=== lru_grant_scheduler ===
Figure 1. Clock nets (lru_grant_scheduler).
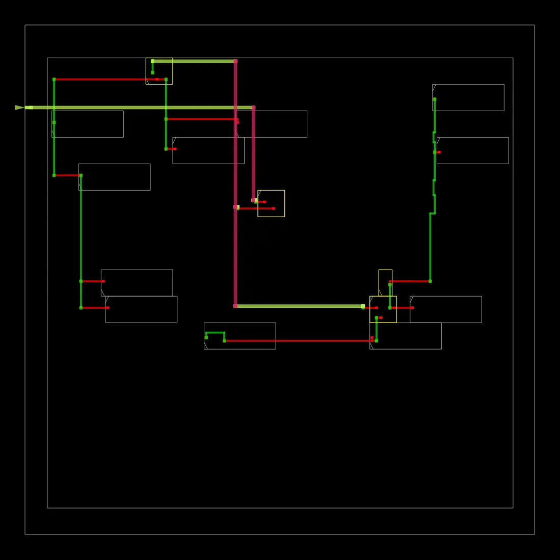
`config.mk`:
```
export PLATFORM = sky130hd
export DESIGN_NAME = lru_grant_scheduler
export DESIGN_NICKNAME = d
export VERILOG_FILES = /design/src/rtl/lru_grant_scheduler.sv
export SDC_FILE = /design/constraint.sdc
export NUM_CORES = 1
export LEC_CHECK = 0
export ABC_AREA = 1
export CAP_MARGIN = 20
export CELL_PAD_IN_SITES_DETAIL_PLACEMENT = 1
export CELL_PAD_IN_SITES_GLOBAL_PLACEMENT = 1
export CORE_MARGIN = 2
export CORE_UTILIZATION = 37
export CTS_CLUSTER_DIAMETER = 150
export DETAILED_ROUTE_END_ITERATION = 16
export PLACE_DENSITY = 0.86
export SKIP_LAST_GASP = 1
export SYNTH_ARGS = -nofsm -noshare
export SYNTH_HDL_FRONTEND = slang
export SYNTH_SLANG_ARGS = --single-unit
```
`constraint.sdc`:
```
create_clock -name clk -period 2.7 [get_ports clk]
set_input_delay 0.27 -clock clk [delete_from_list [all_inputs] [get_ports clk]]
set_output_delay 0.27 -clock clk [all_outputs]
set_load 0.005 [all_outputs]
```
`src/rtl/lru_grant_scheduler.sv`:
```
// LRU arbiter: grants one requester at a time, least-recently-used first.
// Define LRU_TIMEOUT_EN to enable tick-counted forced release (timeout).
module lru_grant_scheduler #(
  parameter int unsigned N         = 4,
  parameter int unsigned MAX_TICKS = 3,
  localparam int unsigned ID_W     = $clog2(N)
) (
  input  logic            clk,
  input  logic            rst,
  input  logic [N-1:0]    req,
  input  logic            tick,
  output logic [N-1:0]    grant,
  output logic [ID_W-1:0] grant_id,
  output logic            busy,
  output logic            timeout,
  output logic [ID_W-1:0] lru_id
);

  typedef enum logic [0:0] {StIdle, StGrant} state_e;

  state_e          state_q, state_d;
  logic [ID_W-1:0] cur_q, cur_d;
  logic [ID_W-1:0] order_q [N];
  logic [ID_W-1:0] order_d [N];
  logic [ID_W-1:0] mru     [N];
  logic [ID_W-1:0] win;
  int              pos;

`ifdef LRU_TIMEOUT_EN
  localparam logic [7:0] TickLast = 8'(MAX_TICKS - 1);
  logic [7:0] tcnt_q, tcnt_d;
  logic       timeout_q, timeout_d;
`else
  logic unused_tick;
  assign unused_tick = tick;
`endif

  // Scan from MRU down so the lowest-position active requester wins.
  always_comb begin
    win = '0;
    for (int k = int'(N) - 1; k >= 0; k--) begin
      if (req[order_q[k]]) win = order_q[k];
    end
  end

  // Order with cur removed from its slot and appended at the MRU end.
  always_comb begin
    pos = 0;
    for (int k = 0; k < int'(N); k++) begin
      if (order_q[k] == cur_q) pos = k;
    end
    for (int k = 0; k < int'(N) - 1; k++) begin
      mru[k] = (k < pos) ? order_q[k] : order_q[k+1];
    end
    mru[N-1] = cur_q;
  end

  always_comb begin
    state_d = state_q;
    cur_d   = cur_q;
    order_d = order_q;
`ifdef LRU_TIMEOUT_EN
    tcnt_d    = tcnt_q;
    timeout_d = 1'b0;
`endif
    unique case (state_q)
      StIdle: begin
        if (|req) begin
          state_d = StGrant;
          cur_d   = win;
`ifdef LRU_TIMEOUT_EN
          tcnt_d  = '0;
`endif
        end
      end
      StGrant: begin
        if (!req[cur_q]) begin
          state_d = StIdle;
          order_d = mru;
        end
`ifdef LRU_TIMEOUT_EN
        else if (tick && tcnt_q == TickLast) begin
          state_d   = StIdle;
          order_d   = mru;
          timeout_d = 1'b1;
        end else if (tick) begin
          tcnt_d = tcnt_q + 8'd1;
        end
`endif
      end
      default: state_d = StIdle;
    endcase
  end

  always_ff @(posedge clk) begin
    if (rst) begin
      state_q <= StIdle;
      cur_q   <= '0;
      for (int k = 0; k < int'(N); k++) order_q[k] <= ID_W'(k);
`ifdef LRU_TIMEOUT_EN
      tcnt_q    <= '0;
      timeout_q <= 1'b0;
`endif
    end else begin
      state_q <= state_d;
      cur_q   <= cur_d;
      order_q <= order_d;
`ifdef LRU_TIMEOUT_EN
      tcnt_q    <= tcnt_d;
      timeout_q <= timeout_d;
`endif
    end
  end

  always_comb begin
    grant = '0;
    if (state_q == StGrant) grant[cur_q] = 1'b1;
  end

  assign busy     = (state_q == StGrant);
  assign grant_id = busy ? cur_q : '0;
  assign lru_id   = order_q[0];
`ifdef LRU_TIMEOUT_EN
  assign timeout  = timeout_q;
`else
  assign timeout  = 1'b0;
`endif

endmodule

```
==> run notes <==
Results of the run.

The run finished with clean final reports. According to the Yosys statistics, the synthesized design has a chip area of 865 µm². The OpenROAD report gives the critical path a required time of 2430 ps. The remaining antenna violation count after routing is 0. Per the layout area report, the combinational gate area comes to 518 µm².

The cell area after placement is 995 µm². Of the cells placed in the final design, the portion with a size suffix greater than 1 is 0.120. For reference, the critical path cell chain is nand2_1 > nor2_1 > clkdlybuf4s50_1. Setup slack on the critical path of the routed design comes to 779 ps. The first detailed-routing pass ran for 4 iterations.

Gates resized during post-CTS repair numbered 0. The worst register-to-register path has a depth of 9. After synthesis, the most frequently instantiated cells are sky130_fd_sc_hd__nand2_1, sky130_fd_sc_hd__inv_1, sky130_fd_sc_hd__dfxtp_1, sky130_fd_sc_hd__a21oi_1, sky130_fd_sc_hd__nor2_1. The core region area is 2210 µm². The number of inverters outside the clock class in the layout is 21.

The layout report lists the non-clock buffer share of cell area as 0.137. The critical path is of the reg -> out type. Counting buffers and inverters, the worst setup path is 3 cells deep. For this sky-water flow run, the detailed-routed wirelength per cell is reported as 13.4 µm. The endpoint kind of the worst setup timing path is a primary output. The largest cell class by area is logic gates.

Per the OpenROAD power report, leakage power amounts to 0.000514 µW. The area fraction in and, or, nand and nor cells is 0.444. The design has 11 sequential cells. The library cell with the largest summed area after synthesis is sky130_fd_sc_hd__dfxtp_1. Per the repair_timing log after CTS, setup buffers inserted total 0. Measured on the finished design, the core utilization comes to 0.462. The max capacitance violation total is 0. In the final layout, excluding clock buffers the buffer count is 14.

Synthesis instantiated 27 different standard cells from the library. In the global route stage, overall resource usage came out at 0.210. Counting flops with a built-in enable in the synthesized netlist gives 0. According to the floorplan report, the die width is 52.3 µm. The number of setup violations in the final report is 0. Setup repair after global routing left no endpoint under its margin. The standard-cell row count is 17. The post-synth net total is 144.
Notes on Figure 1 above:
Power Clock: 119 µW
count of clock tree sinks: 11
clock buffer count in the final layout: 4
worst clock skew: 1.52 ps
latest clock arrival within the worst-skew pair: 280 ps

==> tightest hold or removal path: stages (launching register included) <==
cell and delay, ps:
sky130_fd_sc_hd__dfxtp_1 340, sky130_fd_sc_hd__nand2_1 80, sky130_fd_sc_hd__o211ai_1 80
==> sequential cells by signal (all words and copies together) (netlist names) <==
register,cells
busy,1
cur_q,2
lru_id,2
order_q,6
==> worst paths after layout <==
check | from | to
worst max register to register | cur_q[0]$_SDFFE_PP0P_ | order_q[5]$_SDFFE_PP0P_
worst min register to register | order_q[1]$_SDFFE_PP1P_ | order_q[3]$_SDFFE_PP1P_
worst max-delay path | cur_q[0]$_SDFFE_PP0P_ | grant[1]
worst min-delay path | order_q[1]$_SDFFE_PP1P_ | order_q[3]$_SDFFE_PP1P_
==> layer usage <==
metal / wire (µm) / GRT usage
met1: 1090 / 0.257
met2: 1190 / 0.354
met3: 74 / 0.0600
met4: 34 / 0.0641
met5: 0 / 0
==> layout by cell type (no fill, tap or decap), drive strengths merged <==
cell type	n
inv	21
a31oi	1
dfxtp	11
nand2	54
conb	1
a21oi	8
nand3	9
nor2	12
clkdlybuf4s50	14
o221ai	1
xnor2	1
clkbuf	4
nand4	4
o21ai	5
nor3	1
a22oi	1
o211ai	2

=== mem_arbiter_flat ===
<file path="src/rtl/mem_arbiter_if.sv">
// Bundle of requester-side and RAM-side pins seen by mem_arbiter.
// Latency: none (wires only).
// Backpressure: none here; requesters wait on gnt/ack driven by the arbiter.
interface mem_arbiter_if #(
  parameter int ADDR_W  = 16,
  parameter int DATA_W  = 16,
  parameter int BURST_W = 8
);
  // requester 0 (IO loader)
  logic              rq0_req;
  logic              rq0_we;
  logic [ADDR_W-1:0] rq0_addr;
  logic [DATA_W-1:0] rq0_wdata;
  logic [BURST_W-1:0] rq0_len;
  logic              rq0_gnt;
  logic              rq0_ack;
  logic [DATA_W-1:0] rq0_rdata;
  logic              rq0_rvalid;
  // requester 1 (conv engine)
  logic              rq1_req;
  logic              rq1_we;
  logic [ADDR_W-1:0] rq1_addr;
  logic [DATA_W-1:0] rq1_wdata;
  logic [BURST_W-1:0] rq1_len;
  logic              rq1_gnt;
  logic              rq1_ack;
  logic [DATA_W-1:0] rq1_rdata;
  logic              rq1_rvalid;
  // RAM pins
  logic [ADDR_W-1:0] mem_addr;
  logic [DATA_W-1:0] mem_wdata;
  logic              mem_rd;
  logic              mem_wr;
  logic [DATA_W-1:0] mem_rdata;
  logic              busy;

  // arbiter view
  modport slave (
    input  rq0_req, rq0_we, rq0_addr, rq0_wdata, rq0_len,
    input  rq1_req, rq1_we, rq1_addr, rq1_wdata, rq1_len,
    input  mem_rdata,
    output rq0_gnt, rq0_ack, rq0_rdata, rq0_rvalid,
    output rq1_gnt, rq1_ack, rq1_rdata, rq1_rvalid,
    output mem_addr, mem_wdata, mem_rd, mem_wr, busy
  );

  // requester + RAM view
  modport master (
    output rq0_req, rq0_we, rq0_addr, rq0_wdata, rq0_len,
    output rq1_req, rq1_we, rq1_addr, rq1_wdata, rq1_len,
    output mem_rdata,
    input  rq0_gnt, rq0_ack, rq0_rdata, rq0_rvalid,
    input  rq1_gnt, rq1_ack, rq1_rdata, rq1_rvalid,
    input  mem_addr, mem_wdata, mem_rd, mem_wr, busy
  );
endinterface

</file>
<file path="src/rtl/mem_arbiter.sv">
// Two-port round-robin arbiter/sequencer for the single-port DCNN IO data RAM (MEM_ARB_BURST_EN adds bursts).
// Latency: req sampled in IDLE -> strobe next cycle -> ack RAM_LAT+2 cycles after the request cycle.
// Backpressure: requests are only sampled in IDLE; a losing/late requester simply holds req until granted.
module mem_arbiter #(
  parameter int ADDR_W  = 16,
  parameter int DATA_W  = 16,
  parameter int RAM_LAT = 1,
  parameter int BURST_W = 8
) (
  input  logic         clk,
  input  logic         RST,
  mem_arbiter_if.slave bus
);

  localparam int CNT_W = (RAM_LAT > 1) ? $clog2(RAM_LAT) : 1;

  typedef enum logic [1:0] {
    S_IDLE  = 2'd0,
    S_ISSUE = 2'd1,
    S_WAIT  = 2'd2,
    S_DONE  = 2'd3
  } state_t;

  state_t            state_q, state_d;
  logic              take;      // a command is accepted this cycle
  logic              pick;      // which port wins (1 = port 1)
  logic              owner_q;   // port that owns the RAM
  logic              last_q;    // last granted port, for round robin
  logic              we_q;
  logic [ADDR_W-1:0] addr_q;
  logic [CNT_W-1:0]  cnt_q;
  logic [DATA_W-1:0] rdata0_q;
  logic [DATA_W-1:0] rdata1_q;

`ifdef MEM_ARB_BURST_EN
  logic [BURST_W-1:0] rem_q;    // beats still to run after the current one
`else
  logic unused_len;
  assign unused_len = ^{bus.rq0_len, bus.rq1_len};
`endif

  // next-state and arbitration decision
  always_comb begin
    state_d = state_q;
    take    = 1'b0;
    pick    = 1'b0;
    case (state_q)
      S_IDLE: begin
        if (bus.rq0_req && bus.rq1_req) begin
          take = 1'b1;
          pick = ~last_q;
        end else if (bus.rq0_req) begin
          take = 1'b1;
          pick = 1'b0;
        end else if (bus.rq1_req) begin
          take = 1'b1;
          pick = 1'b1;
        end
        if (take) state_d = S_ISSUE;
      end
      S_ISSUE: state_d = S_WAIT;
      S_WAIT:  if (cnt_q == '0) state_d = S_DONE;
      S_DONE: begin
`ifdef MEM_ARB_BURST_EN
        state_d = (rem_q != '0) ? S_ISSUE : S_IDLE;
`else
        state_d = S_IDLE;
`endif
      end
      default: state_d = S_IDLE;
    endcase
  end

  // state register; reset kills any in-flight beat immediately
  always_ff @(posedge clk or negedge RST) begin
    if (!RST) state_q <= S_IDLE;
    else      state_q <= state_d;
  end

  // command latch, latency counter, read capture and burst stepping
  always_ff @(posedge clk or negedge RST) begin
    if (!RST) begin
      owner_q  <= 1'b0;
      last_q   <= 1'b1;
      we_q     <= 1'b0;
      addr_q   <= '0;
      cnt_q    <= '0;
      rdata0_q <= '0;
      rdata1_q <= '0;
`ifdef MEM_ARB_BURST_EN
      rem_q    <= '0;
`endif
    end else begin
      case (state_q)
        S_IDLE: begin
          if (take) begin
            owner_q <= pick;
            last_q  <= pick;
            we_q    <= pick ? bus.rq1_we   : bus.rq0_we;
            addr_q  <= pick ? bus.rq1_addr : bus.rq0_addr;
`ifdef MEM_ARB_BURST_EN
            rem_q   <= pick ? bus.rq1_len  : bus.rq0_len;
`endif
          end
        end
        S_ISSUE: cnt_q <= CNT_W'(RAM_LAT - 1);
        S_WAIT: begin
          if (cnt_q != '0) begin
            cnt_q <= cnt_q - CNT_W'(1);
          end else if (!we_q) begin
            if (owner_q) rdata1_q <= bus.mem_rdata;
            else         rdata0_q <= bus.mem_rdata;
          end
        end
`ifdef MEM_ARB_BURST_EN
        S_DONE: begin
          if (rem_q != '0) begin
            addr_q <= addr_q + ADDR_W'(1);
            rem_q  <= rem_q - BURST_W'(1);
          end
        end
`endif
        default: ;
      endcase
    end
  end

  logic busy_w, issue_w, done_w;
  assign busy_w  = (state_q != S_IDLE);
  assign issue_w = (state_q == S_ISSUE);
  assign done_w  = (state_q == S_DONE);

  assign bus.busy       = busy_w;
  assign bus.rq0_gnt    = busy_w & ~owner_q;
  assign bus.rq1_gnt    = busy_w &  owner_q;
  assign bus.rq0_ack    = done_w & ~owner_q;
  assign bus.rq1_ack    = done_w &  owner_q;
  assign bus.rq0_rvalid = done_w & ~owner_q & ~we_q;
  assign bus.rq1_rvalid = done_w &  owner_q & ~we_q;
  assign bus.rq0_rdata  = rdata0_q;
  assign bus.rq1_rdata  = rdata1_q;

  assign bus.mem_addr   = addr_q;
  assign bus.mem_rd     = issue_w & ~we_q;
  assign bus.mem_wr     = issue_w &  we_q;
  assign bus.mem_wdata  = busy_w ? (owner_q ? bus.rq1_wdata : bus.rq0_wdata) : '0;

endmodule

</file>
<file path="src/flat_wrapper.sv">
// flat-port wrapper written by rule: the top's interface ports become plain ports
module mem_arbiter_flat 
#(
  parameter int ADDR_W  = 16,
  parameter int DATA_W  = 16,
  parameter int RAM_LAT = 1,
  parameter int BURST_W = 8
)
  (clk, RST, bus_rq0_req, bus_rq0_we, bus_rq0_addr, bus_rq0_wdata, bus_rq0_len, bus_rq1_req, bus_rq1_we, bus_rq1_addr, bus_rq1_wdata, bus_rq1_len, bus_mem_rdata, bus_rq0_gnt, bus_rq0_ack, bus_rq0_rdata, bus_rq0_rvalid, bus_rq1_gnt, bus_rq1_ack, bus_rq1_rdata, bus_rq1_rvalid, bus_mem_addr, bus_mem_wdata, bus_mem_rd, bus_mem_wr, bus_busy);
  mem_arbiter_if #(.ADDR_W(ADDR_W), .DATA_W(DATA_W), .BURST_W(BURST_W)) bus_i ();
  input  logic clk;
  input  logic RST;
  input wire logic [$bits(bus_i.rq0_req)-1:0] bus_rq0_req;
  input wire logic [$bits(bus_i.rq0_we)-1:0] bus_rq0_we;
  input wire logic [$bits(bus_i.rq0_addr)-1:0] bus_rq0_addr;
  input wire logic [$bits(bus_i.rq0_wdata)-1:0] bus_rq0_wdata;
  input wire logic [$bits(bus_i.rq0_len)-1:0] bus_rq0_len;
  input wire logic [$bits(bus_i.rq1_req)-1:0] bus_rq1_req;
  input wire logic [$bits(bus_i.rq1_we)-1:0] bus_rq1_we;
  input wire logic [$bits(bus_i.rq1_addr)-1:0] bus_rq1_addr;
  input wire logic [$bits(bus_i.rq1_wdata)-1:0] bus_rq1_wdata;
  input wire logic [$bits(bus_i.rq1_len)-1:0] bus_rq1_len;
  input wire logic [$bits(bus_i.mem_rdata)-1:0] bus_mem_rdata;
  output wire logic [$bits(bus_i.rq0_gnt)-1:0] bus_rq0_gnt;
  output wire logic [$bits(bus_i.rq0_ack)-1:0] bus_rq0_ack;
  output wire logic [$bits(bus_i.rq0_rdata)-1:0] bus_rq0_rdata;
  output wire logic [$bits(bus_i.rq0_rvalid)-1:0] bus_rq0_rvalid;
  output wire logic [$bits(bus_i.rq1_gnt)-1:0] bus_rq1_gnt;
  output wire logic [$bits(bus_i.rq1_ack)-1:0] bus_rq1_ack;
  output wire logic [$bits(bus_i.rq1_rdata)-1:0] bus_rq1_rdata;
  output wire logic [$bits(bus_i.rq1_rvalid)-1:0] bus_rq1_rvalid;
  output wire logic [$bits(bus_i.mem_addr)-1:0] bus_mem_addr;
  output wire logic [$bits(bus_i.mem_wdata)-1:0] bus_mem_wdata;
  output wire logic [$bits(bus_i.mem_rd)-1:0] bus_mem_rd;
  output wire logic [$bits(bus_i.mem_wr)-1:0] bus_mem_wr;
  output wire logic [$bits(bus_i.busy)-1:0] bus_busy;
  assign bus_i.rq0_req = bus_rq0_req;
  assign bus_i.rq0_we = bus_rq0_we;
  assign bus_i.rq0_addr = bus_rq0_addr;
  assign bus_i.rq0_wdata = bus_rq0_wdata;
  assign bus_i.rq0_len = bus_rq0_len;
  assign bus_i.rq1_req = bus_rq1_req;
  assign bus_i.rq1_we = bus_rq1_we;
  assign bus_i.rq1_addr = bus_rq1_addr;
  assign bus_i.rq1_wdata = bus_rq1_wdata;
  assign bus_i.rq1_len = bus_rq1_len;
  assign bus_i.mem_rdata = bus_mem_rdata;
  assign bus_rq0_gnt = bus_i.rq0_gnt;
  assign bus_rq0_ack = bus_i.rq0_ack;
  assign bus_rq0_rdata = bus_i.rq0_rdata;
  assign bus_rq0_rvalid = bus_i.rq0_rvalid;
  assign bus_rq1_gnt = bus_i.rq1_gnt;
  assign bus_rq1_ack = bus_i.rq1_ack;
  assign bus_rq1_rdata = bus_i.rq1_rdata;
  assign bus_rq1_rvalid = bus_i.rq1_rvalid;
  assign bus_mem_addr = bus_i.mem_addr;
  assign bus_mem_wdata = bus_i.mem_wdata;
  assign bus_mem_rd = bus_i.mem_rd;
  assign bus_mem_wr = bus_i.mem_wr;
  assign bus_busy = bus_i.busy;
  mem_arbiter #(.ADDR_W(ADDR_W), .DATA_W(DATA_W), .RAM_LAT(RAM_LAT), .BURST_W(BURST_W)) u_core (.clk(clk), .RST(RST), .bus(bus_i));
endmodule
</file>
<file path="config.mk">
export PLATFORM = sky130hd
export DESIGN_NAME = mem_arbiter_flat
export DESIGN_NICKNAME = d
export VERILOG_FILES = /design/src/rtl/mem_arbiter_if.sv /design/src/rtl/mem_arbiter.sv /design/src/flat_wrapper.sv
export SDC_FILE = /design/constraint.sdc
export NUM_CORES = 1
export LEC_CHECK = 0
export CAP_MARGIN = 20
export CELL_PAD_IN_SITES_DETAIL_PLACEMENT = 1
export CELL_PAD_IN_SITES_GLOBAL_PLACEMENT = 1
export CORE_ASPECT_RATIO = 2
export CORE_MARGIN = 2
export CORE_UTILIZATION = 26
export DETAILED_ROUTE_END_ITERATION = 7
export GPL_TIMING_DRIVEN = 0
export PLACE_DENSITY = 0.91
export SLEW_MARGIN = 20
export SYNTH_ARGS = -nofsm -noshare
export SYNTH_HDL_FRONTEND = slang
export SYNTH_SLANG_ARGS = --single-unit
</file>
<file path="constraint.sdc">
create_clock -name clk -period 2.3 [get_ports clk]
set_clock_uncertainty 0.2 [all_clocks]
set_input_delay 0.345 -clock clk [delete_from_list [all_inputs] [get_ports clk]]
set_output_delay 0.345 -clock clk [all_outputs]
set_load 0.01 [all_outputs]
</file>
Figure 2. M3 wires (mem_arbiter_flat).
Drawn at 4 px/µm.
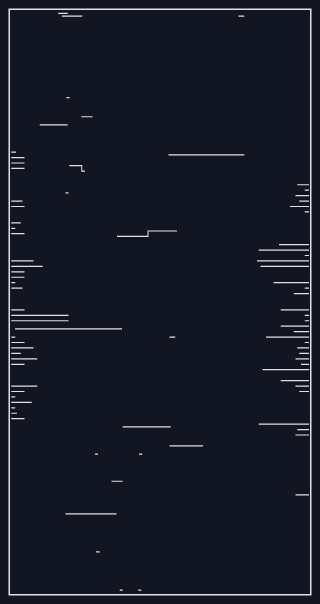
longest straight run: 26.4 µm
share of all routed wire: 4.4%
nets with wire on the layer: 74
main direction: horizontal
wire length on this layer: 391 µm
global-route track usage on met3: 0.0276
detailed-route via count: 2436
Total Wirelength: 9000 µm

==> run notes <==
Results of the run.

Yosys shows that the main logic family after synthesis is multiplexers. The transition time recorded at the tightest slew-check pin is 688 ps. The maximum single-stage delay on the critical path is 540 ps. The DRC violation count after routing is 0. The combinational share of power is 0.571. The tally of filler cells in the layout is 1096.

For the clock group, total power comes out at 725 µW. The final critical path time including I/O delays and setup is 2220 ps. The number of cells in Yosys stat is 232. The power report attributes to the clock group a share of 0.129.

The end point of the critical path is bus_rq1_ack. The largest total area in the synthesized netlist belongs to sky130_fd_sc_hd__dfrtp_1. The proportion of cell area occupied by multi-input gates is 0.264. The weighted congestion at the end of routability-driven global placement is 0.778. The worst supply voltage drop on vdd is 0.441 mV.

The power report lists cell-internal power as 3600 µW. The worst-case clock buffer depth is 2. The run finished with clean final reports. The compound-cell area share of the yosys netlist is 0.0830. The total chip power is 5640 µW. The cell-mix breakdown from Yosys lists the XOR/XNOR area share as 0. The worst min-delay path endpoint is u_core.last_q$_DFFE_PN1P_.
==> Yosys cell counts (all sizes together) <==
master   n
a31oi   18
and2     3
buf      9
clkbuf   9
dfrtp   52
dfstp    1
ha       4
inv      5
mux2    33
mux2i   16
nand2    2
nand3b   1
nor2    37
nor2b    2
nor3b    3
o21a     1
o21ai   17
o22ai    2
or3b    17
==> flip-flops by register name, summed over array words and instances (netlist names) <==
signal                count
u_core.bus.mem_addr      16
u_core.bus.rq0_rdata     16
u_core.bus.rq1_rdata     16
u_core.last_q             1
u_core.owner_q            1
u_core.state_q            2
u_core.we_q               1
==> timing repair <==
| item | CTS | global route |
|---|---|---|
| buffers inserted | 1 | 0 |
| resized | 32 | 2 |
| endpoints found under the setup margin | 22 | 2 |
| hold buffers | 1 | 0 |
| endpoints found under the hold margin | 52 | 0 |
==> tightest hold or removal path: cells and delay by family, from the launching register on <==
kind	cells	cell delay [ps]
compound gates	1	80
flops	1	370
buf+inv	1	40
==> metal layers <==
metal / vias to the layer above / global-route usage
met2: 87 / 0.329
met5: - / 0
met4: 0 / 0.0643
met1: 1183 / 0.160
met3: 20 / 0.0276
li1: 1146 / -

=== fp16_pack_out ===
Figure 3. Metal layers overlaid (fp16_pack_out).
Drawn at 3 px/µm.
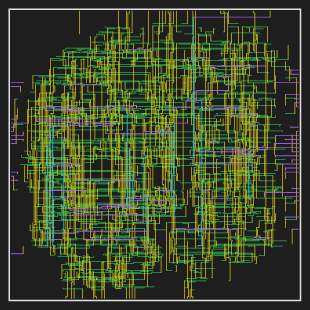
Figure 4. M3 wires (fp16_pack_out).
Drawn at 4 px/µm.
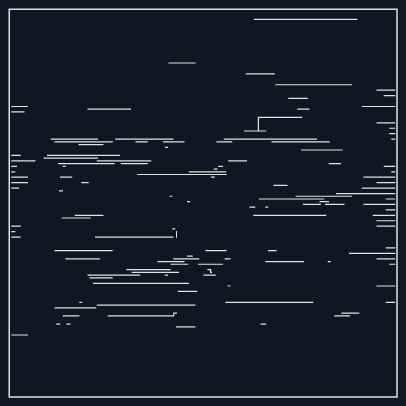
$ cat config.mk
export PLATFORM = sky130hd
export DESIGN_NAME = fp16_pack_out
export DESIGN_NICKNAME = d
export VERILOG_FILES = /design/src/rtl/fp16_pack_out.sv
export SDC_FILE = /design/constraint.sdc
export NUM_CORES = 1
export LEC_CHECK = 0
export CAP_MARGIN = 10
export CORE_MARGIN = 2
export CORE_UTILIZATION = 49
export CTS_BUF_LIST = sky130_fd_sc_hd__clkbuf_4 sky130_fd_sc_hd__clkbuf_8 sky130_fd_sc_hd__clkbuf_16
export CTS_CLUSTER_DIAMETER = 80
export DETAILED_ROUTE_END_ITERATION = 12
export MAX_ROUTING_LAYER = met4
export PLACE_DENSITY = 0.78
export SLEW_MARGIN = 20
export SYNTH_ARGS = -nofsm -noshare
export SYNTH_HDL_FRONTEND = slang
export SYNTH_SLANG_ARGS = --single-unit
$ cat constraint.sdc
create_clock -name clk -period 5.3 [get_ports clk]
set_input_delay 1.59 -clock clk [delete_from_list [all_inputs] [get_ports clk]]
set_output_delay 1.59 -clock clk [all_outputs]
set_load 0.03 [all_outputs]
$ cat src/rtl/fp16_pack_out.sv
// FP32 -> FP16 (RNE) narrowing stage that pairs consecutive halves into one
// 32-bit packed word {second, first}; flush emits a lone half as {0x0000, half}.
module fp16_pack_out #(
  parameter bit SATURATE = 1'b0
) (
  input  logic        clk,
  input  logic        rst_n,
  input  logic        in_valid,
  output logic        in_ready,
  input  logic [31:0] in_data,
  input  logic        flush,
  output logic        out_valid,
  input  logic        out_ready,
  output logic [31:0] out_data,
  output logic        out_single,
  output logic        ovf_sticky,
  output logic        inx_sticky,
  input  logic        clr_sticky
);

  typedef enum logic {ST_EMPTY, ST_HALF} state_t;

  state_t      r_state, w_state_nx;
  logic [15:0] r_held, w_held_nx;
  logic        r_out_valid, w_out_valid_nx;
  logic [31:0] r_out_data, w_out_data_nx;
  logic        r_out_single, w_out_single_nx;
  logic        r_ovf, w_ovf_nx;
  logic        r_inx, w_inx_nx;

  logic        w_in_ready;
  logic        w_accept;

  logic        w_sign;
  logic [7:0]  w_exp;
  logic [22:0] w_man;
  logic [4:0]  w_hexp;
  logic        w_nrnd;
  logic [14:0] w_nsum;
  logic [3:0]  w_shamt;
  logic [34:0] w_sub;
  logic        w_srnd;
  logic [10:0] w_ssum;
  logic [15:0] w_half;
  logic        w_ovf;
  logic        w_inx;

  assign w_in_ready = !r_out_valid || out_ready;
  assign w_accept   = in_valid && w_in_ready;

  assign w_sign = in_data[31];
  assign w_exp  = in_data[30:23];
  assign w_man  = in_data[22:0];

  // Modular arithmetic on the low exponent bits: exp-112 and 112-exp are only
  // consumed in ranges where the narrow result is exact (112 = 16 mod 32 = 0 mod 16).
  assign w_hexp  = w_exp[4:0] - 5'd16;
  assign w_shamt = 4'd0 - w_exp[3:0];

  assign w_nrnd = w_man[12] && ((|w_man[11:0]) || w_man[13]);
  assign w_nsum = {w_hexp, w_man[22:13]} + {14'd0, w_nrnd};

  // Subnormal path: integer part lands in [34:25], guard at [24], sticky below.
  assign w_sub  = {1'b1, w_man, 11'd0} >> w_shamt;
  assign w_srnd = w_sub[24] && ((|w_sub[23:0]) || w_sub[25]);
  assign w_ssum = {1'b0, w_sub[34:25]} + {10'd0, w_srnd};

  always_comb begin
    w_half = '0;
    w_ovf  = 1'b0;
    w_inx  = 1'b0;
    if (w_exp == 8'hFF) begin
      w_half = {w_sign, (w_man != '0) ? 15'h7E00 : 15'h7C00};
    end else if (w_exp == 8'h00) begin
      w_half = {w_sign, 15'h0000};
      w_inx  = |w_man;
    end else if (w_exp <= 8'd101) begin
      w_half = {w_sign, 15'h0000};
      w_inx  = 1'b1;
    end else if (w_exp < 8'd113) begin
      w_half = {w_sign, 4'd0, w_ssum};
      w_inx  = |w_sub[24:0];
    end else if (w_exp >= 8'd143 || w_nsum[14:10] == 5'h1F) begin
      w_half = {w_sign, SATURATE ? 15'h7BFF : 15'h7C00};
      w_ovf  = 1'b1;
      w_inx  = 1'b1;
    end else begin
      w_half = {w_sign, w_nsum};
      w_inx  = |w_man[12:0];
    end
  end

  always_comb begin
    w_state_nx      = r_state;
    w_held_nx       = r_held;
    w_out_valid_nx  = r_out_valid && !out_ready;
    w_out_data_nx   = r_out_data;
    w_out_single_nx = r_out_single;
    w_ovf_nx        = (r_ovf && !clr_sticky) || (w_accept && w_ovf);
    w_inx_nx        = (r_inx && !clr_sticky) || (w_accept && w_inx);
    case (r_state)
      ST_EMPTY: begin
        if (w_accept) begin
          if (flush) begin
            w_out_valid_nx  = 1'b1;
            w_out_data_nx   = {16'h0000, w_half};
            w_out_single_nx = 1'b1;
          end else begin
            w_held_nx  = w_half;
            w_state_nx = ST_HALF;
          end
        end
      end
      ST_HALF: begin
        if (w_accept) begin
          w_out_valid_nx  = 1'b1;
          w_out_data_nx   = {w_half, r_held};
          w_out_single_nx = 1'b0;
          w_state_nx      = ST_EMPTY;
        end else if (w_in_ready && flush) begin
          w_out_valid_nx  = 1'b1;
          w_out_data_nx   = {16'h0000, r_held};
          w_out_single_nx = 1'b1;
          w_state_nx      = ST_EMPTY;
        end
      end
      default: w_state_nx = ST_EMPTY;
    endcase
  end

  always_ff @(posedge clk) begin
    if (!rst_n) begin
      r_state      <= ST_EMPTY;
      r_held       <= '0;
      r_out_valid  <= 1'b0;
      r_out_data   <= '0;
      r_out_single <= 1'b0;
      r_ovf        <= 1'b0;
      r_inx        <= 1'b0;
    end else begin
      r_state      <= w_state_nx;
      r_held       <= w_held_nx;
      r_out_valid  <= w_out_valid_nx;
      r_out_data   <= w_out_data_nx;
      r_out_single <= w_out_single_nx;
      r_ovf        <= w_ovf_nx;
      r_inx        <= w_inx_nx;
    end
  end

  assign in_ready   = w_in_ready;
  assign out_valid  = r_out_valid;
  assign out_data   = r_out_data;
  assign out_single = r_out_single;
  assign ovf_sticky = r_ovf;
  assign inx_sticky = r_inx;

endmodule

==> run notes <==
Results of the run.

The share of Yosys cell area claimed by the top area cell type is 0.253. The worst min-delay path endpoint is r_held[2]$_SDFFE_PN0P_. The worst-case clock buffer depth is 2. After synthesis, the cell types taking the most area are sky130_fd_sc_hd__dfxtp_1, sky130_fd_sc_hd__mux2i_1, sky130_fd_sc_hd__nand2_1, sky130_fd_sc_hd__mux4_2, sky130_fd_sc_hd__a21oi_1. The HPWL after detailed placement is 9670 µm. The number of gates resized after CTS was 0. At the placement stage, the worst setup path has a slack of 16.4 ps. The worst register-to-register path depth is 6. The overall overflow remaining after global route is 0. The final sum of negative setup slack is 0 ps. In the post-route analysis, the smallest setup slack over all paths is 311 ps. Once synthesis finished, the tally of register bits stood at 53.

Looking at the area split, the leading class of cells is logic gates. In the CTS report, the clock slew at the register clock pins of the worst setup and hold paths is listed as 100 ps. The final design was reported to hold multi-input combinational gates totalling 425.

Per the gpl log, the routability congestion estimate is 1.00. The most used cell along the critical path is sky130_fd_sc_hd__ha_1. After routing the design area is 5140 µm². The fmax is 200 MHz.

In the final design database the tool counted 639 nets. The clock net sink count is 53. The floorplan step records an initial core utilization of 0.508. The start point of the worst hold path is r_held[2]$_SDFFE_PN0P_. The remaining antenna violation count after routing is 0. TritonCTS built the clock tree. The relative max-transition margin is 0.296. During tapcell insertion the tool placed 105 well taps.

Per the detail_route report, routed wire per instance is 18.2 µm. The total instance count after detailed placement is 692. The most critical setup path has its endpoint at out_data[8]$_SDFFE_PN0P_. The number of synthesized flops with an enable pin is 0. The core region area is 8260 µm². The post-layout period usage of the worst path is 0.941.

The number of distinct standard cells referenced by the synthesized netlist is 67. The sort of element at the start of the critical path is a primary input. The number of hold violations in the final report is 0.

Entering global routing, the biggest net connects 41 pins. The DRC violation count after routing is 0. The worst hold path stage count is 2. Summing all placed instances gives a cell area of 5050 µm². In this run the post-CTS setup repair buffer count came out at 0.

The number of cells in Yosys stat is 531. The detailed router finished its first iteration with 273 violations. Looking at the reg2reg group, the worst path ends at out_data[10]$_SDFFE_PN0P_.

Detailed routing inserted a total of 4372 vias. The die covers 9320 µm². The die boundary width is 96.5 µm.

Fill cells in the final layout number 764. The post-layout utilization of the core is 0.623. The peak fanout along the critical path is 40.

The most frequent logic cell in the layout is sky130_fd_sc_hd__clkdlybuf4s50_1. Per the final layout report, the fraction of cells sized above drive strength 1 comes to 0.114. The cell sequence reported for the critical path is clkdlybuf4s50_1 > inv_1 > ha_1 > buf_4 > or2_2 > mux2i_1 > o311ai_1 > and2_1 > ha_1 > nand2_1 > nor4_1 > xnor2_1 > a22oi_1 > nor2_1 > o31a_1. The growth of design area from synthesis to finish is 22.6%. The post-synthesis cell area is 4200 µm². The leakage dissipation is 0.00190 µW. The cell-mix breakdown from Yosys lists the simple-gate area share as 0.248. The standard-cell row count is 33. The share of the synthesized netlist area taken by xor and xnor gates is 0.0397. The synthesized netlist has a Yosys-reported chip area of 4200 µm². The library cell with the largest summed area after synthesis is sky130_fd_sc_hd__dfxtp_1.

The logs give a warning total of 29. The post-cts hold-fix buffer tally is 0. The number of inverters outside the clock class in the layout is 9. The total wire length after detailed routing is 12800 µm. The mean post-synth cell area is 7.90 µm². The flow ran to the end, and the final reports show no timing, DRC or antenna violations.
Notes on Figure 3 above:
legend:
  cyan:
    layer: M4
    wire_length: 402 µm
  yellow:
    layer: M2
    wire_length: 6050 µm
  purple:
    layer: M3
    wire_length: 786 µm
  green:
    layer: M1
    wire_length: 5520 µm

Notes on Figure 4 above:
share of all routed wire: 6.2%
longest straight run: 25.5 µm
nets with wire on the layer: 99
main direction: horizontal

-- registers in the layout (all words and copies together) (netlist names) --
name and cells:
out_data 32, r_held 16, inx_sticky 1, out_single 1
out_valid 1, ovf_sticky 1, r_state 1
-- worst reg2reg max path: stages, from the launching register on --
cell and delay, ps:
sky130_fd_sc_hd__dfxtp_1 960, sky130_fd_sc_hd__nor2_1 210, sky130_fd_sc_hd__nor2_1 170, sky130_fd_sc_hd__nand2_1 610
sky130_fd_sc_hd__a21oi_1 340, sky130_fd_sc_hd__o21ai_0 140, sky130_fd_sc_hd__o211a_1 180
-- per-layer routing --
layer / track usage / up-vias / wire length [µm]
li1: - / 2088 / -
met1: 0.384 / 2063 / 5520
met2: 0.457 / 189 / 6050
met3: 0.0272 / 32 / 786
met4: 0.122 / 0 / 401
met5: - / - / 0
-- where the power goes --
group / total [µW] / switching [µW] / internal, µW
Sequential: 430 / 12.9 / 417
Clock: 232 / 134 / 98.4
Combinational: 405 / 233 / 172

=== calc_arbiter ===
Figure 5. Routed clock nets over the placement (calc_arbiter).
Drawn at 6 px/µm.
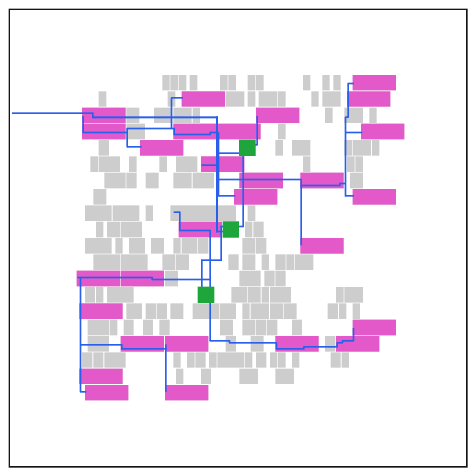
`src/rtl/calc_arbiter.sv`:
```
// calc_arbiter
//   Round-robin arbiter that shares one calculator between two requesters.
//   A granted requester's op/operands are latched once at grant and then
//   presented to the calculator. Each transaction issues a one-cycle Go and
//   waits for Done, giving up after TIMEOUT cycles. It then returns a
//   one-cycle ack to the owner together with res/err.
//
// Ports
//   clk, rst              clock, synchronous active-high reset
//   req0/req1             level requests, held until acked
//   op0/op1, a0/b0, a1/b1 per-requester op code and operands
//   ack0/ack1             one-cycle completion pulse (RESP only)
//   res, err              result / timeout flag, valid while an ack is high
//   calc_go               one-cycle start pulse to the calculator
//   calc_op, calc_in1/2   registered op and operands to the calculator
//   calc_done, calc_out   calculator done strobe and result
//   state                 FSM state code (IDLE=0, ISSUE=1, WAIT=2, RESP=3)
//   owner                 requester currently granted
module calc_arbiter #(
    parameter int unsigned TIMEOUT = 15
) (
    input  logic       clk,
    input  logic       rst,
    input  logic       req0,
    input  logic       req1,
    input  logic [1:0] op0,
    input  logic [1:0] op1,
    input  logic [2:0] a0,
    input  logic [2:0] b0,
    input  logic [2:0] a1,
    input  logic [2:0] b1,
    output logic       ack0,
    output logic       ack1,
    output logic [2:0] res,
    output logic       err,
    output logic       calc_go,
    output logic [1:0] calc_op,
    output logic [2:0] calc_in1,
    output logic [2:0] calc_in2,
    input  logic       calc_done,
    input  logic [2:0] calc_out,
    output logic [1:0] state,
    output logic       owner
);

    typedef enum logic [1:0] {
        IDLE  = 2'd0,
        ISSUE = 2'd1,
        WAIT  = 2'd2,
        RESP  = 2'd3
    } state_t;

    state_t     state_q, state_d;
    logic       owner_q, owner_d;
    logic       last_q, last_d;    // requester served most recently
    logic       block_q, block_d;  // last_q is ineligible this IDLE cycle
    logic [7:0] cnt_q, cnt_d;
    logic       go_q, go_d;
    logic       ack0_q, ack0_d;
    logic       ack1_q, ack1_d;
    logic [2:0] res_q, res_d;
    logic       err_q, err_d;
    logic [1:0] op_q, op_d;
    logic [2:0] in1_q, in1_d;
    logic [2:0] in2_q, in2_d;

    logic       elig0, elig1, grant;
    logic [7:0] cnt_inc;

    assign elig0   = req0 && !(block_q && !last_q);
    assign elig1   = req1 && !(block_q && last_q);
    // Contention goes to whoever was not served last; otherwise the sole requester.
    assign grant   = (elig0 && elig1) ? ~last_q : elig1;
    assign cnt_inc = cnt_q + 8'd1;

    always_comb begin
        state_d = state_q;
        owner_d = owner_q;
        last_d  = last_q;
        block_d = block_q;
        cnt_d   = cnt_q;
        go_d    = 1'b0;
        ack0_d  = 1'b0;
        ack1_d  = 1'b0;
        res_d   = res_q;
        err_d   = err_q;
        op_d    = op_q;
        in1_d   = in1_q;
        in2_d   = in2_q;

        case (state_q)
            IDLE: begin
                block_d = 1'b0;
                if (elig0 || elig1) begin
                    owner_d = grant;
                    op_d    = grant ? op1 : op0;
                    in1_d   = grant ? a1 : a0;
                    in2_d   = grant ? b1 : b0;
                    go_d    = 1'b1;
                    state_d = ISSUE;
                end
            end
            ISSUE: begin
                cnt_d   = '0;
                state_d = WAIT;
            end
            WAIT: begin
                // Done is checked first so it wins over a simultaneous expiry.
                if (calc_done) begin
                    res_d   = calc_out;
                    err_d   = 1'b0;
                    ack0_d  = ~owner_q;
                    ack1_d  = owner_q;
                    state_d = RESP;
                end else begin
                    cnt_d = cnt_inc;
                    if (cnt_inc == TIMEOUT[7:0]) begin
                        res_d   = '0;
                        err_d   = 1'b1;
                        ack0_d  = ~owner_q;
                        ack1_d  = owner_q;
                        state_d = RESP;
                    end
                end
            end
            RESP: begin
                last_d  = owner_q;
                block_d = 1'b1;
                state_d = IDLE;
            end
            default: state_d = IDLE;
        endcase
    end

    always_ff @(posedge clk) begin
        if (rst) begin
            state_q <= IDLE;
            owner_q <= 1'b0;
            last_q  <= 1'b1;   // makes requester 0 win the first contention
            block_q <= 1'b0;
            cnt_q   <= '0;
            go_q    <= 1'b0;
            ack0_q  <= 1'b0;
            ack1_q  <= 1'b0;
            res_q   <= '0;
            err_q   <= 1'b0;
            op_q    <= '0;
            in1_q   <= '0;
            in2_q   <= '0;
        end else begin
            state_q <= state_d;
            owner_q <= owner_d;
            last_q  <= last_d;
            block_q <= block_d;
            cnt_q   <= cnt_d;
            go_q    <= go_d;
            ack0_q  <= ack0_d;
            ack1_q  <= ack1_d;
            res_q   <= res_d;
            err_q   <= err_d;
            op_q    <= op_d;
            in1_q   <= in1_d;
            in2_q   <= in2_d;
        end
    end

    assign state    = state_q;
    assign owner    = owner_q;
    assign calc_go  = go_q;
    assign ack0     = ack0_q;
    assign ack1     = ack1_q;
    assign res      = res_q;
    assign err      = err_q;
    assign calc_op  = op_q;
    assign calc_in1 = in1_q;
    assign calc_in2 = in2_q;

endmodule

```
`config.mk`:
```
export PLATFORM = sky130hd
export DESIGN_NAME = calc_arbiter
export DESIGN_NICKNAME = d
export VERILOG_FILES = /design/src/rtl/calc_arbiter.sv
export SDC_FILE = /design/constraint.sdc
export NUM_CORES = 1
export LEC_CHECK = 0
export CAP_MARGIN = 20
export CORE_MARGIN = 10
export CORE_UTILIZATION = 45
export DETAILED_ROUTE_END_ITERATION = 7
export DONT_BUFFER_PORTS = 1
export SLEW_MARGIN = 20
export SYNTH_ARGS = -nofsm -noshare
export SYNTH_HDL_FRONTEND = slang
export SYNTH_SLANG_ARGS = --single-unit
export TNS_END_PERCENT = 50
```
`constraint.sdc`:
```
create_clock -name clk -period 2.48 [get_ports clk]
set_input_delay 0.372 -clock clk [delete_from_list [all_inputs] [get_ports clk]]
set_output_delay 0.372 -clock clk [all_outputs]
set_load 0.01 [all_outputs]
```
==> run notes <==
Results of the run.

STA classifies the critical path endpoint as a register. The worst hold path stage count is 1. Entering global routing, the biggest net connects 30 pins. The clock tree from TritonCTS is built.

The total number of cells along the worst setup path is 5. The sort of element at the start of the critical path is a register. There are 28 flip-flops and latches. For the worst min-delay path, the startpoint reported by OpenROAD is rst. Per the layout area report, the sequential fraction of cell area is 0.378. The global-route wire length before repair is 5430 µm. Measured along the x axis, the die boundary spans 76.0 µm. The number of hold violations in the final report is 0. The number of buffer and inverter stages on the critical path is 0.

The total wire length after detailed routing is 3210 µm. The area taken by multi-input combinational cells is reported as 793 µm². The I/O pin total is 42. In the global route stage, met3 resource usage came out at 0.0531.

The clock buffer count from CTS is 3. The critical path maximum fanout is 11. The top cell type in the final layout, fill and taps aside, is sky130_fd_sc_hd__dfxtp_1. Ranked by instance count, the synthesized netlist is headed by sky130_fd_sc_hd__dfxtp_1, sky130_fd_sc_hd__nor2_1, sky130_fd_sc_hd__nand2_1, sky130_fd_sc_hd__a311oi_1, sky130_fd_sc_hd__a21oi_1.

The number of OpenROAD warnings is 31. The share of the Yosys chip area taken by registers is 0.397. Per the detail_route report, vias per standard cell equal 5.43. The fmax is 477 MHz. The clock network latency to the later pin of the worst-skew pair is 320 ps.

Total global-route track usage over all layers is 0.111. The final sum of negative setup slack is 0 ps. The global routing usage on met1 is 0.131. The post-cts hold-fix buffer tally is 0.

Before antenna repair, the detailed router went through 4 iterations. The signal on the critical path passes through nand4_1 > or3_1 > a222oi_1 > o22ai_1 > a211oi_2. After global routing, the most crowded layer is met2. The worst supply voltage drop on vdd is 0.492 mV.

On the critical path the largest part of the delay comes from AND-OR/OR-AND gates. The terminus of the critical flop-to-flop path is state[0]$_SDFFE_PP0P_. Counting along the longest clock path gives a buffer depth of 2. Among all cell types in the netlist, the one instantiated most often is sky130_fd_sc_hd__dfxtp_1. The average routed wire per standard cell is 15.1 µm. The flow ran to the end, and the final reports show no timing, DRC or antenna violations. The routed length on met3 is 281 µm. The relative area of clock buffers and inverters in the final design is 0.0354. The category of the most critical setup path is reg -> reg. At floorplan, the net count of the design was reported as 204.
## Picture notes: Figure 5
legend:
  magenta:
    item: flip-flops
    count: 28
  green:
    item: clock-net drivers
    count: 3
  blue:
    item: clock wires
    length: 330 µm
routed clock nets: 4

-- sequential cells by signal, indices dropped and copies added (netlist names) --
| register | count |
|---|---|
| cnt_q | 8 |
| calc_in1 | 3 |
| calc_in2 | 3 |
| res | 3 |
| calc_op | 2 |
| state | 2 |
| ack0 | 1 |
| ack1 | 1 |
| block_q | 1 |
| calc_go | 1 |
| err | 1 |
| last_q | 1 |
| owner | 1 |
-- per-stage QoR --
step / hold slack [ps] / worst slack [ps]
final: 83.0 / 384
after global routing: 47.6 / 66.0
after CTS: 68.5 / 386
after detailed placement: 444 / 422
after global placement: 440 / 497
after floorplan: 471 / 665
-- worst register-to-register path: cells and delay by family, from the launching register on --
kind            cells  cell delay, ps
compound gates      3             970
flops               1             530
simple gates        2             540
-- power by group --
part           switching [µW]  internal, µW
Sequential                107           533
Combinational             235           157
Clock                     133           163
Total                     475           854
-- logic make-up (layout without fill, tap and decap cells) --
family,after synthesis,in the layout,synth area share
muxes,7,7,0.0496
adders and majority gates,7,7,0.0620
and+or+nand+nor,79,79,0.268
buffers and inverters,15,10,0.0416
DFF,28,28,0.397
AOI/OAI and AO/OA,37,37,0.182

=== majority_run_detector_flat ===
Figure 6. Clock nets (majority_run_detector_flat).
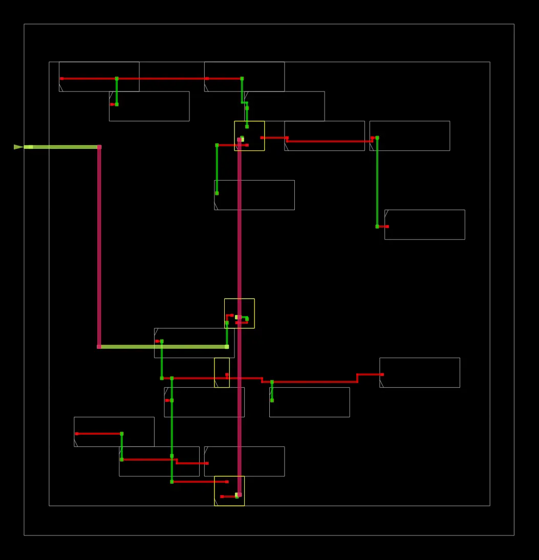
Figure 7. M3 wires (majority_run_detector_flat).
Drawn at 10 px/µm.
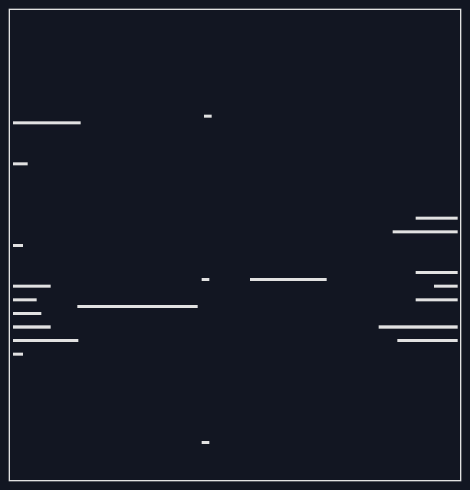
## src/rtl/majority_run_detector_if.sv

```systemverilog
// Sample/result bundle for majority_run_detector.
//
// Handshake: there is no backpressure. in_val qualifies in_data for one
// cycle; every cycle with in_val=1 is one consumed sample. The result
// signals are registered and always valid; they hold between samples.
// dbg_state mirrors the detector FSM (0=IDLE, 1=COUNTING, 2=DETECTED).
interface majority_run_detector_if #(
    parameter int NBITS = 3,
    parameter int EVW   = 8
);
    localparam int PW = $clog2(NBITS + 1);

    logic             in_val;
    logic [NBITS-1:0] in_data;
    logic             clr;
    logic [PW-1:0]    pop;
    logic             match;
    logic             detect;
    logic             active;
    logic [EVW-1:0]   events;
    logic [1:0]       dbg_state;

    // Sample source / result observer.
    modport master (
        output in_val, in_data, clr,
        input  pop, match, detect, active, events, dbg_state
    );

    // The detector itself.
    modport slave (
        input  in_val, in_data, clr,
        output pop, match, detect, active, events, dbg_state
    );
endinterface

```

## src/rtl/majority_run_detector.sv

```systemverilog
// majority_run_detector: counts set bits of each valid sample, flags samples
// with at least THRESH set bits, and detects RUN consecutive flagged samples
// (bubbles with in_val=0 do not break a run). Each detection pulses detect
// for one cycle and bumps the events counter.
//
// Optional build macro MAJORITY_RUN_DETECTOR_SATURATE_EN: when defined the
// events counter saturates at all-ones, otherwise it wraps.
module majority_run_detector #(
    parameter int NBITS  = 3,
    parameter int THRESH = 2,
    parameter int RUN    = 2,
    parameter int EVW    = 8
) (
    input  logic                  clk,
    input  logic                  rst,
    majority_run_detector_if.slave bus
);
    localparam int PW = $clog2(NBITS + 1);
    localparam int RW = $clog2(RUN + 1);

    typedef enum logic [1:0] {
        IDLE     = 2'd0,
        COUNTING = 2'd1,
        DETECTED = 2'd2
    } state_t;

    state_t          state_q, state_n;
    logic [RW-1:0]   run_q, run_n;
    logic            det_n;
    logic [PW-1:0]   pop_c;
    logic            match_c;
    logic [PW-1:0]   pop_q;
    logic            match_q;
    logic            detect_q;
    logic [EVW-1:0]  events_q;

    // Population count of the incoming sample and its threshold test.
    always_comb begin
        pop_c = '0;
        for (int i = 0; i < NBITS; i++) begin
            pop_c = pop_c + PW'(bus.in_data[i]);
        end
        match_c = (32'(pop_c) >= THRESH);
    end

    // Next state, next run count and detection pulse for this sample.
    always_comb begin
        state_n = state_q;
        run_n   = run_q;
        det_n   = 1'b0;
        if (bus.in_val) begin
            if (match_c) begin
                unique case (state_q)
                    IDLE: begin
                        run_n = RW'(1);
                        if (RUN == 1) begin
                            state_n = DETECTED;
                            det_n   = 1'b1;
                        end else begin
                            state_n = COUNTING;
                        end
                    end
                    COUNTING: begin
                        // The run count is always below RUN here, so it
                        // cannot overflow its RW bits.
                        run_n = run_q + 1'b1;
                        if (32'(run_q) + 1 == RUN) begin
                            state_n = DETECTED;
                            det_n   = 1'b1;
                        end
                    end
                    DETECTED: begin
                        // Stay detected; no new pulse until the run breaks.
                        run_n = run_q;
                    end
                    default: begin
                        state_n = IDLE;
                        run_n   = '0;
                    end
                endcase
            end else begin
                state_n = IDLE;
                run_n   = '0;
            end
        end
    end

    // State, run counter and registered sample results.
    always_ff @(posedge clk) begin
        if (rst) begin
            state_q  <= IDLE;
            run_q    <= '0;
            pop_q    <= '0;
            match_q  <= 1'b0;
            detect_q <= 1'b0;
        end else begin
            state_q  <= state_n;
            run_q    <= run_n;
            detect_q <= det_n;
            if (bus.in_val) begin
                pop_q   <= pop_c;
                match_q <= match_c;
            end
        end
    end

    // Detection event counter; clr beats a coincident detection.
    always_ff @(posedge clk) begin
        if (rst) begin
            events_q <= '0;
        end else if (bus.clr) begin
            events_q <= '0;
        end else if (det_n) begin
`ifdef MAJORITY_RUN_DETECTOR_SATURATE_EN
            if (events_q != {EVW{1'b1}}) begin
                events_q <= events_q + 1'b1;
            end
`else
            events_q <= events_q + 1'b1;
`endif
        end
    end

    assign bus.pop       = pop_q;
    assign bus.match     = match_q;
    assign bus.detect    = detect_q;
    assign bus.active    = (state_q == DETECTED);
    assign bus.events    = events_q;
    assign bus.dbg_state = state_q;
endmodule
```

## src/flat_wrapper.sv

```systemverilog
// flat-port wrapper written by rule: the top's interface ports become plain ports
module majority_run_detector_flat 
#(
    parameter int NBITS  = 3,
    parameter int THRESH = 2,
    parameter int RUN    = 2,
    parameter int EVW    = 8
)
  (clk, rst, bus_in_val, bus_in_data, bus_clr, bus_pop, bus_match, bus_detect, bus_active, bus_events, bus_dbg_state);
  majority_run_detector_if #(.NBITS(NBITS), .EVW(EVW)) bus_i ();
  input  logic clk;
  input  logic rst;
  input wire logic [$bits(bus_i.in_val)-1:0] bus_in_val;
  input wire logic [$bits(bus_i.in_data)-1:0] bus_in_data;
  input wire logic [$bits(bus_i.clr)-1:0] bus_clr;
  output wire logic [$bits(bus_i.pop)-1:0] bus_pop;
  output wire logic [$bits(bus_i.match)-1:0] bus_match;
  output wire logic [$bits(bus_i.detect)-1:0] bus_detect;
  output wire logic [$bits(bus_i.active)-1:0] bus_active;
  output wire logic [$bits(bus_i.events)-1:0] bus_events;
  output wire logic [$bits(bus_i.dbg_state)-1:0] bus_dbg_state;
  assign bus_i.in_val = bus_in_val;
  assign bus_i.in_data = bus_in_data;
  assign bus_i.clr = bus_clr;
  assign bus_pop = bus_i.pop;
  assign bus_match = bus_i.match;
  assign bus_detect = bus_i.detect;
  assign bus_active = bus_i.active;
  assign bus_events = bus_i.events;
  assign bus_dbg_state = bus_i.dbg_state;
  majority_run_detector #(.NBITS(NBITS), .THRESH(THRESH), .RUN(RUN), .EVW(EVW)) u_core (.clk(clk), .rst(rst), .bus(bus_i));
endmodule
```

## config.mk

```make
export PLATFORM = sky130hd
export DESIGN_NAME = majority_run_detector_flat
export DESIGN_NICKNAME = d
export VERILOG_FILES = /design/src/rtl/majority_run_detector_if.sv /design/src/rtl/majority_run_detector.sv /design/src/flat_wrapper.sv
export SDC_FILE = /design/constraint.sdc
export NUM_CORES = 1
export LEC_CHECK = 0
export CAP_MARGIN = 15
export CORE_AREA = 2 2 43 45
export CTS_CLUSTER_DIAMETER = 100
export DETAILED_ROUTE_END_ITERATION = 8
export DIE_AREA = 0 0 45 47
export PLACE_DENSITY = 0.78
export SETUP_SLACK_MARGIN = 0.3
export SLEW_MARGIN = 20
export SYNTH_ARGS = -nofsm -noshare
export SYNTH_HDL_FRONTEND = slang
export SYNTH_SLANG_ARGS = --single-unit
export TNS_END_PERCENT = 30
```

## constraint.sdc

```tcl
create_clock -name clk -period 3.3 [get_ports clk]
set_input_delay 0.66 -clock clk [delete_from_list [all_inputs] [get_ports clk]]
set_output_delay 0.66 -clock clk [all_outputs]
set_load 0.01 [all_outputs]
```

==> run notes <==
Results of the run.

The run finished with clean final reports. After routing, the total negative slack on setup checks comes to 0 ps. The worst setup path is captured at a primary output. The floorplan core density is 0.460.

The die boundary width is 45 µm. The number of setup violations in the final report is 0. STA classifies the critical path startpoint as a register.

The remaining antenna violation count after routing is 0. TritonCTS built the clock tree. The slew at the pin with the worst max-slew slack is 409 ps.

The relative max-transition margin is 0.726. The number of antenna violations at the first check in global routing was 0. The tree is rooted in a sky130_fd_sc_hd__clkbuf_4. Per the synthesis report, the simple-gate share of the synthesized area is 0.295. The critical path's top delay family is buffers and inverters. Clock tree synthesis found a total of 15 sinks.

Detailed placement ended at an HPWL of 1200 µm. The library cell with the largest summed area after synthesis is sky130_fd_sc_hd__dfxtp_1. On the final layout, the worst hold slack is 494 ps. The number of distinct standard cells referenced by the synthesized netlist is 32.

The share of synthesized cell area in full adder, half adder and majority cells is 0.0593. The clock buffer count from CTS is 3. Ranked by total cell area, the synthesized netlist is headed by sky130_fd_sc_hd__dfxtp_1, sky130_fd_sc_hd__a21oi_1, sky130_fd_sc_hd__mux2i_1, sky130_fd_sc_hd__ha_1, sky130_fd_sc_hd__o21ai_0. The most used flip-flop cell after synthesis is sky130_fd_sc_hd__dfxtp_1. The share of Yosys cell area claimed by the top area cell type is 0.395. The count of input and output buffers is 21. The share of the synthesized netlist area taken by xor and xnor gates is 0. The terminus of the critical flop-to-flop path is u_core.bus.events[4]$_SDFFE_PP0P_.

During synthesis, Yosys emitted a total of 0 warnings. The data arrival time of the worst path is 1500 ps. The main kind of combinational logic by area is simple AND/OR/NAND/NOR gates.
## Picture notes: Figure 6
clock buffer count in the final layout: 4
worst clock skew: 5.59 ps
latest clock arrival within the worst-skew pair: 280 ps

## Picture notes: Figure 7
share of all routed wire: 5.0%
wire length on this layer: 79.8 µm

-- where the power goes --
| group | switching (µW) | internal [µW] | total, µW |
|---|---|---|---|
| sequential | 4.67 | 185 | 190 |
| clock | 55.9 | 47.0 | 103 |
| combinational | 21.2 | 23.2 | 44.4 |
| total | 81.8 | 255 | 337 |
-- metal layers --
layer,track usage,share of wire,vias up,routed length (µm)
met1,0.207,0.45,326,721
met2,0.297,0.47,21,759
met5,0,0,-,0
li1,-,-,350,-
met3,0.0231,0.049,5,79
met4,0.141,0.032,0,51
-- per-stage QoR --
stage / util / setup WS, ps
5_1_grt: 0.598 / 1030
6_report: 0.598 / 1140
4_1_cts: 0.598 / 1110
2_1_floorplan: - / 1530
3_5_place_dp: 0.583 / 888
3_3_place_gp: 0.583 / 946
-- sequential cells by signal, indices dropped and copies added (netlist names) --
signal and flops:
u_core.bus.detect 1, u_core.bus.match 1, u_core.bus.dbg_state 2, u_core.bus.pop 1
u_core.bus.events 8, u_core.run_q 2
-- area by class of cell --
type / count / area, µm²
Inverter: 2 / 7.51
Timing Repair Buffer: 21 / 210
Sequential cell: 15 / 300
Fill cell: 161 / 663
Tap cell: 17 / 21.3
Clock buffer: 4 / 26.3
Multi-Input combinational cell: 60 / 423

=== mem_wb_pipe ===
Figure 8. Routed clock nets over the placement (mem_wb_pipe).
Drawn at 3 px/µm.
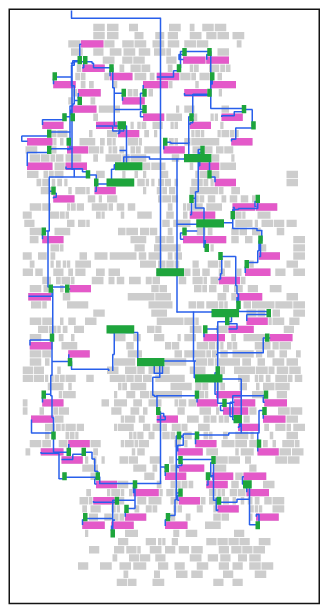
## config.mk

```make
export PLATFORM = sky130hd
export DESIGN_NAME = mem_wb_pipe
export DESIGN_NICKNAME = d
export VERILOG_FILES = /design/src/rtl/mem_wb_pipe_pkg.sv /design/src/rtl/mem_wb_pipe_load_extract.sv /design/src/rtl/mem_wb_pipe.sv
export SDC_FILE = /design/constraint.sdc
export NUM_CORES = 1
export LEC_CHECK = 0
export CELL_PAD_IN_SITES_DETAIL_PLACEMENT = 0
export CELL_PAD_IN_SITES_GLOBAL_PLACEMENT = 2
export CORE_ASPECT_RATIO = 2
export CORE_MARGIN = 4
export CORE_UTILIZATION = 25
export DETAILED_ROUTE_END_ITERATION = 16
export PLACE_DENSITY = 0.79
export SLEW_MARGIN = 20
export SYNTH_ARGS = -nofsm -noshare
export SYNTH_HDL_FRONTEND = slang
export SYNTH_SLANG_ARGS = --single-unit
export TNS_END_PERCENT = 10
```

## constraint.sdc

```tcl
create_clock -name clk -period 2.8 [get_ports clk]
set_clock_uncertainty 0.2 [all_clocks]
set_input_delay 0.56 -clock clk [delete_from_list [all_inputs] [get_ports clk]]
set_output_delay 0.56 -clock clk [all_outputs]
set_load 0.01 [all_outputs]
```

## src/rtl/mem_wb_pipe_pkg.sv

```systemverilog
// Shared definitions for the MEM/WB pipeline register: load-size encodings
// and default datapath widths.
package mem_wb_pipe_pkg;

    localparam int DEF_DATA_W = 32;
    localparam int DEF_REG_AW = 5;

    // Load size encodings; the unused code 2'd3 behaves as a word load.
    typedef enum logic [1:0] {
        LD_BYTE = 2'd0,
        LD_HALF = 2'd1,
        LD_WORD = 2'd2
    } ld_size_e;

endpackage

```

## src/rtl/mem_wb_pipe_load_extract.sv

```systemverilog
// Combinational load-data extraction: selects the addressed byte or halfword
// lane of the memory word and sign- or zero-extends it to DATA_W.
// The lane select assumes DATA_W is 32 (four byte lanes).
module load_extract
    import mem_wb_pipe_pkg::*;
#(
    parameter int DATA_W = DEF_DATA_W
) (
    input  logic [DATA_W-1:0] dato_mem,
    input  logic [1:0]        addr_lo,
    input  logic [1:0]        ld_size,
    input  logic              ld_signed,
    output logic [DATA_W-1:0] load_data
);

    logic [7:0]  byte_sel;
    logic [15:0] half_sel;

    // Pick the byte lane (addr_lo) and halfword lane (addr_lo[1]).
    always_comb begin
        byte_sel = 8'h00;
        case (addr_lo)
            2'd0:    byte_sel = dato_mem[7:0];
            2'd1:    byte_sel = dato_mem[15:8];
            2'd2:    byte_sel = dato_mem[23:16];
            default: byte_sel = dato_mem[31:24];
        endcase
        half_sel = addr_lo[1] ? dato_mem[31:16] : dato_mem[15:0];
    end

    // Extend the selected lane; word and the spare encoding pass through.
    always_comb begin
        load_data = dato_mem;
        case (ld_size)
            LD_BYTE: load_data = {{(DATA_W-8){ld_signed & byte_sel[7]}}, byte_sel};
            LD_HALF: load_data = {{(DATA_W-16){ld_signed & half_sel[15]}}, half_sel};
            default: load_data = dato_mem;
        endcase
    end

endmodule

```

## src/rtl/mem_wb_pipe.sv

```systemverilog
// MEM/WB pipeline register with a one-entry skid buffer. Write-back data and
// destination address are resolved when an entry is captured, so the output
// entry directly drives the register-file write port and the forwarding tap.
// All state is captured on the falling clock edge.
//
// Handshake: a transfer happens on a capture edge where valid and ready are
// both high. in_ready is registered and depends only on skid occupancy, so
// the producer never sees a combinational path from out_ready. While
// out_valid is high and out_ready low, out_valid and payload hold steady.
module mem_wb_pipe
    import mem_wb_pipe_pkg::*;
#(
    parameter int DATA_W   = DEF_DATA_W,
    parameter int REG_AW   = DEF_REG_AW,
    parameter int LOAD_EXT = 1
) (
    input  logic              clk,
    input  logic              reset,
    input  logic              in_valid,
    output logic              in_ready,
    input  logic [DATA_W-1:0] dato_mem,
    input  logic [DATA_W-1:0] ALU,
    input  logic [REG_AW-1:0] rd,
    input  logic [REG_AW-1:0] rt,
    input  logic              reg_write,
    input  logic              mem_to_reg,
    input  logic              dst_rt,
    input  logic [1:0]        ld_size,
    input  logic              ld_signed,
    input  logic              flush,
    output logic              out_valid,
    input  logic              out_ready,
    output logic [DATA_W-1:0] wb_data,
    output logic [REG_AW-1:0] wb_addr,
    output logic              wb_en,
    output logic              fwd_valid,
    output logic [REG_AW-1:0] fwd_addr,
    output logic [DATA_W-1:0] fwd_data
);

    logic [DATA_W-1:0] ext_data;
    logic [DATA_W-1:0] cap_data;
    logic [REG_AW-1:0] cap_addr;

    logic              main_valid_q, main_valid_d;
    logic [DATA_W-1:0] main_data_q,  main_data_d;
    logic [REG_AW-1:0] main_addr_q,  main_addr_d;
    logic              main_rw_q,    main_rw_d;
    logic              skid_valid_q, skid_valid_d;
    logic [DATA_W-1:0] skid_data_q,  skid_data_d;
    logic [REG_AW-1:0] skid_addr_q,  skid_addr_d;
    logic              skid_rw_q,    skid_rw_d;
    logic              in_ready_q;
    logic              accept;
    logic              retire;

    load_extract #(
        .DATA_W (DATA_W)
    ) u_load_extract (
        .dato_mem  (dato_mem),
        .addr_lo   (ALU[1:0]),
        .ld_size   (ld_size),
        .ld_signed (ld_signed),
        .load_data (ext_data)
    );

    // Resolve the write-back value and destination of the incoming entry.
    always_comb begin
        cap_addr = dst_rt ? rt : rd;
        cap_data = ALU;
        if (mem_to_reg) begin
            cap_data = (LOAD_EXT != 0) ? ext_data : dato_mem;
        end
    end

    // Next-state for main/skid entries; flush overrides every other event.
    always_comb begin
        main_valid_d = main_valid_q;
        main_data_d  = main_data_q;
        main_addr_d  = main_addr_q;
        main_rw_d    = main_rw_q;
        skid_valid_d = skid_valid_q;
        skid_data_d  = skid_data_q;
        skid_addr_d  = skid_addr_q;
        skid_rw_d    = skid_rw_q;
        accept       = in_valid & in_ready_q;
        retire       = main_valid_q & out_ready;

        if (flush) begin
            main_valid_d = 1'b0;
            skid_valid_d = 1'b0;
        end else if (skid_valid_q) begin
            // in_ready is low here, so no input can be taken this edge.
            if (retire) begin
                main_valid_d = 1'b1;
                main_data_d  = skid_data_q;
                main_addr_d  = skid_addr_q;
                main_rw_d    = skid_rw_q;
                skid_valid_d = 1'b0;
            end
        end else if (!main_valid_q || retire) begin
            main_valid_d = accept;
            if (accept) begin
                main_data_d = cap_data;
                main_addr_d = cap_addr;
                main_rw_d   = reg_write;
            end
        end else if (accept) begin
            // Main is stalled: park the new entry in the skid slot.
            skid_valid_d = 1'b1;
            skid_data_d  = cap_data;
            skid_addr_d  = cap_addr;
            skid_rw_d    = reg_write;
        end
    end

    // State register, captured on the falling edge; reset dominates all.
    always_ff @(negedge clk) begin
        if (reset) begin
            main_valid_q <= 1'b0;
            main_data_q  <= '0;
            main_addr_q  <= '0;
            main_rw_q    <= 1'b0;
            skid_valid_q <= 1'b0;
            skid_data_q  <= '0;
            skid_addr_q  <= '0;
            skid_rw_q    <= 1'b0;
            in_ready_q   <= 1'b1;
        end else begin
            main_valid_q <= main_valid_d;
            main_data_q  <= main_data_d;
            main_addr_q  <= main_addr_d;
            main_rw_q    <= main_rw_d;
            skid_valid_q <= skid_valid_d;
            skid_data_q  <= skid_data_d;
            skid_addr_q  <= skid_addr_d;
            skid_rw_q    <= skid_rw_d;
            in_ready_q   <= ~skid_valid_d;
        end
    end

    assign in_ready  = in_ready_q;
    assign out_valid = main_valid_q;
    assign wb_data   = main_data_q;
    assign wb_addr   = main_addr_q;
    assign wb_en     = main_valid_q & main_rw_q & (main_addr_q != '0);
    assign fwd_valid = wb_en;
    assign fwd_addr  = main_addr_q;
    assign fwd_data  = main_data_q;

endmodule

```

==> run notes <==
Results of the run.

The flow ran to the end, but the final reports show violations. The final reports fail on setup timing. The number of placed instances, taps included, is 972. After routing, the total negative slack on setup checks comes to -44420 ps.

The finished layout reports a core utilization of 0.466. The number of setup buffers added after CTS is 15. Among logic cells in the layout, the one with the most instances is sky130_fd_sc_hd__buf_6. For the worst flop-to-flop path, the logic depth is 7. The storage element area is 1660 µm². The cell area after placement is 6770 µm². The commonest cells after synthesis are sky130_fd_sc_hd__dfxtp_1, sky130_fd_sc_hd__a21oi_1, sky130_fd_sc_hd__nand2_1, sky130_fd_sc_hd__o21ai_0, sky130_fd_sc_hd__nor2_1. The overall overflow remaining after global route is 0.

The max-slew violation count is 0. TritonCTS built the clock tree. Looking at area per cell type in the netlist, the leader is sky130_fd_sc_hd__dfxtp_1. The growth of design area from synthesis to finish is 83.7%.

The max capacitance violation total is 0. Of the total synthesized cell area, the portion taken by AND, OR, NAND and NOR gates is 0.175. The I/O pin total is 163.

The total chip power is 3800 µW. The share of Yosys cell area claimed by the top area cell type is 0.352. The relative max-transition margin is 0.659. The worst hold path stage count is 2. The maximum number of pins on one net before global-route repair is 34.

The number of hold violations in the final report is 0. The endpoint of the worst hold path is reported as skid_data_q[3]$_SDFFE_NP0P_. The report puts the hold buffer count at CTS at 0.

The DRC violation count after routing is 0. The main kind of combinational logic by area is AND-OR/OR-AND gates. The number of synthesized flops with an enable pin is 0. Counting every instance in the synthesized netlist gives 583. STA classifies the critical path endpoint as a primary output.

The total power per unit cell area is 461 nW/µm². The area recorded from the Yosys report for this design is 4490 µm². Sorting the synthesis cell report by count puts at the top sky130_fd_sc_hd__dfxtp_1.

The number of global-route vias before repair was 5856. The number of gates given a new drive strength after cts is 550. The start point of the worst hold path is skid_data_q[3]$_SDFFE_NP0P_. The number of register bits inferred by synthesis is 79.

The number of antenna diodes in the final layout is 0. Looking at the max-slew report, the worst-margin pin has a slew of 511 ps. The first global-routing pass estimated 30300 µm of wire. The weighted congestion at the end of routability-driven global placement is 0.894. OpenSTA lists the critical path startpoint as fwd_addr[3]$_SDFFE_NP0P_.

The combinational gate area is 2800 µm². The post-synth net total is 668. Per the post-place timing report, worst setup slack is -1490 ps.

From the final report, the count of setup violators was given as 154. The share of synthesized registers carrying an async set or reset is 0. For reference, the post-synthesis area per instance comes to 7.71 µm². The number of antenna violations at the first check in global routing came to 0. The setup path with the least slack is of type reg -> out. The sort of element at the start of the critical path is a register. The worst min-delay path category is reg -> reg.

The total wire length after detailed routing is 20700 µm. The CTS clock-pin slew for the worst setup and hold paths is 30 ps. The number of distinct standard cells referenced by the synthesized netlist is 53. STA puts the critical path data arrival time at 2930 ps. The clock net sink count is 79.

For the completed layout, the total cell area is recorded as 8250 µm². The standard-cell row count is 69. The height of the die is 198 µm. In the layout the commonest cells are sky130_fd_sc_hd__buf_6, sky130_fd_sc_hd__inv_1, sky130_fd_sc_hd__buf_4. The worst path setup slack after routing is -887 ps. The synthesis report names the predominant flop master as sky130_fd_sc_hd__dfxtp_1. The peak fanout along the critical path is 2. The core region area is 17700 µm². The net count of the finished layout is 958.
Notes on Figure 8 above:
legend:
  blue:
    item: clock wires
    length: 1670 µm
  magenta:
    item: flip-flops
    count: 79
  green:
    item: clock-net drivers
    count: 88
routed clock nets: 89

[worst max-delay path, stage by stage, from the launching register on]
cell                      delay, ps
sky130_fd_sc_hd__dfxtp_2        310
sky130_fd_sc_hd__or3_4          370
sky130_fd_sc_hd__o311a_1        300
sky130_fd_sc_hd__buf_2          140
[area by class of cell]
cell class | count | share of cell area
Inverter | 11 | 0.00500
Tap cell | 213 | 0.0323
Clock inverter | 86 | 0.0452
Timing Repair Buffer | 288 | 0.350
Clock buffer | 9 | 0.0273
Sequential cell | 79 | 0.202
Multi-Input combinational cell | 405 | 0.339
[state kept, by name, indices dropped and copies added (netlist names)]
name,flops
fwd_data,32
out_valid,1
skid_rw_q,1
fwd_addr,5
in_ready,1
skid_valid_q,1
main_rw_q,1
skid_addr_q,5
skid_data_q,32
[power breakdown]
part	internal [µW]	switching, µW
combinational	475	403
sequential	1180	46.9
clock	854	839
[layer usage]
| metal | track usage | part of all wire | wire, µm |
|---|---|---|---|
| met1 | 0.196 | 0.35 | 7250 |
| met2 | 0.351 | 0.56 | 11600 |
| met3 | 0.0484 | 0.045 | 925 |
| met4 | 0.108 | 0.044 | 911 |
| met5 | 0 | 0 | 0 |

=== sfif_mrd_cpl_gen ===
Figure 9. Metal layers overlaid (sfif_mrd_cpl_gen).
Drawn at 1 px/µm.
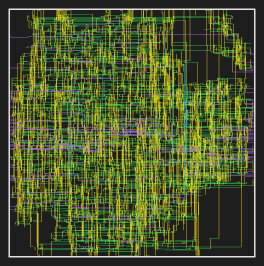
Figure 10. Routed clock nets over the placement (sfif_mrd_cpl_gen).
Drawn at 2 px/µm.
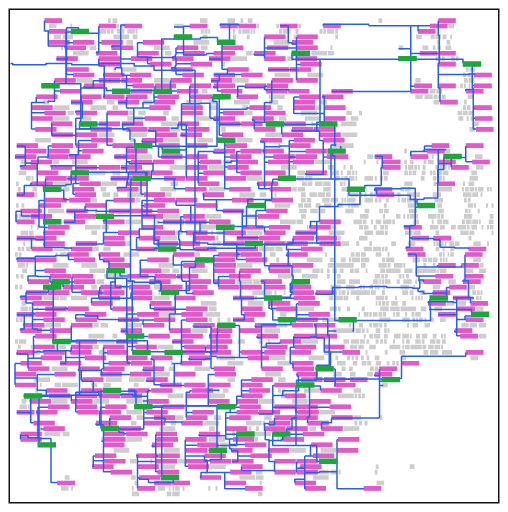
`src/rtl/sfif_mrd_cpl_gen.sv`:
```
// sfif_mrd_cpl_gen: answers 32-bit MRd TLPs from a 64-bit RX stream with a CplD
// (or a no-data UR Cpl for oversize reads) on a 64-bit TX stream. Rev 1.0
`default_nettype none

module sfif_mrd_cpl_gen #(
  parameter int MAX_DW = 16,
  parameter int AW     = 10
) (
  input  logic          clk_125,
  input  logic          rst,
  input  logic [15:0]   completer_id,
  input  logic          rx64_st,
  input  logic          rx64_end,
  input  logic [63:0]   rx64_data,
  output logic [AW-1:0] mem_addr,
  output logic          mem_rd,
  input  logic [31:0]   mem_data,
  output logic          tx64_req,
  input  logic          tx64_rdy,
  output logic          tx64_val,
  output logic          tx64_st,
  output logic          tx64_end,
  output logic          tx64_dwen,
  output logic [63:0]   tx64_data,
  output logic          busy,
  output logic [15:0]   drop_cnt
);

  localparam int          BW      = (MAX_DW > 1) ? $clog2(MAX_DW) : 1;
  localparam logic [10:0] MAX_LEN = 11'(MAX_DW);

  typedef enum logic [2:0] {
    S_IDLE  = 3'd0,
    S_HDR2  = 3'd1,
    S_FETCH = 3'd2,
    S_REQ   = 3'd3,
    S_SEND  = 3'd4
  } state_t;

  state_t        state_q, state_d;
  logic [10:0]   len_q, len_d;
  logic [10:0]   cnt_q, cnt_d;
  logic          ur_q, ur_d;
  logic [15:0]   req_id_q, req_id_d;
  logic [7:0]    tag_q, tag_d;
  logic [AW-1:0] base_q, base_d;
  logic [4:0]    la_q, la_d;
  logic [6:0]    beat_q, beat_d;
  logic [15:0]   drop_q, drop_d;
  logic [31:0]   buf_q [2**BW];

  logic          w_mrd;
  logic          w_last;
  logic [10:0]   w_nbeats;
  logic [10:0]   w_hi_idx, w_lo_idx, w_wr_idx;
  logic [31:0]   w_dw0, w_dw1, w_dw2;
  logic [63:0]   w_beat_data;
  logic          unused_sink;

  assign w_mrd    = rx64_st && (rx64_data[63:56] == 8'h00);
  assign w_nbeats = ur_q ? 11'd2 : ((len_q + 11'd4) >> 1);
  assign w_last   = ({4'd0, beat_q} == (w_nbeats - 11'd1));
  assign w_hi_idx = {3'd0, beat_q, 1'b0} - 11'd3;
  assign w_lo_idx = {3'd0, beat_q, 1'b0} - 11'd2;
  assign w_wr_idx = cnt_q - 11'd1;

  // len_q[9:0] is the raw length field, so 1024 DW naturally encodes as 0
  assign w_dw0 = ur_q ? {8'h0A, 24'd0} : {8'h4A, 14'd0, len_q[9:0]};
  assign w_dw1 = {completer_id, (ur_q ? 3'b001 : 3'b000), 1'b0,
                  (ur_q ? 12'd0 : {len_q[9:0], 2'b00})};
  assign w_dw2 = {req_id_q, tag_q, 1'b0, la_q, 2'b00};

  always_comb begin
    w_beat_data = '0;
    if (beat_q == 7'd0) begin
      w_beat_data = {w_dw0, w_dw1};
    end else if (beat_q == 7'd1) begin
      w_beat_data = {w_dw2, (ur_q ? 32'd0 : buf_q[0])};
    end else begin
      w_beat_data[63:32] = buf_q[w_hi_idx[BW-1:0]];
      if (w_lo_idx < len_q) begin
        w_beat_data[31:0] = buf_q[w_lo_idx[BW-1:0]];
      end
    end
  end

  always_comb begin
    state_d  = state_q;
    len_d    = len_q;
    cnt_d    = cnt_q;
    ur_d     = ur_q;
    req_id_d = req_id_q;
    tag_d    = tag_q;
    base_d   = base_q;
    la_d     = la_q;
    beat_d   = beat_q;
    drop_d   = drop_q;
    tx64_req = 1'b0;
    tx64_val = 1'b0;
    case (state_q)
      S_IDLE: begin
        if (w_mrd) begin
          state_d  = S_HDR2;
          len_d    = (rx64_data[41:32] == 10'd0) ? 11'd1024 : {1'b0, rx64_data[41:32]};
          req_id_d = rx64_data[31:16];
          tag_d    = rx64_data[15:8];
        end
      end
      S_HDR2: begin
        base_d = rx64_data[AW+33:34];
        la_d   = rx64_data[38:34];
        cnt_d  = 11'd0;
        beat_d = 7'd0;
        ur_d   = (len_q > MAX_LEN);
        state_d = (len_q > MAX_LEN) ? S_REQ : S_FETCH;
      end
      S_FETCH: begin
        // one extra cycle after the last read lets its data land in the buffer
        if (cnt_q == len_q) begin
          state_d = S_REQ;
        end else begin
          cnt_d = cnt_q + 11'd1;
        end
      end
      S_REQ: begin
        tx64_req = 1'b1;
        if (tx64_rdy) state_d = S_SEND;
      end
      S_SEND: begin
        tx64_req = 1'b1;
        tx64_val = 1'b1;
        if (tx64_rdy) begin
          if (w_last) begin
            state_d = S_IDLE;
            beat_d  = 7'd0;
          end else begin
            beat_d = beat_q + 7'd1;
          end
        end
      end
      default: state_d = S_IDLE;
    endcase
    if (w_mrd && (state_q == S_FETCH || state_q == S_REQ || state_q == S_SEND)
        && (drop_q != 16'hFFFF)) begin
      drop_d = drop_q + 16'd1;
    end
  end

  always_ff @(posedge clk_125 or posedge rst) begin
    if (rst) begin
      state_q  <= S_IDLE;
      len_q    <= '0;
      cnt_q    <= '0;
      ur_q     <= 1'b0;
      req_id_q <= '0;
      tag_q    <= '0;
      base_q   <= '0;
      la_q     <= '0;
      beat_q   <= '0;
      drop_q   <= '0;
    end else begin
      state_q  <= state_d;
      len_q    <= len_d;
      cnt_q    <= cnt_d;
      ur_q     <= ur_d;
      req_id_q <= req_id_d;
      tag_q    <= tag_d;
      base_q   <= base_d;
      la_q     <= la_d;
      beat_q   <= beat_d;
      drop_q   <= drop_d;
    end
  end

  always_ff @(posedge clk_125) begin
    if (state_q == S_FETCH && cnt_q != 11'd0) begin
      buf_q[w_wr_idx[BW-1:0]] <= mem_data;
    end
  end

  assign mem_rd    = (state_q == S_FETCH) && (cnt_q < len_q);
  assign mem_addr  = mem_rd ? (base_q + AW'(cnt_q)) : '0;
  assign tx64_st   = tx64_val && (beat_q == 7'd0);
  assign tx64_end  = tx64_val && w_last;
  assign tx64_dwen = tx64_val && w_last && (ur_q || !len_q[0]);
  assign tx64_data = tx64_val ? w_beat_data : 64'd0;
  assign busy      = (state_q != S_IDLE);
  assign drop_cnt  = drop_q;

  assign unused_sink = ^{rx64_end, rx64_data, w_hi_idx, w_lo_idx, w_wr_idx};

endmodule

`default_nettype wire

```
`config.mk`:
```
export PLATFORM = sky130hd
export DESIGN_NAME = sfif_mrd_cpl_gen
export DESIGN_NICKNAME = d
export VERILOG_FILES = /design/src/rtl/sfif_mrd_cpl_gen.sv
export SDC_FILE = /design/constraint.sdc
export NUM_CORES = 1
export LEC_CHECK = 0
export CORE_AREA = 2 2 242 244
export CTS_CLUSTER_DIAMETER = 200
export DETAILED_ROUTE_END_ITERATION = 7
export DIE_AREA = 0 0 244 246
export DONT_BUFFER_PORTS = 1
export PLACE_DENSITY_LB_ADDON = 0.2
export REMOVE_ABC_BUFFERS = 1
export SLEW_MARGIN = 20
export SYNTH_ARGS = -nofsm -noshare
export SYNTH_HDL_FRONTEND = slang
export SYNTH_SLANG_ARGS = --single-unit
```
`constraint.sdc`:
```
create_clock -name clk_125 -period 10.3 [get_ports clk_125]
set_input_delay 3.09 -clock clk_125 [delete_from_list [all_inputs] [get_ports clk_125]]
set_output_delay 3.09 -clock clk_125 [all_outputs]
set_load 0.01 [all_outputs]
```
==> run notes <==
Results of the run.

The run finished with clean final reports. The final sum of negative setup slack is 0 ps. Across all checked pins, the minimum headroom to the slew limit is 0.280. The I/O pin total is 214.

Warnings reported by Yosys during synthesis add up to 0. The start point of the worst hold path is req_id_q[15]$_DFFE_PP0P_. The number of gates given a new drive strength after cts is 0. The biggest area contributor in the post-synthesis netlist is sky130_fd_sc_hd__edfxtp_1. The endpoint identified for the worst register-to-register timing path is beat_q[1]$_DFFE_PP0P_. After layout, the minimum clock period comes to 8120 ps.

The netlist uses 64 different library cells. Routing resource usage on met1 recorded by global route was 0.303. The chip occupies 60000 µm².

For this design, the CTS-stage hold fixing added 0 buffers. In the synthesized netlist, the cells that appear most often are sky130_fd_sc_hd__edfxtp_1, sky130_fd_sc_hd__mux4_2, sky130_fd_sc_hd__nor2_1, sky130_fd_sc_hd__dfrtp_1, sky130_fd_sc_hd__mux2_2. The length of routed wiring on met1 is 27900 µm. The post-route cell area is 28700 µm². In this run, the synthesized area fraction spent on AND-OR/OR-AND gates is recorded as 0.0513.

According to the hold report, the worst path is of the reg -> reg type. Routing resource usage on met3 recorded by global route was 0.0388. Endpoints with negative setup slack in the final report add up to 0. The leakage dissipation is 0.00940 µW. By instance count, the cell type seen most on the critical path is sky130_fd_sc_hd__a21oi_1. The startpoint identified for the worst register-to-register timing path is ur_q$_DFFE_PP0P_.

The number of buffer and inverter stages on the critical path is 3. The routed length on met3 is 4440 µm. The tally of filler cells in the layout is 4701. The synth_stat.txt file lists the number of cells as 1504. The chip area line of the yosys report is 25600 µm².

The category of the most critical setup path is reg -> out. The HPWL after detailed placement is 35900 µm. TritonCTS built the clock tree.

The number of OpenROAD warnings is 59. In the layout the commonest cells are sky130_fd_sc_hd__edfxtp_1, sky130_fd_sc_hd__mux4_2, sky130_fd_sc_hd__mux2_2, sky130_fd_sc_hd__dfrtp_1, sky130_fd_sc_hd__nor2_1. The library cell with the highest instance count after synthesis is sky130_fd_sc_hd__edfxtp_1. The number of hold violations in the final report is 0. The path with the worst hold slack has its endpoint at req_id_q[15]$_DFFE_PP0P_. The first global-routing pass estimated 92900 µm of wire.

According to the finish report, the design has a final net count of 1682. The share of synthesized cell area in full adder, half adder and majority cells is 0.0237. The worst hold path stage count is 1. The maximum number of pins on one net before global-route repair is 115. The remaining antenna violation count after routing is 0.
About Figure 9:
legend:
  green:
    layer: M1
    wire_length: 27.9 mm
  yellow:
    layer: M2
    wire_length: 30.3 mm
  cyan:
    layer: M4
    wire_length: 1190 µm
  purple:
    layer: M3
    wire_length: 4440 µm

About Figure 10:
legend:
  magenta:
    item: flip-flops
    count: 595
  green:
    item: clock-net drivers
    count: 60
  blue:
    item: clock wires
    length: 7200 µm
routed clock nets: 61
clock share of power: 0.323
worst clock skew: 55.9 ps
latest clock arrival within the worst-skew pair: 650 ps

-- power by group --
part / leakage (µW) / internal, µW / switching (µW)
Combinational: 0.00275 / 573 / 1040
Sequential: 0.00572 / 2720 / 94.3
Clock: 0.000924 / 1180 / 932
Total: 0.00940 / 4480 / 2070
-- kinds of logic after synthesis --
group,count (synthesis)
adders and majority gates,48
DFF,595
AOI/OAI and AO/OA,207
and+or+nand+nor,249
xor gates and xnor gates,49
muxes,243
buffers and inverters,113
-- registers in the layout, indices dropped and copies added, names as in the netlist --
signal,cells
cnt_q,11
drop_cnt,16
len_q,11
ur_q,1
req_id_q,16
beat_q,7
base_q,10
state_q,3
buf_q,512
tag_q,8
-- layout make-up --
| cell class | instances | area (µm²) | area share |
|---|---|---|---|
| Timing Repair Buffer | 34 | 288 | 0.0100 |
| Sequential cell | 595 | 17500 | 0.609 |
| Clock buffer | 90 | 1710 | 0.0598 |
| Multi-Input combinational cell | 796 | 7910 | 0.276 |
| Clock inverter | 23 | 208 | 0.00725 |
| Inverter | 30 | 115 | 0.00402 |
| Tap cell | 765 | 957 | 0.0334 |

=== alu_uart_ctrl ===
Figure 11. Gate-type map (alu_uart_ctrl).
Drawn at 4 px/µm.
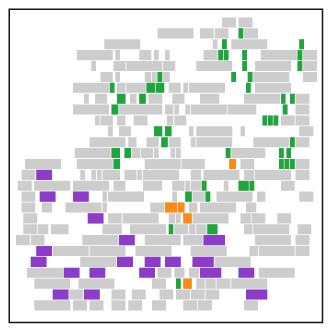
Figure 12. M3 wires (alu_uart_ctrl).
Drawn at 6 px/µm.
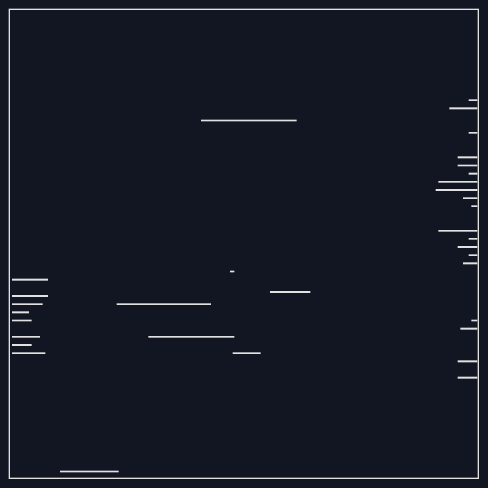
**src/rtl/alu_uart_ctrl.sv**
```systemverilog
// alu_uart_ctrl: gathers operand A, operand B and an opcode from a byte
// stream, presents them to a combinational ALU, and hands the result byte to
// the UART transmitter. It waits for the transmitter to finish before it
// accepts the next command.
module alu_uart_ctrl #(
    parameter int NBITS   = 8,
    parameter int COD_OP  = 6,
    parameter int TIMEOUT = 50000
) (
    input  logic              clk,
    input  logic              reset,
    input  logic              rx_done,
    input  logic [NBITS-1:0]  rx_data,
    input  logic              tx_done,
    output logic              tx_start,
    output logic [NBITS-1:0]  tx_data,
    output logic [NBITS-1:0]  operando_A,
    output logic [NBITS-1:0]  operando_B,
    output logic [COD_OP-1:0] cod_operacion,
    input  logic [NBITS-1:0]  ALU_Result,
    output logic              busy,
    output logic              error,
    output logic              overrun
);

    // The counter keeps at least one bit so that TIMEOUT = 0 (timeout
    // disabled) still elaborates.
    localparam int CW = (TIMEOUT > 0) ? $clog2(TIMEOUT + 1) : 1;

    localparam logic [2:0] S_WAIT_A  = 3'd0;
    localparam logic [2:0] S_WAIT_B  = 3'd1;
    localparam logic [2:0] S_WAIT_OP = 3'd2;
    localparam logic [2:0] S_EXEC    = 3'd3;
    localparam logic [2:0] S_WAIT_TX = 3'd4;

    localparam logic [COD_OP-1:0] OP_ADD = COD_OP'(6'b100000);
    localparam logic [COD_OP-1:0] OP_SUB = COD_OP'(6'b100010);
    localparam logic [COD_OP-1:0] OP_AND = COD_OP'(6'b100100);
    localparam logic [COD_OP-1:0] OP_OR  = COD_OP'(6'b100101);
    localparam logic [COD_OP-1:0] OP_XOR = COD_OP'(6'b100110);
    localparam logic [COD_OP-1:0] OP_NOR = COD_OP'(6'b100111);
    localparam logic [COD_OP-1:0] OP_SRA = COD_OP'(6'b000011);
    localparam logic [COD_OP-1:0] OP_SRL = COD_OP'(6'b000010);

    logic [2:0]        state_q, state_d;
    logic [NBITS-1:0]  opa_q, opa_d;
    logic [NBITS-1:0]  opb_q, opb_d;
    logic [COD_OP-1:0] cod_q, cod_d;
    logic [NBITS-1:0]  txd_q, txd_d;
    logic              tx_start_q, tx_start_d;
    logic              error_q, error_d;
    logic              overrun_q, overrun_d;
    logic [CW-1:0]     cnt_q, cnt_d;

    logic [COD_OP-1:0] rx_low;
    logic              op_valid;
    logic              timeout_hit;

    // Opcode byte is legal only with clear upper bits and a known ALU code.
    always_comb begin
        rx_low   = rx_data[COD_OP-1:0];
        op_valid = ((rx_data >> COD_OP) == '0) &&
                   (rx_low inside {OP_ADD, OP_SUB, OP_AND, OP_OR,
                                   OP_XOR, OP_NOR, OP_SRA, OP_SRL});
    end

    // The counter restarts at 0 on entry to WAIT_B/WAIT_OP, so the edge on
    // which it would reach TIMEOUT is the one where it currently holds
    // TIMEOUT-1; the wait is abandoned on that edge.
    assign timeout_hit = (TIMEOUT != 0) && (cnt_q == CW'(TIMEOUT - 1));

    // Next-state and datapath decisions for the command sequencer.
    always_comb begin
        // NOTE: every signal gets a default first so no path leaves it
        // unassigned; otherwise synthesis would infer a latch.
        state_d    = state_q;
        opa_d      = opa_q;
        opb_d      = opb_q;
        cod_d      = cod_q;
        txd_d      = txd_q;
        tx_start_d = 1'b0;
        error_d    = 1'b0;
        overrun_d  = 1'b0;
        cnt_d      = '0;

        case (state_q)
            S_WAIT_A: begin
                if (rx_done) begin
                    opa_d   = rx_data;
                    state_d = S_WAIT_B;
                end
            end
            S_WAIT_B: begin
                // A byte on the expiry edge wins over the timeout.
                if (rx_done) begin
                    opb_d   = rx_data;
                    state_d = S_WAIT_OP;
                end else if (timeout_hit) begin
                    error_d = 1'b1;
                    state_d = S_WAIT_A;
                end else begin
                    cnt_d = cnt_q + 1'b1;
                end
            end
            S_WAIT_OP: begin
                if (rx_done) begin
                    if (op_valid) begin
                        cod_d   = rx_low;
                        state_d = S_EXEC;
                    end else begin
                        error_d = 1'b1;
                        state_d = S_WAIT_A;
                    end
                end else if (timeout_hit) begin
                    error_d = 1'b1;
                    state_d = S_WAIT_A;
                end else begin
                    cnt_d = cnt_q + 1'b1;
                end
            end
            S_EXEC: begin
                // Operands and opcode were registered last edge, so the ALU
                // output has settled by now.
                txd_d      = ALU_Result;
                tx_start_d = 1'b1;
                overrun_d  = rx_done;
                state_d    = S_WAIT_TX;
            end
            S_WAIT_TX: begin
                overrun_d = rx_done;
                if (tx_done) begin
                    state_d = S_WAIT_A;
                end
            end
            default: begin
                state_d = S_WAIT_A;
            end
        endcase
    end

    // State and output registers, cleared asynchronously by reset.
    always_ff @(posedge clk or posedge reset) begin
        if (reset) begin
            state_q    <= S_WAIT_A;
            opa_q      <= '0;
            opb_q      <= '0;
            cod_q      <= '0;
            txd_q      <= '0;
            tx_start_q <= 1'b0;
            error_q    <= 1'b0;
            overrun_q  <= 1'b0;
            cnt_q      <= '0;
        end else begin
            // NOTE: non-blocking assignments make every register sample the
            // pre-edge values, independent of statement order.
            state_q    <= state_d;
            opa_q      <= opa_d;
            opb_q      <= opb_d;
            cod_q      <= cod_d;
            txd_q      <= txd_d;
            tx_start_q <= tx_start_d;
            error_q    <= error_d;
            overrun_q  <= overrun_d;
            cnt_q      <= cnt_d;
        end
    end

    assign operando_A    = opa_q;
    assign operando_B    = opb_q;
    assign cod_operacion = cod_q;
    assign tx_data       = txd_q;
    assign tx_start      = tx_start_q;
    assign error         = error_q;
    assign overrun       = overrun_q;
    assign busy          = (state_q == S_EXEC) || (state_q == S_WAIT_TX);

endmodule

```
**config.mk**
```make
export PLATFORM = sky130hd
export DESIGN_NAME = alu_uart_ctrl
export DESIGN_NICKNAME = d
export VERILOG_FILES = /design/src/rtl/alu_uart_ctrl.sv
export SDC_FILE = /design/constraint.sdc
export NUM_CORES = 1
export LEC_CHECK = 0
export CORE_UTILIZATION = 39
export DETAILED_ROUTE_END_ITERATION = 8
export PLACE_DENSITY = 0.69
export SLEW_MARGIN = 40
export SYNTH_ARGS = -nofsm -noshare
export SYNTH_HDL_FRONTEND = slang
export SYNTH_SLANG_ARGS = --single-unit
```
**constraint.sdc**
```tcl
create_clock -name clk -period 2.35 [get_ports clk]
set_input_delay 0.47 -clock clk [delete_from_list [all_inputs] [get_ports clk]]
set_output_delay 0.47 -clock clk [all_outputs]
set_load 0.01 [all_outputs]
```
==> run notes <==
Results of the run.

The run finished with clean final reports. The flow reports an fmax of 465 MHz. The tally of filler cells in the layout is 484.

The register area share after synthesis is 0.579. Per the placement report, the placed cell count is 327. Setup slack on the worst reg-to-reg path comes out at 460 ps. Of the total power, combinational logic draws 0.391. The CTS clock-pin slew for the worst setup and hold paths is 90 ps. Row generation in the floorplan step produced 27 rows. The flow reported a cell area power density of 1050 nW/µm². The die covers 6070 µm². The multi-input combinational cells in the finished layout cover a total of 887 µm².

Leaving out fill and tap cells, the most frequent cells in the layout are sky130_fd_sc_hd__clkdlybuf4s50_1, sky130_fd_sc_hd__dfrtp_1, sky130_fd_sc_hd__nand2_1. The number of clock buffers added by TritonCTS is 5. Of all power groups, the one with the highest power is sequential cells.

During placement, the flow inserted port buffers numbering 53. At the worst endpoint, the required time is 2540 ps. The minimum hold slack is 430 ps.

The library cell with the highest instance count after synthesis is sky130_fd_sc_hd__dfrtp_1. The global route stage reports its total congestion overflow as 0. sky130_fd_sc_hd__dfrtp_1 takes more of the synthesized area than any other cell. In this run the critical register-to-register path is launched from state_q[1]$_DFFE_PP0P_.

Synthesis produced a netlist whose cell count is 198. The post-layout utilization of the core is 0.549. The worst supply voltage drop on vdd is 0.548 mV. The slew at the pin with the worst max-slew slack is 353 ps. The report counts max-capacitance violations totalling 0. At floorplan, the net count of the design was reported as 219. Counting flops and latches in the post-synthesis netlist gives 52. The critical path in this run is classified as in -> reg.

The height of the die is 77.9 µm. The net switching fraction of the power is 0.300. The first global-routing pass estimated 7210 µm of wire.

Setup repair after global routing left no endpoint under its margin. The final sum of negative setup slack is 0 ps. Per the synthesis report, the simple-gate share of the synthesized area is 0.207. The post-synthesis cell area is 2250 µm². In the routed design, unresolved DRC markers number 0.

The chip area line of the yosys report is 2250 µm². The area fraction in mux cells is 0.107. The worst path setup slack after routing is 198 ps. The clock tree from TritonCTS is built. The leakage dissipation is 0.00130 µW. The number of warnings reported in the yosys synthesis log is 0. The number of hold violations in the final report is 0. The number of standard cells in the final layout excluding fillers is 335.

The peak fanout along the critical path is 8. The commonest cells after synthesis are sky130_fd_sc_hd__dfrtp_1, sky130_fd_sc_hd__nand2_1, sky130_fd_sc_hd__nor2_1, sky130_fd_sc_hd__mux2_2, sky130_fd_sc_hd__xnor2_1. The clock-net power is 587 µW.

The worst-case clock buffer depth is 2.
## Picture notes: Figure 11
legend:
  purple:
    family: mux cells
    cells: 20
  orange:
    family: aoi and oai cells
    cells: 5
  green:
    family: nand cells
    cells: 46

## Picture notes: Figure 12
share of all routed wire: 3.5%
nets with wire on the layer: 30
main direction: horizontal
longest straight run: 15.6 µm
wire length on this layer: 152 µm
detailed-route via count: 1582
global-route track usage on met3: 0.0282
Total Wirelength: 4300 µm

-- cell type report --
| class | instances | share of cell area |
|---|---|---|
| inverter | 6 | 0.00740 |
| clock inverter | 2 | 0.0115 |
| sequential | 52 | 0.428 |
| multi-input combinational | 132 | 0.292 |
| tap | 72 | 0.0296 |
| timing repair buffer | 65 | 0.208 |
| clock buffer | 6 | 0.0239 |
-- registers in the layout, summed over array words and instances, names as in the netlist --
signal and count:
operando_A 8, tx_start 1, cnt_q 16, state_q 3, tx_data 8, cod_operacion 6
operando_B 8, error 1, overrun 1
-- layer usage --
layer | routed length (µm) | GRT usage | vias to the layer above
met5 | 0 | 0 | -
met4 | 66 | 0.0556 | 0
met3 | 152 | 0.0282 | 6
met2 | 2060 | 0.247 | 36
met1 | 2020 | 0.206 | 745
li1 | - | - | 795
-- critical path, stage by stage --
cell and delay, ps:
sky130_fd_sc_hd__clkdlybuf4s50_1 440, sky130_fd_sc_hd__nor4_2 340, sky130_fd_sc_hd__nand2_1 110, sky130_fd_sc_hd__or4b_1 500, sky130_fd_sc_hd__buf_4 190, sky130_fd_sc_hd__mux2_4 300

=== irq_priority_ctrl ===
Figure 13. Metal layers overlaid (irq_priority_ctrl).
Drawn at 4 px/µm.
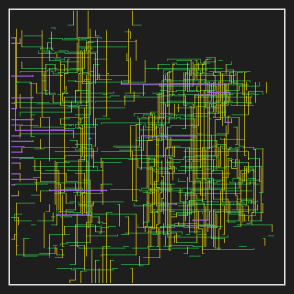
Figure 14. Clock nets (irq_priority_ctrl).
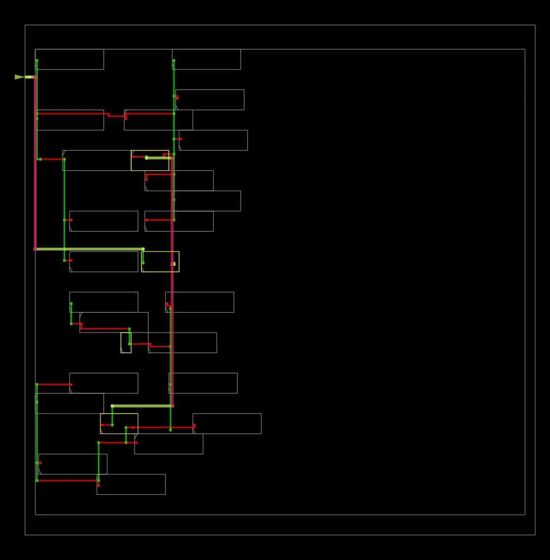
--- config.mk ---
export PLATFORM = sky130hd
export DESIGN_NAME = irq_priority_ctrl
export DESIGN_NICKNAME = d
export VERILOG_FILES = /design/src/rtl/irq_ctrl_pkg.sv /design/src/rtl/irq_prio_pick.sv /design/src/rtl/irq_priority_ctrl.sv
export SDC_FILE = /design/constraint.sdc
export NUM_CORES = 1
export LEC_CHECK = 0
export CAP_MARGIN = 5
export CORE_UTILIZATION = 45
export CTS_CLUSTER_DIAMETER = 40
export DETAILED_ROUTE_END_ITERATION = 10
export GPL_TIMING_DRIVEN = 0
export PLACE_DENSITY = 0.69
export SLEW_MARGIN = 20
export SYNTH_ARGS = -nofsm -noshare
export SYNTH_HDL_FRONTEND = slang
export SYNTH_HIERARCHICAL = 1
export SYNTH_SLANG_ARGS = --single-unit
--- constraint.sdc ---
create_clock -name clk -period 4.05 [get_ports clk]
set_clock_uncertainty 0.15 [all_clocks]
set_input_delay 0.81 -clock clk [delete_from_list [all_inputs] [get_ports clk]]
set_output_delay 0.81 -clock clk [all_outputs]
set_load 0.1 [all_outputs]
--- src/rtl/irq_ctrl_pkg.sv ---
// Shared types and constants for the interrupt priority controller.
// Optional feature macro used by this slice: IRQ_ROUND_ROBIN_EN (rotating priority).
package irq_ctrl_pkg;

    typedef enum logic [1:0] {
        IDLE    = 2'd0,
        REQ     = 2'd1,
        SERVICE = 2'd2
    } state_t;

    localparam int N_IRQ_DEF = 8;

    // Ceiling log2, used to size the interrupt index.
    function automatic int clog2(input int v);
        int r;
        r = 0;
        while ((1 << r) < v) r++;
        return r;
    endfunction

endpackage

--- src/rtl/irq_prio_pick.sv ---
// Combinational priority picker.
// Searches downward from base (base, base-1, ..., 0, N_IRQ-1, ..., base+1) and
// reports the first set bit. With base = N_IRQ-1 this is plain fixed priority,
// highest index wins.
module irq_prio_pick
    import irq_ctrl_pkg::*;
#(
    parameter int N_IRQ = N_IRQ_DEF,
    parameter int ID_W  = clog2(N_IRQ)
) (
    input  logic [N_IRQ-1:0] vec,
    input  logic [ID_W-1:0]  base,
    output logic             valid,
    output logic [ID_W-1:0]  idx
);

    int p;

    // First set bit in rotated descending order wins.
    always_comb begin
        valid = 1'b0;
        idx   = '0;
        p     = 0;
        for (int i = 0; i < N_IRQ; i++) begin
            p = int'(base) - i;
            if (p < 0) p = p + N_IRQ;
            if (!valid && vec[p[ID_W-1:0]]) begin
                valid = 1'b1;
                idx   = p[ID_W-1:0];
            end
        end
    end

endmodule

--- src/rtl/irq_priority_ctrl.sv ---
// 8-input interrupt controller: rising-edge capture into a pending register,
// masking, priority selection, req/ack handshake to the CPU and in-service
// tracking until EOI. Outputs are registered.
// Macro IRQ_ROUND_ROBIN_EN: when defined, priority rotates past the last
// acknowledged line; when undefined, fixed priority with highest index first.
module irq_priority_ctrl
    import irq_ctrl_pkg::*;
#(
    parameter int N_IRQ = N_IRQ_DEF,
    parameter int ID_W  = clog2(N_IRQ)
) (
    input  logic             clk,
    input  logic             rst_n,
    input  logic [N_IRQ-1:0] irq_in,
    input  logic [N_IRQ-1:0] mask,
    input  logic             irq_ack,
    input  logic             eoi,
    output logic             irq_req,
    output logic [ID_W-1:0]  irq_id,
    output logic             busy,
    output logic [N_IRQ-1:0] pending
);

    state_t            state_q, state_d;
    logic [N_IRQ-1:0]  irq_prev;
    logic [N_IRQ-1:0]  rise;
    logic [N_IRQ-1:0]  eligible;
    logic [N_IRQ-1:0]  pending_d;
    logic              req_d, busy_d, clr;
    logic [ID_W-1:0]   id_d;
    logic              pick_valid;
    logic [ID_W-1:0]   pick_id;
    logic [ID_W-1:0]   base;

    assign rise     = irq_in & ~irq_prev;
    // Masked lines stay latched but can never be chosen.
    assign eligible = pending & ~mask;

`ifdef IRQ_ROUND_ROBIN_EN
    logic [ID_W-1:0] rr_base;

    // After acking line k the search starts at k-1, so k drops to last place.
    always_ff @(posedge clk or negedge rst_n) begin
        if (!rst_n)
            rr_base <= ID_W'(N_IRQ - 1);
        else if (clr)
            rr_base <= (irq_id == '0) ? ID_W'(N_IRQ - 1) : irq_id - 1'b1;
    end

    assign base = rr_base;
`else
    assign base = ID_W'(N_IRQ - 1);
`endif

    irq_prio_pick #(
        .N_IRQ (N_IRQ),
        .ID_W  (ID_W)
    ) u_pick (
        .vec   (eligible),
        .base  (base),
        .valid (pick_valid),
        .idx   (pick_id)
    );

    // Handshake FSM: next state and next registered outputs.
    always_comb begin
        state_d = state_q;
        req_d   = irq_req;
        id_d    = irq_id;
        busy_d  = busy;
        clr     = 1'b0;
        case (state_q)
            IDLE: begin
                if (pick_valid) begin
                    state_d = REQ;
                    req_d   = 1'b1;
                    id_d    = pick_id;
                end
            end
            REQ: begin
                // Request is neither preempted nor retracted; only ack moves on.
                if (irq_ack) begin
                    state_d = SERVICE;
                    req_d   = 1'b0;
                    busy_d  = 1'b1;
                    clr     = 1'b1;
                end
            end
            SERVICE: begin
                if (eoi) begin
                    state_d = IDLE;
                    busy_d  = 1'b0;
                end
            end
            default: state_d = IDLE;
        endcase
    end

    // Pending update: ack clears the served bit, a new edge in the same cycle sets it again.
    always_comb begin
        pending_d = pending;
        if (clr) pending_d[irq_id] = 1'b0;
        pending_d = pending_d | rise;
    end

    // State, edge history, pending and output registers.
    always_ff @(posedge clk or negedge rst_n) begin
        if (!rst_n) begin
            state_q  <= IDLE;
            irq_prev <= '0;
            pending  <= '0;
            irq_req  <= 1'b0;
            irq_id   <= '0;
            busy     <= 1'b0;
        end else begin
            state_q  <= state_d;
            irq_prev <= irq_in;
            pending  <= pending_d;
            irq_req  <= req_d;
            irq_id   <= id_d;
            busy     <= busy_d;
        end
    end

endmodule

==> run notes <==
Results of the run.

The report lists the cells along the critical path as clkdlybuf4s50_1 > nor2b_1 > mux4_2 > mux2_4 > a2111oi_4 > or2_1 > buf_6 > nand3_2 > or2_1 > nor3b_2 > mux2_2. The compound-cell area share of the yosys netlist is 0.227. Summing over the stages, the warning tally comes to 26. The routed length on met3 is 166 µm. Setup slack on the worst reg-to-reg path comes out at 860 ps. The remaining antenna violation count after routing is 0. The buffer share of cell area is 0.162. In this run the maximum-capacitance check reported violations numbering 0. The storage element area is 576 µm². The run finished with clean final reports.

The final sum of negative setup slack is 0 ps. For reference, the top logic cell family by area is multiplexers. The die boundary width is 68.5 µm. Of all the cell area in the finished design, the clock network holds 0.0185.

VDD sags by at most 0.469 mV. Clock tree synthesis selected as its root buffer the cell sky130_fd_sc_hd__clkbuf_8. The number of ordinary and repair buffers in the finished layout is 42. The peak fanout along the critical path is 8. Along the critical path, the tally of buffer and inverter instances is 2.

At the worst endpoint, the arrival time is 3670 ps. The number of violations reported at the end of detailed-routing iteration 0 is 152. The share of the synthesized netlist area taken by xor and xnor gates is 0.00879. The relative max-transition margin is 0.351.

Detailed placement ended at an HPWL of 3500 µm. The worst register-to-register path has a depth of 10. At the end of routability-driven placement, the weighted congestion stood at 0.878. The slowest cell on the critical path is sky130_fd_sc_hd__mux4_2. By instance count, the cell type seen most on the critical path is sky130_fd_sc_hd__or2_1. After synthesis the cells add up to 1990 µm². The slew at the pin with the worst max-slew slack is 971 ps. The global routing usage on met1 is 0.280. For this configuration, the core starts out at a cell density of 0.484. The number of antenna diodes in the final layout is 0.
Notes on Figure 13 above:
legend:
  green:
    layer: M1
    wire_length: 2120 µm
  yellow:
    layer: M2
    wire_length: 2150 µm
  purple:
    layer: M3
    wire_length: 167 µm
  cyan:
    layer: M4
    wire_length: 66.0 µm

Notes on Figure 14 above:
latest clock arrival within the worst-skew pair: 260 ps
clock buffer count in the final layout: 4
Power Clock: 140 µW
number of clock buffers inserted by TritonCTS: 3

==> kinds of logic after synthesis <==
| family | Yosys count |
|---|---|
| other | 1 |
| XOR/XNOR | 2 |
| buffers and inverters | 28 |
| flip-flops | 23 |
| AND/OR/NAND/NOR | 42 |
| adder cells (fa/ha/maj) | 2 |
| multiplexers | 33 |
| AND-OR/OR-AND | 64 |
==> power breakdown <==
part	leakage, µW	switching, µW	internal, µW
sequential	0.000246	64.6	291
clock	0.0000228	69.8	70.3
combinational	0.000702	638	323
total	0.000972	773	684
==> worst max-delay path by stage <==
stage / from / to / cells after the start
CTS: mask[5] / irq_id[0]$_DFFE_PN0P_ / 11
detailed placement: mask[5] / irq_id[0]$_DFFE_PN0P_ / 11
floorplan: pending[5]$_DFF_PN0_ / irq_id[0]$_DFFE_PN0P_ / 10
global route: mask[5] / irq_id[1]$_DFFE_PN0P_ / 11
finish: mask[5] / irq_id[0]$_DFFE_PN0P_ / 11
global placement: mask[5] / irq_id[0]$_DFFE_PN0P_ / 11
==> sequential cells by signal (all words and copies together), names as in the netlist <==
name	count
busy	1
irq_id	3
irq_prev	8
irq_req	1
pending	8
state_q	2

=== siso_shift_ctrl ===
Figure 15. Gate-type map (siso_shift_ctrl).
Drawn at 2 px/µm.
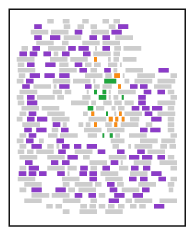
Figure 16. M3 wires (siso_shift_ctrl).
Drawn at 4 px/µm.
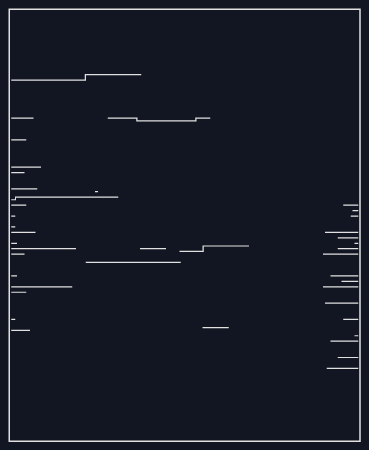
Figure 17. Clock nets (siso_shift_ctrl).
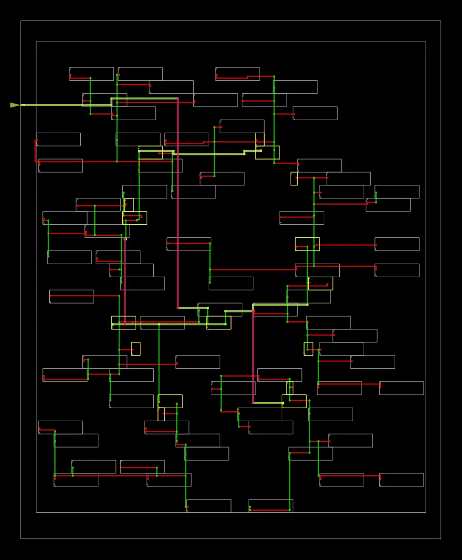
### src/rtl/siso_shift_pkg.sv
// Shared FSM state type and counter-width helper for the serial shift controller.
package siso_shift_pkg;

    typedef enum logic [1:0] {
        IDLE  = 2'd0,
        SHIFT = 2'd1,
        DONE  = 2'd2
    } state_e;

    // A counter for values 0..n-1 still needs one bit when n is 1.
    function automatic int cnt_width(input int n);
        return (n > 1) ? $clog2(n) : 1;
    endfunction

endpackage

### src/rtl/siso_bit_timer.sv
// Bit-period divider and bit counter: strobe on the last divider cycle of each bit, last on the final bit.
// Combinational strobe/last from registered counters; no backpressure, counts only while run is high.
module siso_bit_timer
    import siso_shift_pkg::*;
#(
    parameter int BITWIDTH = 32,
    parameter int DIV      = 4
) (
    input  logic clk,
    input  logic reset,
    input  logic clear,
    input  logic run,
    output logic strobe,
    output logic last
);

    localparam int DW = cnt_width(DIV);
    localparam int BW = cnt_width(BITWIDTH);
    localparam logic [DW-1:0] DIV_MAX = DW'(DIV - 1);
    localparam logic [BW-1:0] BIT_MAX = BW'(BITWIDTH - 1);

    logic [DW-1:0] div_q, div_d;
    logic [BW-1:0] bit_q, bit_d;

    assign strobe = run && (div_q == DIV_MAX);
    assign last   = strobe && (bit_q == BIT_MAX);

    always_comb begin
        div_d = div_q;
        bit_d = bit_q;
        if (clear) begin
            div_d = '0;
            bit_d = '0;
        end else if (run) begin
            if (strobe) begin
                div_d = '0;
                // Return to zero after the final bit rather than wrapping past BITWIDTH-1.
                bit_d = last ? '0 : bit_q + BW'(1);
            end else begin
                div_d = div_q + DW'(1);
            end
        end
    end

    always_ff @(posedge clk or negedge reset) begin
        if (!reset) begin
            div_q <= '0;
            bit_q <= '0;
        end else begin
            div_q <= div_d;
            bit_q <= bit_d;
        end
    end

endmodule

### src/rtl/siso_shift_ctrl.sv
// Parallel-in word shifted out MSB first on ser_out while ser_in is captured into send_msg.
// Word accepted in IDLE only; result held in DONE with send_val until send_rdy.
module siso_shift_ctrl
    import siso_shift_pkg::*;
#(
    parameter int BITWIDTH = 32,
    parameter int DIV      = 4
) (
    input  logic                clk,
    input  logic                reset,
    input  logic [BITWIDTH-1:0] recv_msg,
    input  logic                recv_val,
    output logic                recv_rdy,
    output logic [BITWIDTH-1:0] send_msg,
    output logic                send_val,
    input  logic                send_rdy,
    input  logic                ser_in,
    output logic                ser_out,
    output logic                ser_strobe,
    output logic                frame
);

    state_e              state_q, state_d;
    logic [BITWIDTH-1:0] shift_q, shift_d;
    logic [BITWIDTH-1:0] send_msg_q, send_msg_d;
    logic                load, running, strobe, last;

    assign load    = (state_q == IDLE) && recv_val;
    assign running = (state_q == SHIFT);

    siso_bit_timer #(
        .BITWIDTH (BITWIDTH),
        .DIV      (DIV)
    ) u_bit_timer (
        .clk    (clk),
        .reset  (reset),
        .clear  (load),
        .run    (running),
        .strobe (strobe),
        .last   (last)
    );

    always_comb begin
        state_d    = state_q;
        shift_d    = shift_q;
        send_msg_d = send_msg_q;
        case (state_q)
            IDLE: begin
                if (recv_val) begin
                    shift_d = recv_msg;
                    state_d = SHIFT;
                end
            end
            SHIFT: begin
                if (strobe) begin
                    shift_d = {shift_q[BITWIDTH-2:0], ser_in};
                    if (last) begin
                        state_d    = DONE;
                        send_msg_d = {shift_q[BITWIDTH-2:0], ser_in};
                    end
                end
            end
            DONE: begin
                // Handshake only returns to IDLE; the next word is taken a cycle later.
                if (send_rdy) begin
                    state_d = IDLE;
                end
            end
            default: state_d = IDLE;
        endcase
    end

    always_ff @(posedge clk or negedge reset) begin
        if (!reset) begin
            state_q    <= IDLE;
            shift_q    <= '0;
            send_msg_q <= '0;
        end else begin
            state_q    <= state_d;
            shift_q    <= shift_d;
            send_msg_q <= send_msg_d;
        end
    end

    assign recv_rdy   = (state_q == IDLE);
    assign send_val   = (state_q == DONE);
    assign frame      = running;
    assign ser_out    = running & shift_q[BITWIDTH-1];
    assign ser_strobe = strobe;
    assign send_msg   = send_msg_q;

endmodule

### config.mk
export PLATFORM = sky130hd
export DESIGN_NAME = siso_shift_ctrl
export DESIGN_NICKNAME = d
export VERILOG_FILES = /design/src/rtl/siso_shift_pkg.sv /design/src/rtl/siso_bit_timer.sv /design/src/rtl/siso_shift_ctrl.sv
export SDC_FILE = /design/constraint.sdc
export NUM_CORES = 1
export LEC_CHECK = 0
export CELL_PAD_IN_SITES_DETAIL_PLACEMENT = 1
export CELL_PAD_IN_SITES_GLOBAL_PLACEMENT = 1
export CORE_ASPECT_RATIO = 1.25
export CORE_MARGIN = 3
export CORE_UTILIZATION = 41
export CTS_CLUSTER_SIZE = 30
export DETAILED_ROUTE_END_ITERATION = 12
export PLACE_DENSITY = 0.86
export SLEW_MARGIN = 20
export SYNTH_ARGS = -nofsm -noshare
export SYNTH_HDL_FRONTEND = slang
export SYNTH_HIERARCHICAL = 1
export SYNTH_SLANG_ARGS = --single-unit
### constraint.sdc
create_clock -name clk -period 2.7 [get_ports clk]
set_clock_uncertainty 0.05 [all_clocks]
set_input_delay 0.81 -clock clk [delete_from_list [all_inputs] [get_ports clk]]
set_output_delay 0.81 -clock clk [all_outputs]
set_load 0.02 [all_outputs]
==> run notes <==
Results of the run.

The relative area of clock buffers and inverters in the final design is 0.0352. Once layout is complete, the utilization of the core stands at 0.556. The combined global-route utilization of all metal layers is 0.172. The fmax is 386 MHz. The part of the total power dissipated in the clock network is 0.209. The floorplan step set the die width to 87.3 µm.

The number of nets in the finished design is 343. In the layout the commonest cells are sky130_fd_sc_hd__dfrtp_1, sky130_fd_sc_hd__clkdlybuf4s50_1, sky130_fd_sc_hd__mux2_2. The main kind of combinational logic by area is multiplexers. The plain and repair buffers instantiated in the layout total 82. The net switching fraction of the power is 0.304. The cell area that synthesis handed to floorplanning was 3390 µm². The number of hold buffers added after CTS was 0. For the worst setup path, the data required time is 1840 ps. The peak fanout along the critical path is 5. Together, buffers and inverters on the worst path number 1. In the synthesized netlist the async set-or-reset flop fraction comes to 1.00. In this run the layout overhead on the synthesized area is reported as 30.2%. The number of OpenROAD warnings is 26. The detailed router finished its first iteration with 85 violations.

OpenSTA, run right after detailed placement, puts the worst setup slack at 242 ps. The internal power component is 2410 µW. The most used routing layer in global routing is met2. The synthesized design contains 73 register bits.

The most critical hold endpoint after final layout shows a slack of 381 ps. Setup repair after global routing left no endpoint under its margin. 135 cells are multi-input combinational gates. The sort of element at the start of the critical path is a register.

The run finished with clean final reports. The number of setup buffers added after CTS is 0. The met2 routing resource usage after global routing is 0.300.

The HPWL after detailed placement is 5130 µm. The number of inverters outside the clock class in the layout is 2. In the global route stage, met1 resource usage came out at 0.202. In the final layout, the clock buffer count is 12. The worst path setup slack after routing is 111 ps.

The first TritonRoute pass finished after 3 iterations. The worst min-delay path category is in -> async. The H-tree was split into 3 levels. After routing the design area is 4410 µm².

VDD sags by at most 0.384 mV. Ranked by total area, the top cell class in this layout is registers. Per the post-synthesis report, the nets total 260. Row generation in the floorplan step produced 36 rows. The I/O pin total is 74. Yosys reports the multiplexer fraction of the synthesized area as 0.357. The number of setup violations in the final report is 0. The max capacitance violation total is 0. In the finished design the tool counted flip-flops and latches totalling 73. Per the synthesis report, the simple-gate share of the synthesized area is 0.0436.
## Picture notes: Figure 15
legend:
  orange:
    family: aoi and oai cells
    cells: 10
    where: middle
  green:
    family: nand cells
    cells: 9
    where: middle
  purple:
    family: mux cells
    cells: 98
    where: widely spread
most frequent logic cell in the layout: sky130_fd_sc_hd__dfrtp_1
multi-input logic portion of the cell area: 0.334
number of standard cells in the layout, taps in and fillers out: 403

## Picture notes: Figure 16
share of all routed wire: 4.2%
longest straight run: 25.5 µm
main direction: horizontal
wire length on this layer: 306 µm
detailed-route via count: 2052
Total Wirelength: 7250 µm
global-route track usage on met3: 0.0475

## Picture notes: Figure 17
latest clock arrival within the worst-skew pair: 340 ps
Power Clock: 724 µW

logic make-up (layout without fill, tap and decap cells):
logic type	Yosys count	count (layout)
simple gates	23	23
xor+xnor	1	1
buf+inv	12	100
compound gates	10	10
fa+ha+maj	3	3
flops	73	73
mux	98	98
metal layers:
metal	up-vias	wire length (µm)
met4	0	80
met2	45	3890
met3	6	305
li1	949	-
met5	-	0
met1	1052	2980
worst paths after layout:
path	to	slack (ps)	cells after the start
setup / recovery	frame	110	2
hold / removal	send_msg[7]$_DFFE_PN0P_	380	1
setup reg to reg	send_msg[25]$_DFFE_PN0P_	310	7
hold reg to reg	shift_q[31]$_DFFE_PN0P_	450	1
max in group asynchronous	shift_q[14]$_DFFE_PN0P_	1650	2
min in group clk	shift_q[31]$_DFFE_PN0P_	450	1
state kept, by name, summed over array words and instances (netlist names):
name               cells
send_msg              32
u_bit_timer/bit_q      5
state_q                2
u_bit_timer/div_q      2
shift_q               32
power by group through the flow:
stage	clock, µW	combinational (µW)	sequential (µW)
floorplan	0	808	1590
global placement	0	1080	1630
detailed placement	0	1120	1660
CTS	749	1120	1640
global route	800	1220	1690
finish	724	1100	1630

=== fifo_reader ===
Figure 18. M3 wires (fifo_reader).
Drawn at 6 px/µm.
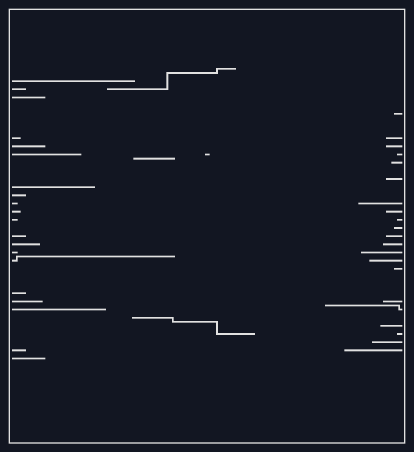
Figure 19. Metal layers overlaid (fifo_reader).
Drawn at 4 px/µm.
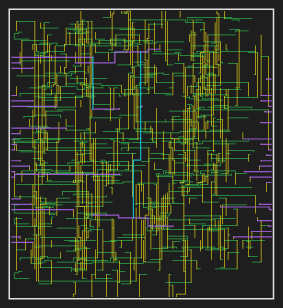
Figure 20. Clock nets (fifo_reader).
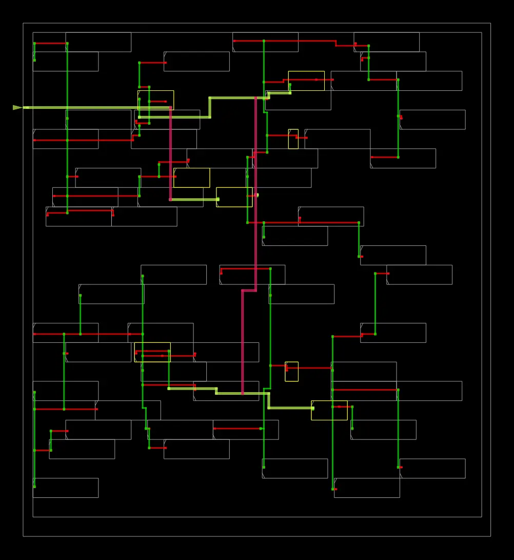
[config.mk]
export PLATFORM = sky130hd
export DESIGN_NAME = fifo_reader
export DESIGN_NICKNAME = d
export VERILOG_FILES = /design/src/rtl/fifo_reader.sv
export SDC_FILE = /design/constraint.sdc
export NUM_CORES = 1
export LEC_CHECK = 0
export CAP_MARGIN = 20
export CORE_ASPECT_RATIO = 1.1
export CORE_UTILIZATION = 52
export DETAILED_ROUTE_END_ITERATION = 16
export GPL_ROUTABILITY_DRIVEN = 0
export GPL_TIMING_DRIVEN = 0
export PLACE_DENSITY = 0.81
export SETUP_SLACK_MARGIN = 0.5
export SYNTH_ARGS = -nofsm -noshare
export SYNTH_HDL_FRONTEND = slang
export SYNTH_SLANG_ARGS = --single-unit
[constraint.sdc]
create_clock -name clk -period 4.3 [get_ports clk]
set_input_delay 0.86 -clock clk [delete_from_list [all_inputs] [get_ports clk]]
set_output_delay 0.86 -clock clk [all_outputs]
set_load 0.01 [all_outputs]
[src/rtl/fifo_reader.sv]
// fifo_reader: pulls words from a FIFO read port into a 2-entry in-order
// output buffer and presents them on a valid/ready downstream interface.
//
// Ports:
//   clk, rst_n      clock, asynchronous active-low reset
//   enable          1 = fetch words from the FIFO, 0 = stop fetching
//   clr_err         synchronous clear of underflow_err
//   fifo_rd_en      read strobe to the FIFO
//   fifo_data_out   FIFO read data, valid the cycle after an accepted read
//   fifo_empty      FIFO empty flag
//   fifo_underflow  FIFO underflow flag
//   m_valid/m_data  downstream word (buffer head)
//   m_ready         downstream accept
//   rd_count        count of completed downstream transfers (wraps)
//   underflow_err   sticky underflow indication
//   busy            state != IDLE or a word is still buffered
//
// state | meaning
// IDLE  | not fetching, waiting for enable
// RUN   | issuing FIFO reads while buffer space allows
// STOP  | enable dropped, waiting for the in-flight word to land
module fifo_reader #(
  parameter int DATA_WIDTH = 16,
  parameter int CNT_WIDTH  = 16
) (
  input  logic                  clk,
  input  logic                  rst_n,
  input  logic                  enable,
  input  logic                  clr_err,
  output logic                  fifo_rd_en,
  input  logic [DATA_WIDTH-1:0] fifo_data_out,
  input  logic                  fifo_empty,
  input  logic                  fifo_underflow,
  output logic                  m_valid,
  output logic [DATA_WIDTH-1:0] m_data,
  input  logic                  m_ready,
  output logic [CNT_WIDTH-1:0]  rd_count,
  output logic                  underflow_err,
  output logic                  busy
);

  typedef enum logic [1:0] {
    IDLE = 2'd0,
    RUN  = 2'd1,
    STOP = 2'd2
  } state_t;

  state_t                state;
  state_t                state_nxt;
  logic [1:0]            occ;
  logic                  inf;
  logic                  pop;
  logic [2:0]            committed;
  logic [DATA_WIDTH-1:0] buf_head;
  logic [DATA_WIDTH-1:0] buf_tail;

  assign m_valid = (occ != 2'd0);
  assign m_data  = buf_head;
  assign pop     = m_valid & m_ready;
  assign busy    = (state != IDLE) | m_valid;

  // Slots that will be occupied after this edge, counting the in-flight word.
  assign committed = {1'b0, occ} + {2'b00, inf} - {2'b00, pop};

  always_ff @(posedge clk or negedge rst_n) begin
    if (!rst_n) state <= IDLE;
    else        state <= state_nxt;
  end

  always_comb begin
    state_nxt  = state;
    fifo_rd_en = 1'b0;
    case (state)
      IDLE: if (enable) state_nxt = RUN;
      RUN:  if (!enable) state_nxt = STOP;
      STOP: begin
        if (enable)    state_nxt = RUN;
        else if (!inf) state_nxt = IDLE;
      end
      default: state_nxt = IDLE;
    endcase
    // A read issued now lands next cycle, so it needs a free slot after this
    // edge; this is what makes a capture into a full buffer impossible.
    if (state == RUN && !fifo_empty && committed < 3'd2) fifo_rd_en = 1'b1;
  end

  always_ff @(posedge clk or negedge rst_n) begin
    if (!rst_n) begin
      occ      <= 2'd0;
      inf      <= 1'b0;
      buf_head <= '0;
      buf_tail <= '0;
      rd_count <= '0;
    end else begin
      inf <= fifo_rd_en;
      occ <= occ + {1'b0, inf} - {1'b0, pop};
      if (pop) buf_head <= buf_tail;
      // Capture goes to the slot that is the tail after any pop; a capture
      // into an otherwise-emptied head overrides the shift above.
      if (inf) begin
        if (occ == 2'd0 || (occ == 2'd1 && pop)) buf_head <= fifo_data_out;
        else                                      buf_tail <= fifo_data_out;
      end
      if (pop) rd_count <= rd_count + CNT_WIDTH'(1);
    end
  end

  always_ff @(posedge clk or negedge rst_n) begin
    if (!rst_n)              underflow_err <= 1'b0;
    else if (fifo_underflow) underflow_err <= 1'b1;
    else if (clr_err)        underflow_err <= 1'b0;
  end

endmodule

==> run notes <==
Results of the run.

Per the detail_route report, vias per standard cell equal 5.27. The count of cells in the finished layout, fillers not included, comes to 313. The part of the total power dissipated in the clock network is 0.158.

Per the detail_route log, met2 wirelength is 2220 µm. The total instance count after detailed placement is 305. The routed design shows a wire length per standard cell of 14.6 µm. The most frequent logic cell in the layout is sky130_fd_sc_hd__clkdlybuf4s50_1. The sequential-cell power consumption is 817 µW.

The share of Yosys cell area claimed by the top area cell type is 0.583. For this run the aggregate overflow at the end of global routing stands at 0. After synthesis, the chip area reported by Yosys is 2320 µm². Traced cell by cell, the critical path runs through clkbuf_2 > o21ai_4 > buf_6 > or2_2 > nand2_1 > ha_1 > fa_1 > nor4_2 > buf_2. In this run, distinct cell masters in the synthesized netlist total 35. The met3 routing resource usage after global routing is 0.0566. The tree built by TritonCTS fans out to 54 sinks. The number of logic gates is 129. For reference, the top cells by area after synthesis are sky130_fd_sc_hd__dfrtp_1, sky130_fd_sc_hd__mux2_2, sky130_fd_sc_hd__mux2i_1, sky130_fd_sc_hd__nand2_1, sky130_fd_sc_hd__xnor2_1. The critical path is of the in -> out type. Per the final report, the share of cell area in clock cells is 0.0296. On met2, the global router reports a usage of 0.337. The library cells used most frequently in the layout, excluding fill and tap cells, are sky130_fd_sc_hd__clkdlybuf4s50_1, sky130_fd_sc_hd__dfrtp_1, sky130_fd_sc_hd__nand2_1. The slew at the pin with the worst max-slew slack is 499 ps. Relative to the synthesized area, the layout overhead comes to 33.0%. Setup repair after global routing left no endpoint under its margin. The CTS clock-pin slew for the worst setup and hold paths is 90 ps. Detailed routing inserted a total of 1650 vias. Counting pins that exceed their max-slew limit in the final report gives 0. Entering global routing, the biggest net connects 40 pins.

A synthesized cell averages 12.1 µm². Buffers added to address setup during post-CTS repair amount to 0. Signal routing reaches up to met4. The root buffer cell is sky130_fd_sc_hd__clkbuf_8.

The flow ran to the end, and the final reports show no timing, DRC or antenna violations. The register fraction of the total cell area is 0.438. The count of nets left with antenna violations once routing finished came out at 0. Once the clock tree was built, the resizer swapped 10 gates to a different size.

The detailed router reports a met3 wire length of 257 µm. The number of nets in the finished design is 284. The final layout report lists a non-clock buffer count of 66. Counting the clock-network buffers in the layout gives 7. Of all power groups, the one with the highest power is sequential cells. The worst-case register-to-register setup slack is 2070 ps.
About Figure 18:
nets with wire on the layer: 42
longest straight run: 26.2 µm
share of all routed wire: 5.6%

About Figure 19:
legend:
  green:
    layer: M1
    wire_length: 2030 µm
  cyan:
    layer: M4
    wire_length: 56.2 µm
  purple:
    layer: M3
    wire_length: 257 µm
  yellow:
    layer: M2
    wire_length: 2220 µm

About Figure 20:
Power Clock: 286 µW
latest clock arrival within the worst-skew pair: 300 ps

## cell usage after synthesis (all sizes together)
master and instances:
a21boi 1, a21o 1, a21oi 1, and2 1
and3 1, and4 1, buf 5, clkbuf 2
dfrtp 54, fa 1, ha 2, inv 2
mux2 16, mux2i 16, nand2 28, nand2b 1
nand3 6, nand3b 1, nand4 3, nor2 4
nor2b 1, nor3 2, nor3b 1, nor4 2
o21ai 18, or2 3, or3 1, or4 1
xnor2 12, xor2 4
## how the worst max path moves through the flow
stage                        from          to  slack (ps)  depth (start not counted)
after floorplan           m_ready  fifo_rd_en         870                          7
after CTS                 m_ready  fifo_rd_en         530                          9
final                     m_ready  fifo_rd_en         720                          9
after global routing      m_ready  fifo_rd_en         630                          9
after global placement    m_ready  fifo_rd_en        -210                          9
after detailed placement  m_ready  fifo_rd_en        -290                          9
## kinds of logic after synthesis
logic type	share of synthesized area
buffers and inverters	0.0184
DFF	0.583
adders and majority gates	0.0194
xor gates and xnor gates	0.0604
and+or+nand+nor	0.121
muxes	0.147
AOI/OAI and AO/OA	0.0507


==> notes/layouts.md <==
Pictures saved along the way, in no particular order.

Metal layers overlaid.
(a)
Drawn at 2 px/µm.
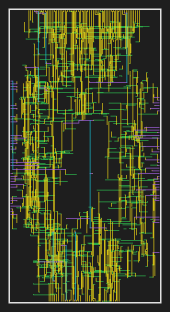
(b)
Drawn at 4 px/µm.
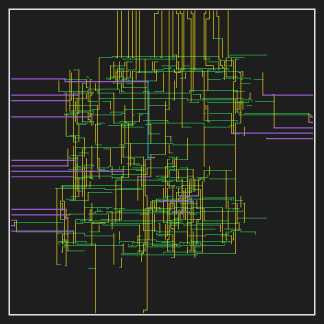
(c)
Drawn at 2 px/µm.
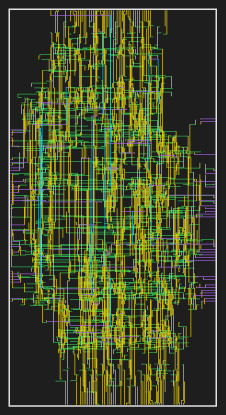
(d)
Drawn at 6 px/µm.
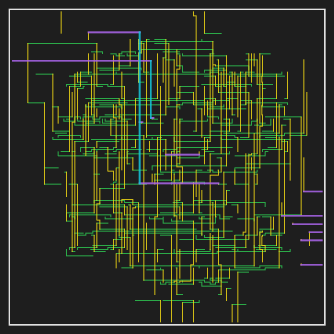
(e)
Drawn at 6 px/µm.
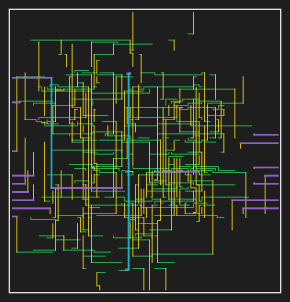
(f)
Drawn at 2 px/µm.
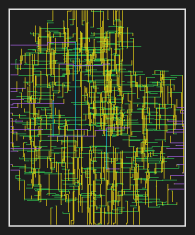
For siso_shift_ctrl, see (f).
For majority_run_detector_flat, see (e).
For mem_arbiter_flat, see (a).
For calc_arbiter, see (b).
For lru_grant_scheduler, see (d).
For mem_wb_pipe, see (c).
- most wire: (c)
- smallest die: (e)

Key to (d):
legend:
  green:
    layer: M1
    wire_length: 1090 µm
  cyan:
    layer: M4
    wire_length: 34.7 µm
  yellow:
    layer: M2
    wire_length: 1190 µm
  purple:
    layer: M3
    wire_length: 74.1 µm


## Gallery

M3 wires.
image #1
Drawn at 3 px/µm.
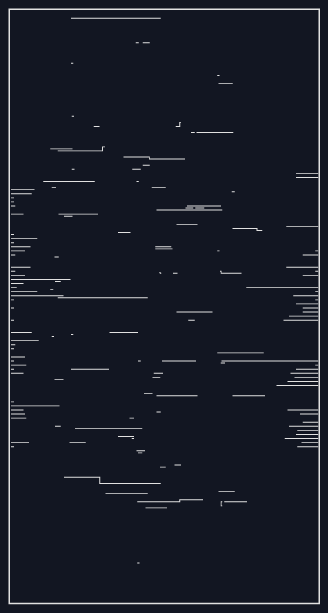
image #2
Drawn at 6 px/µm.
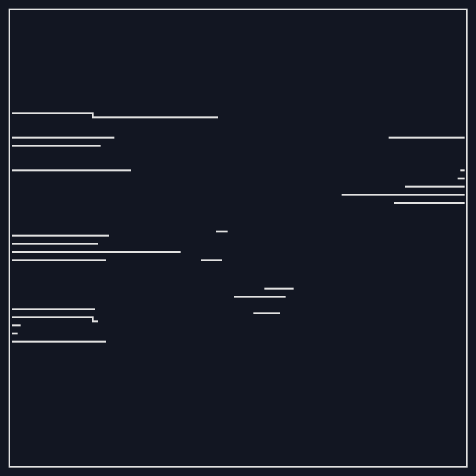
image #3
Drawn at 10 px/µm.
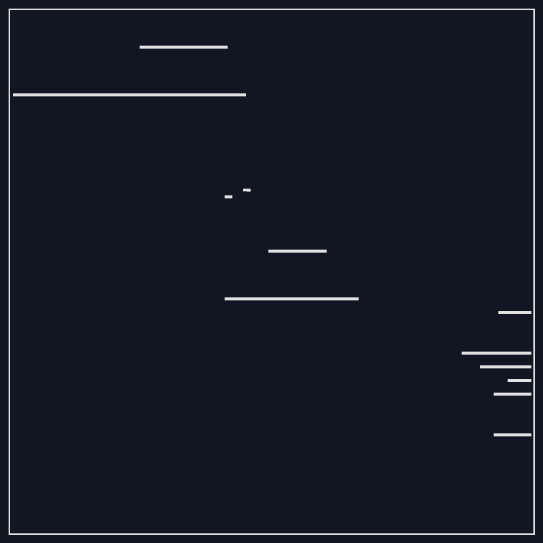
image #4
Drawn at 6 px/µm.
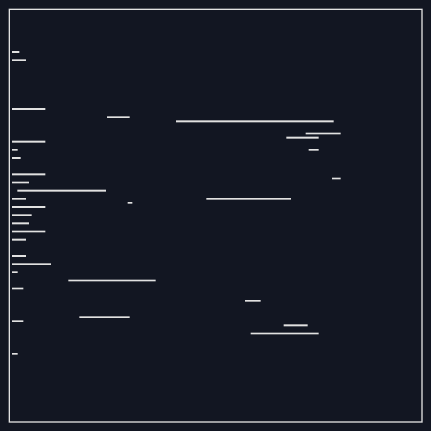
image #5
Drawn at 2 px/µm.
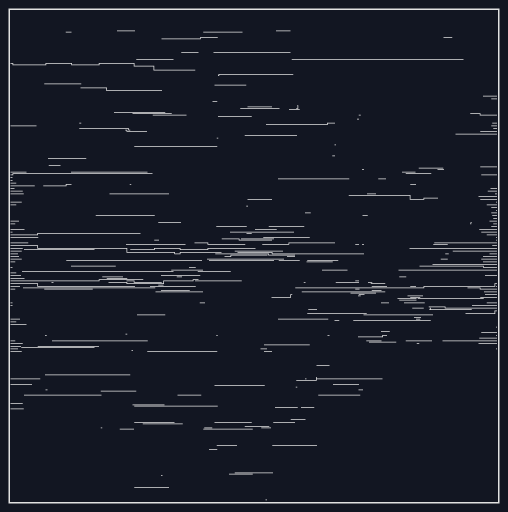
- image #5 = sfif_mrd_cpl_gen
- image #4 = irq_priority_ctrl
- image #2 = calc_arbiter
- image #3 = lru_grant_scheduler
- image #1 = mem_wb_pipe

Power and IR drop assume default switching activity.
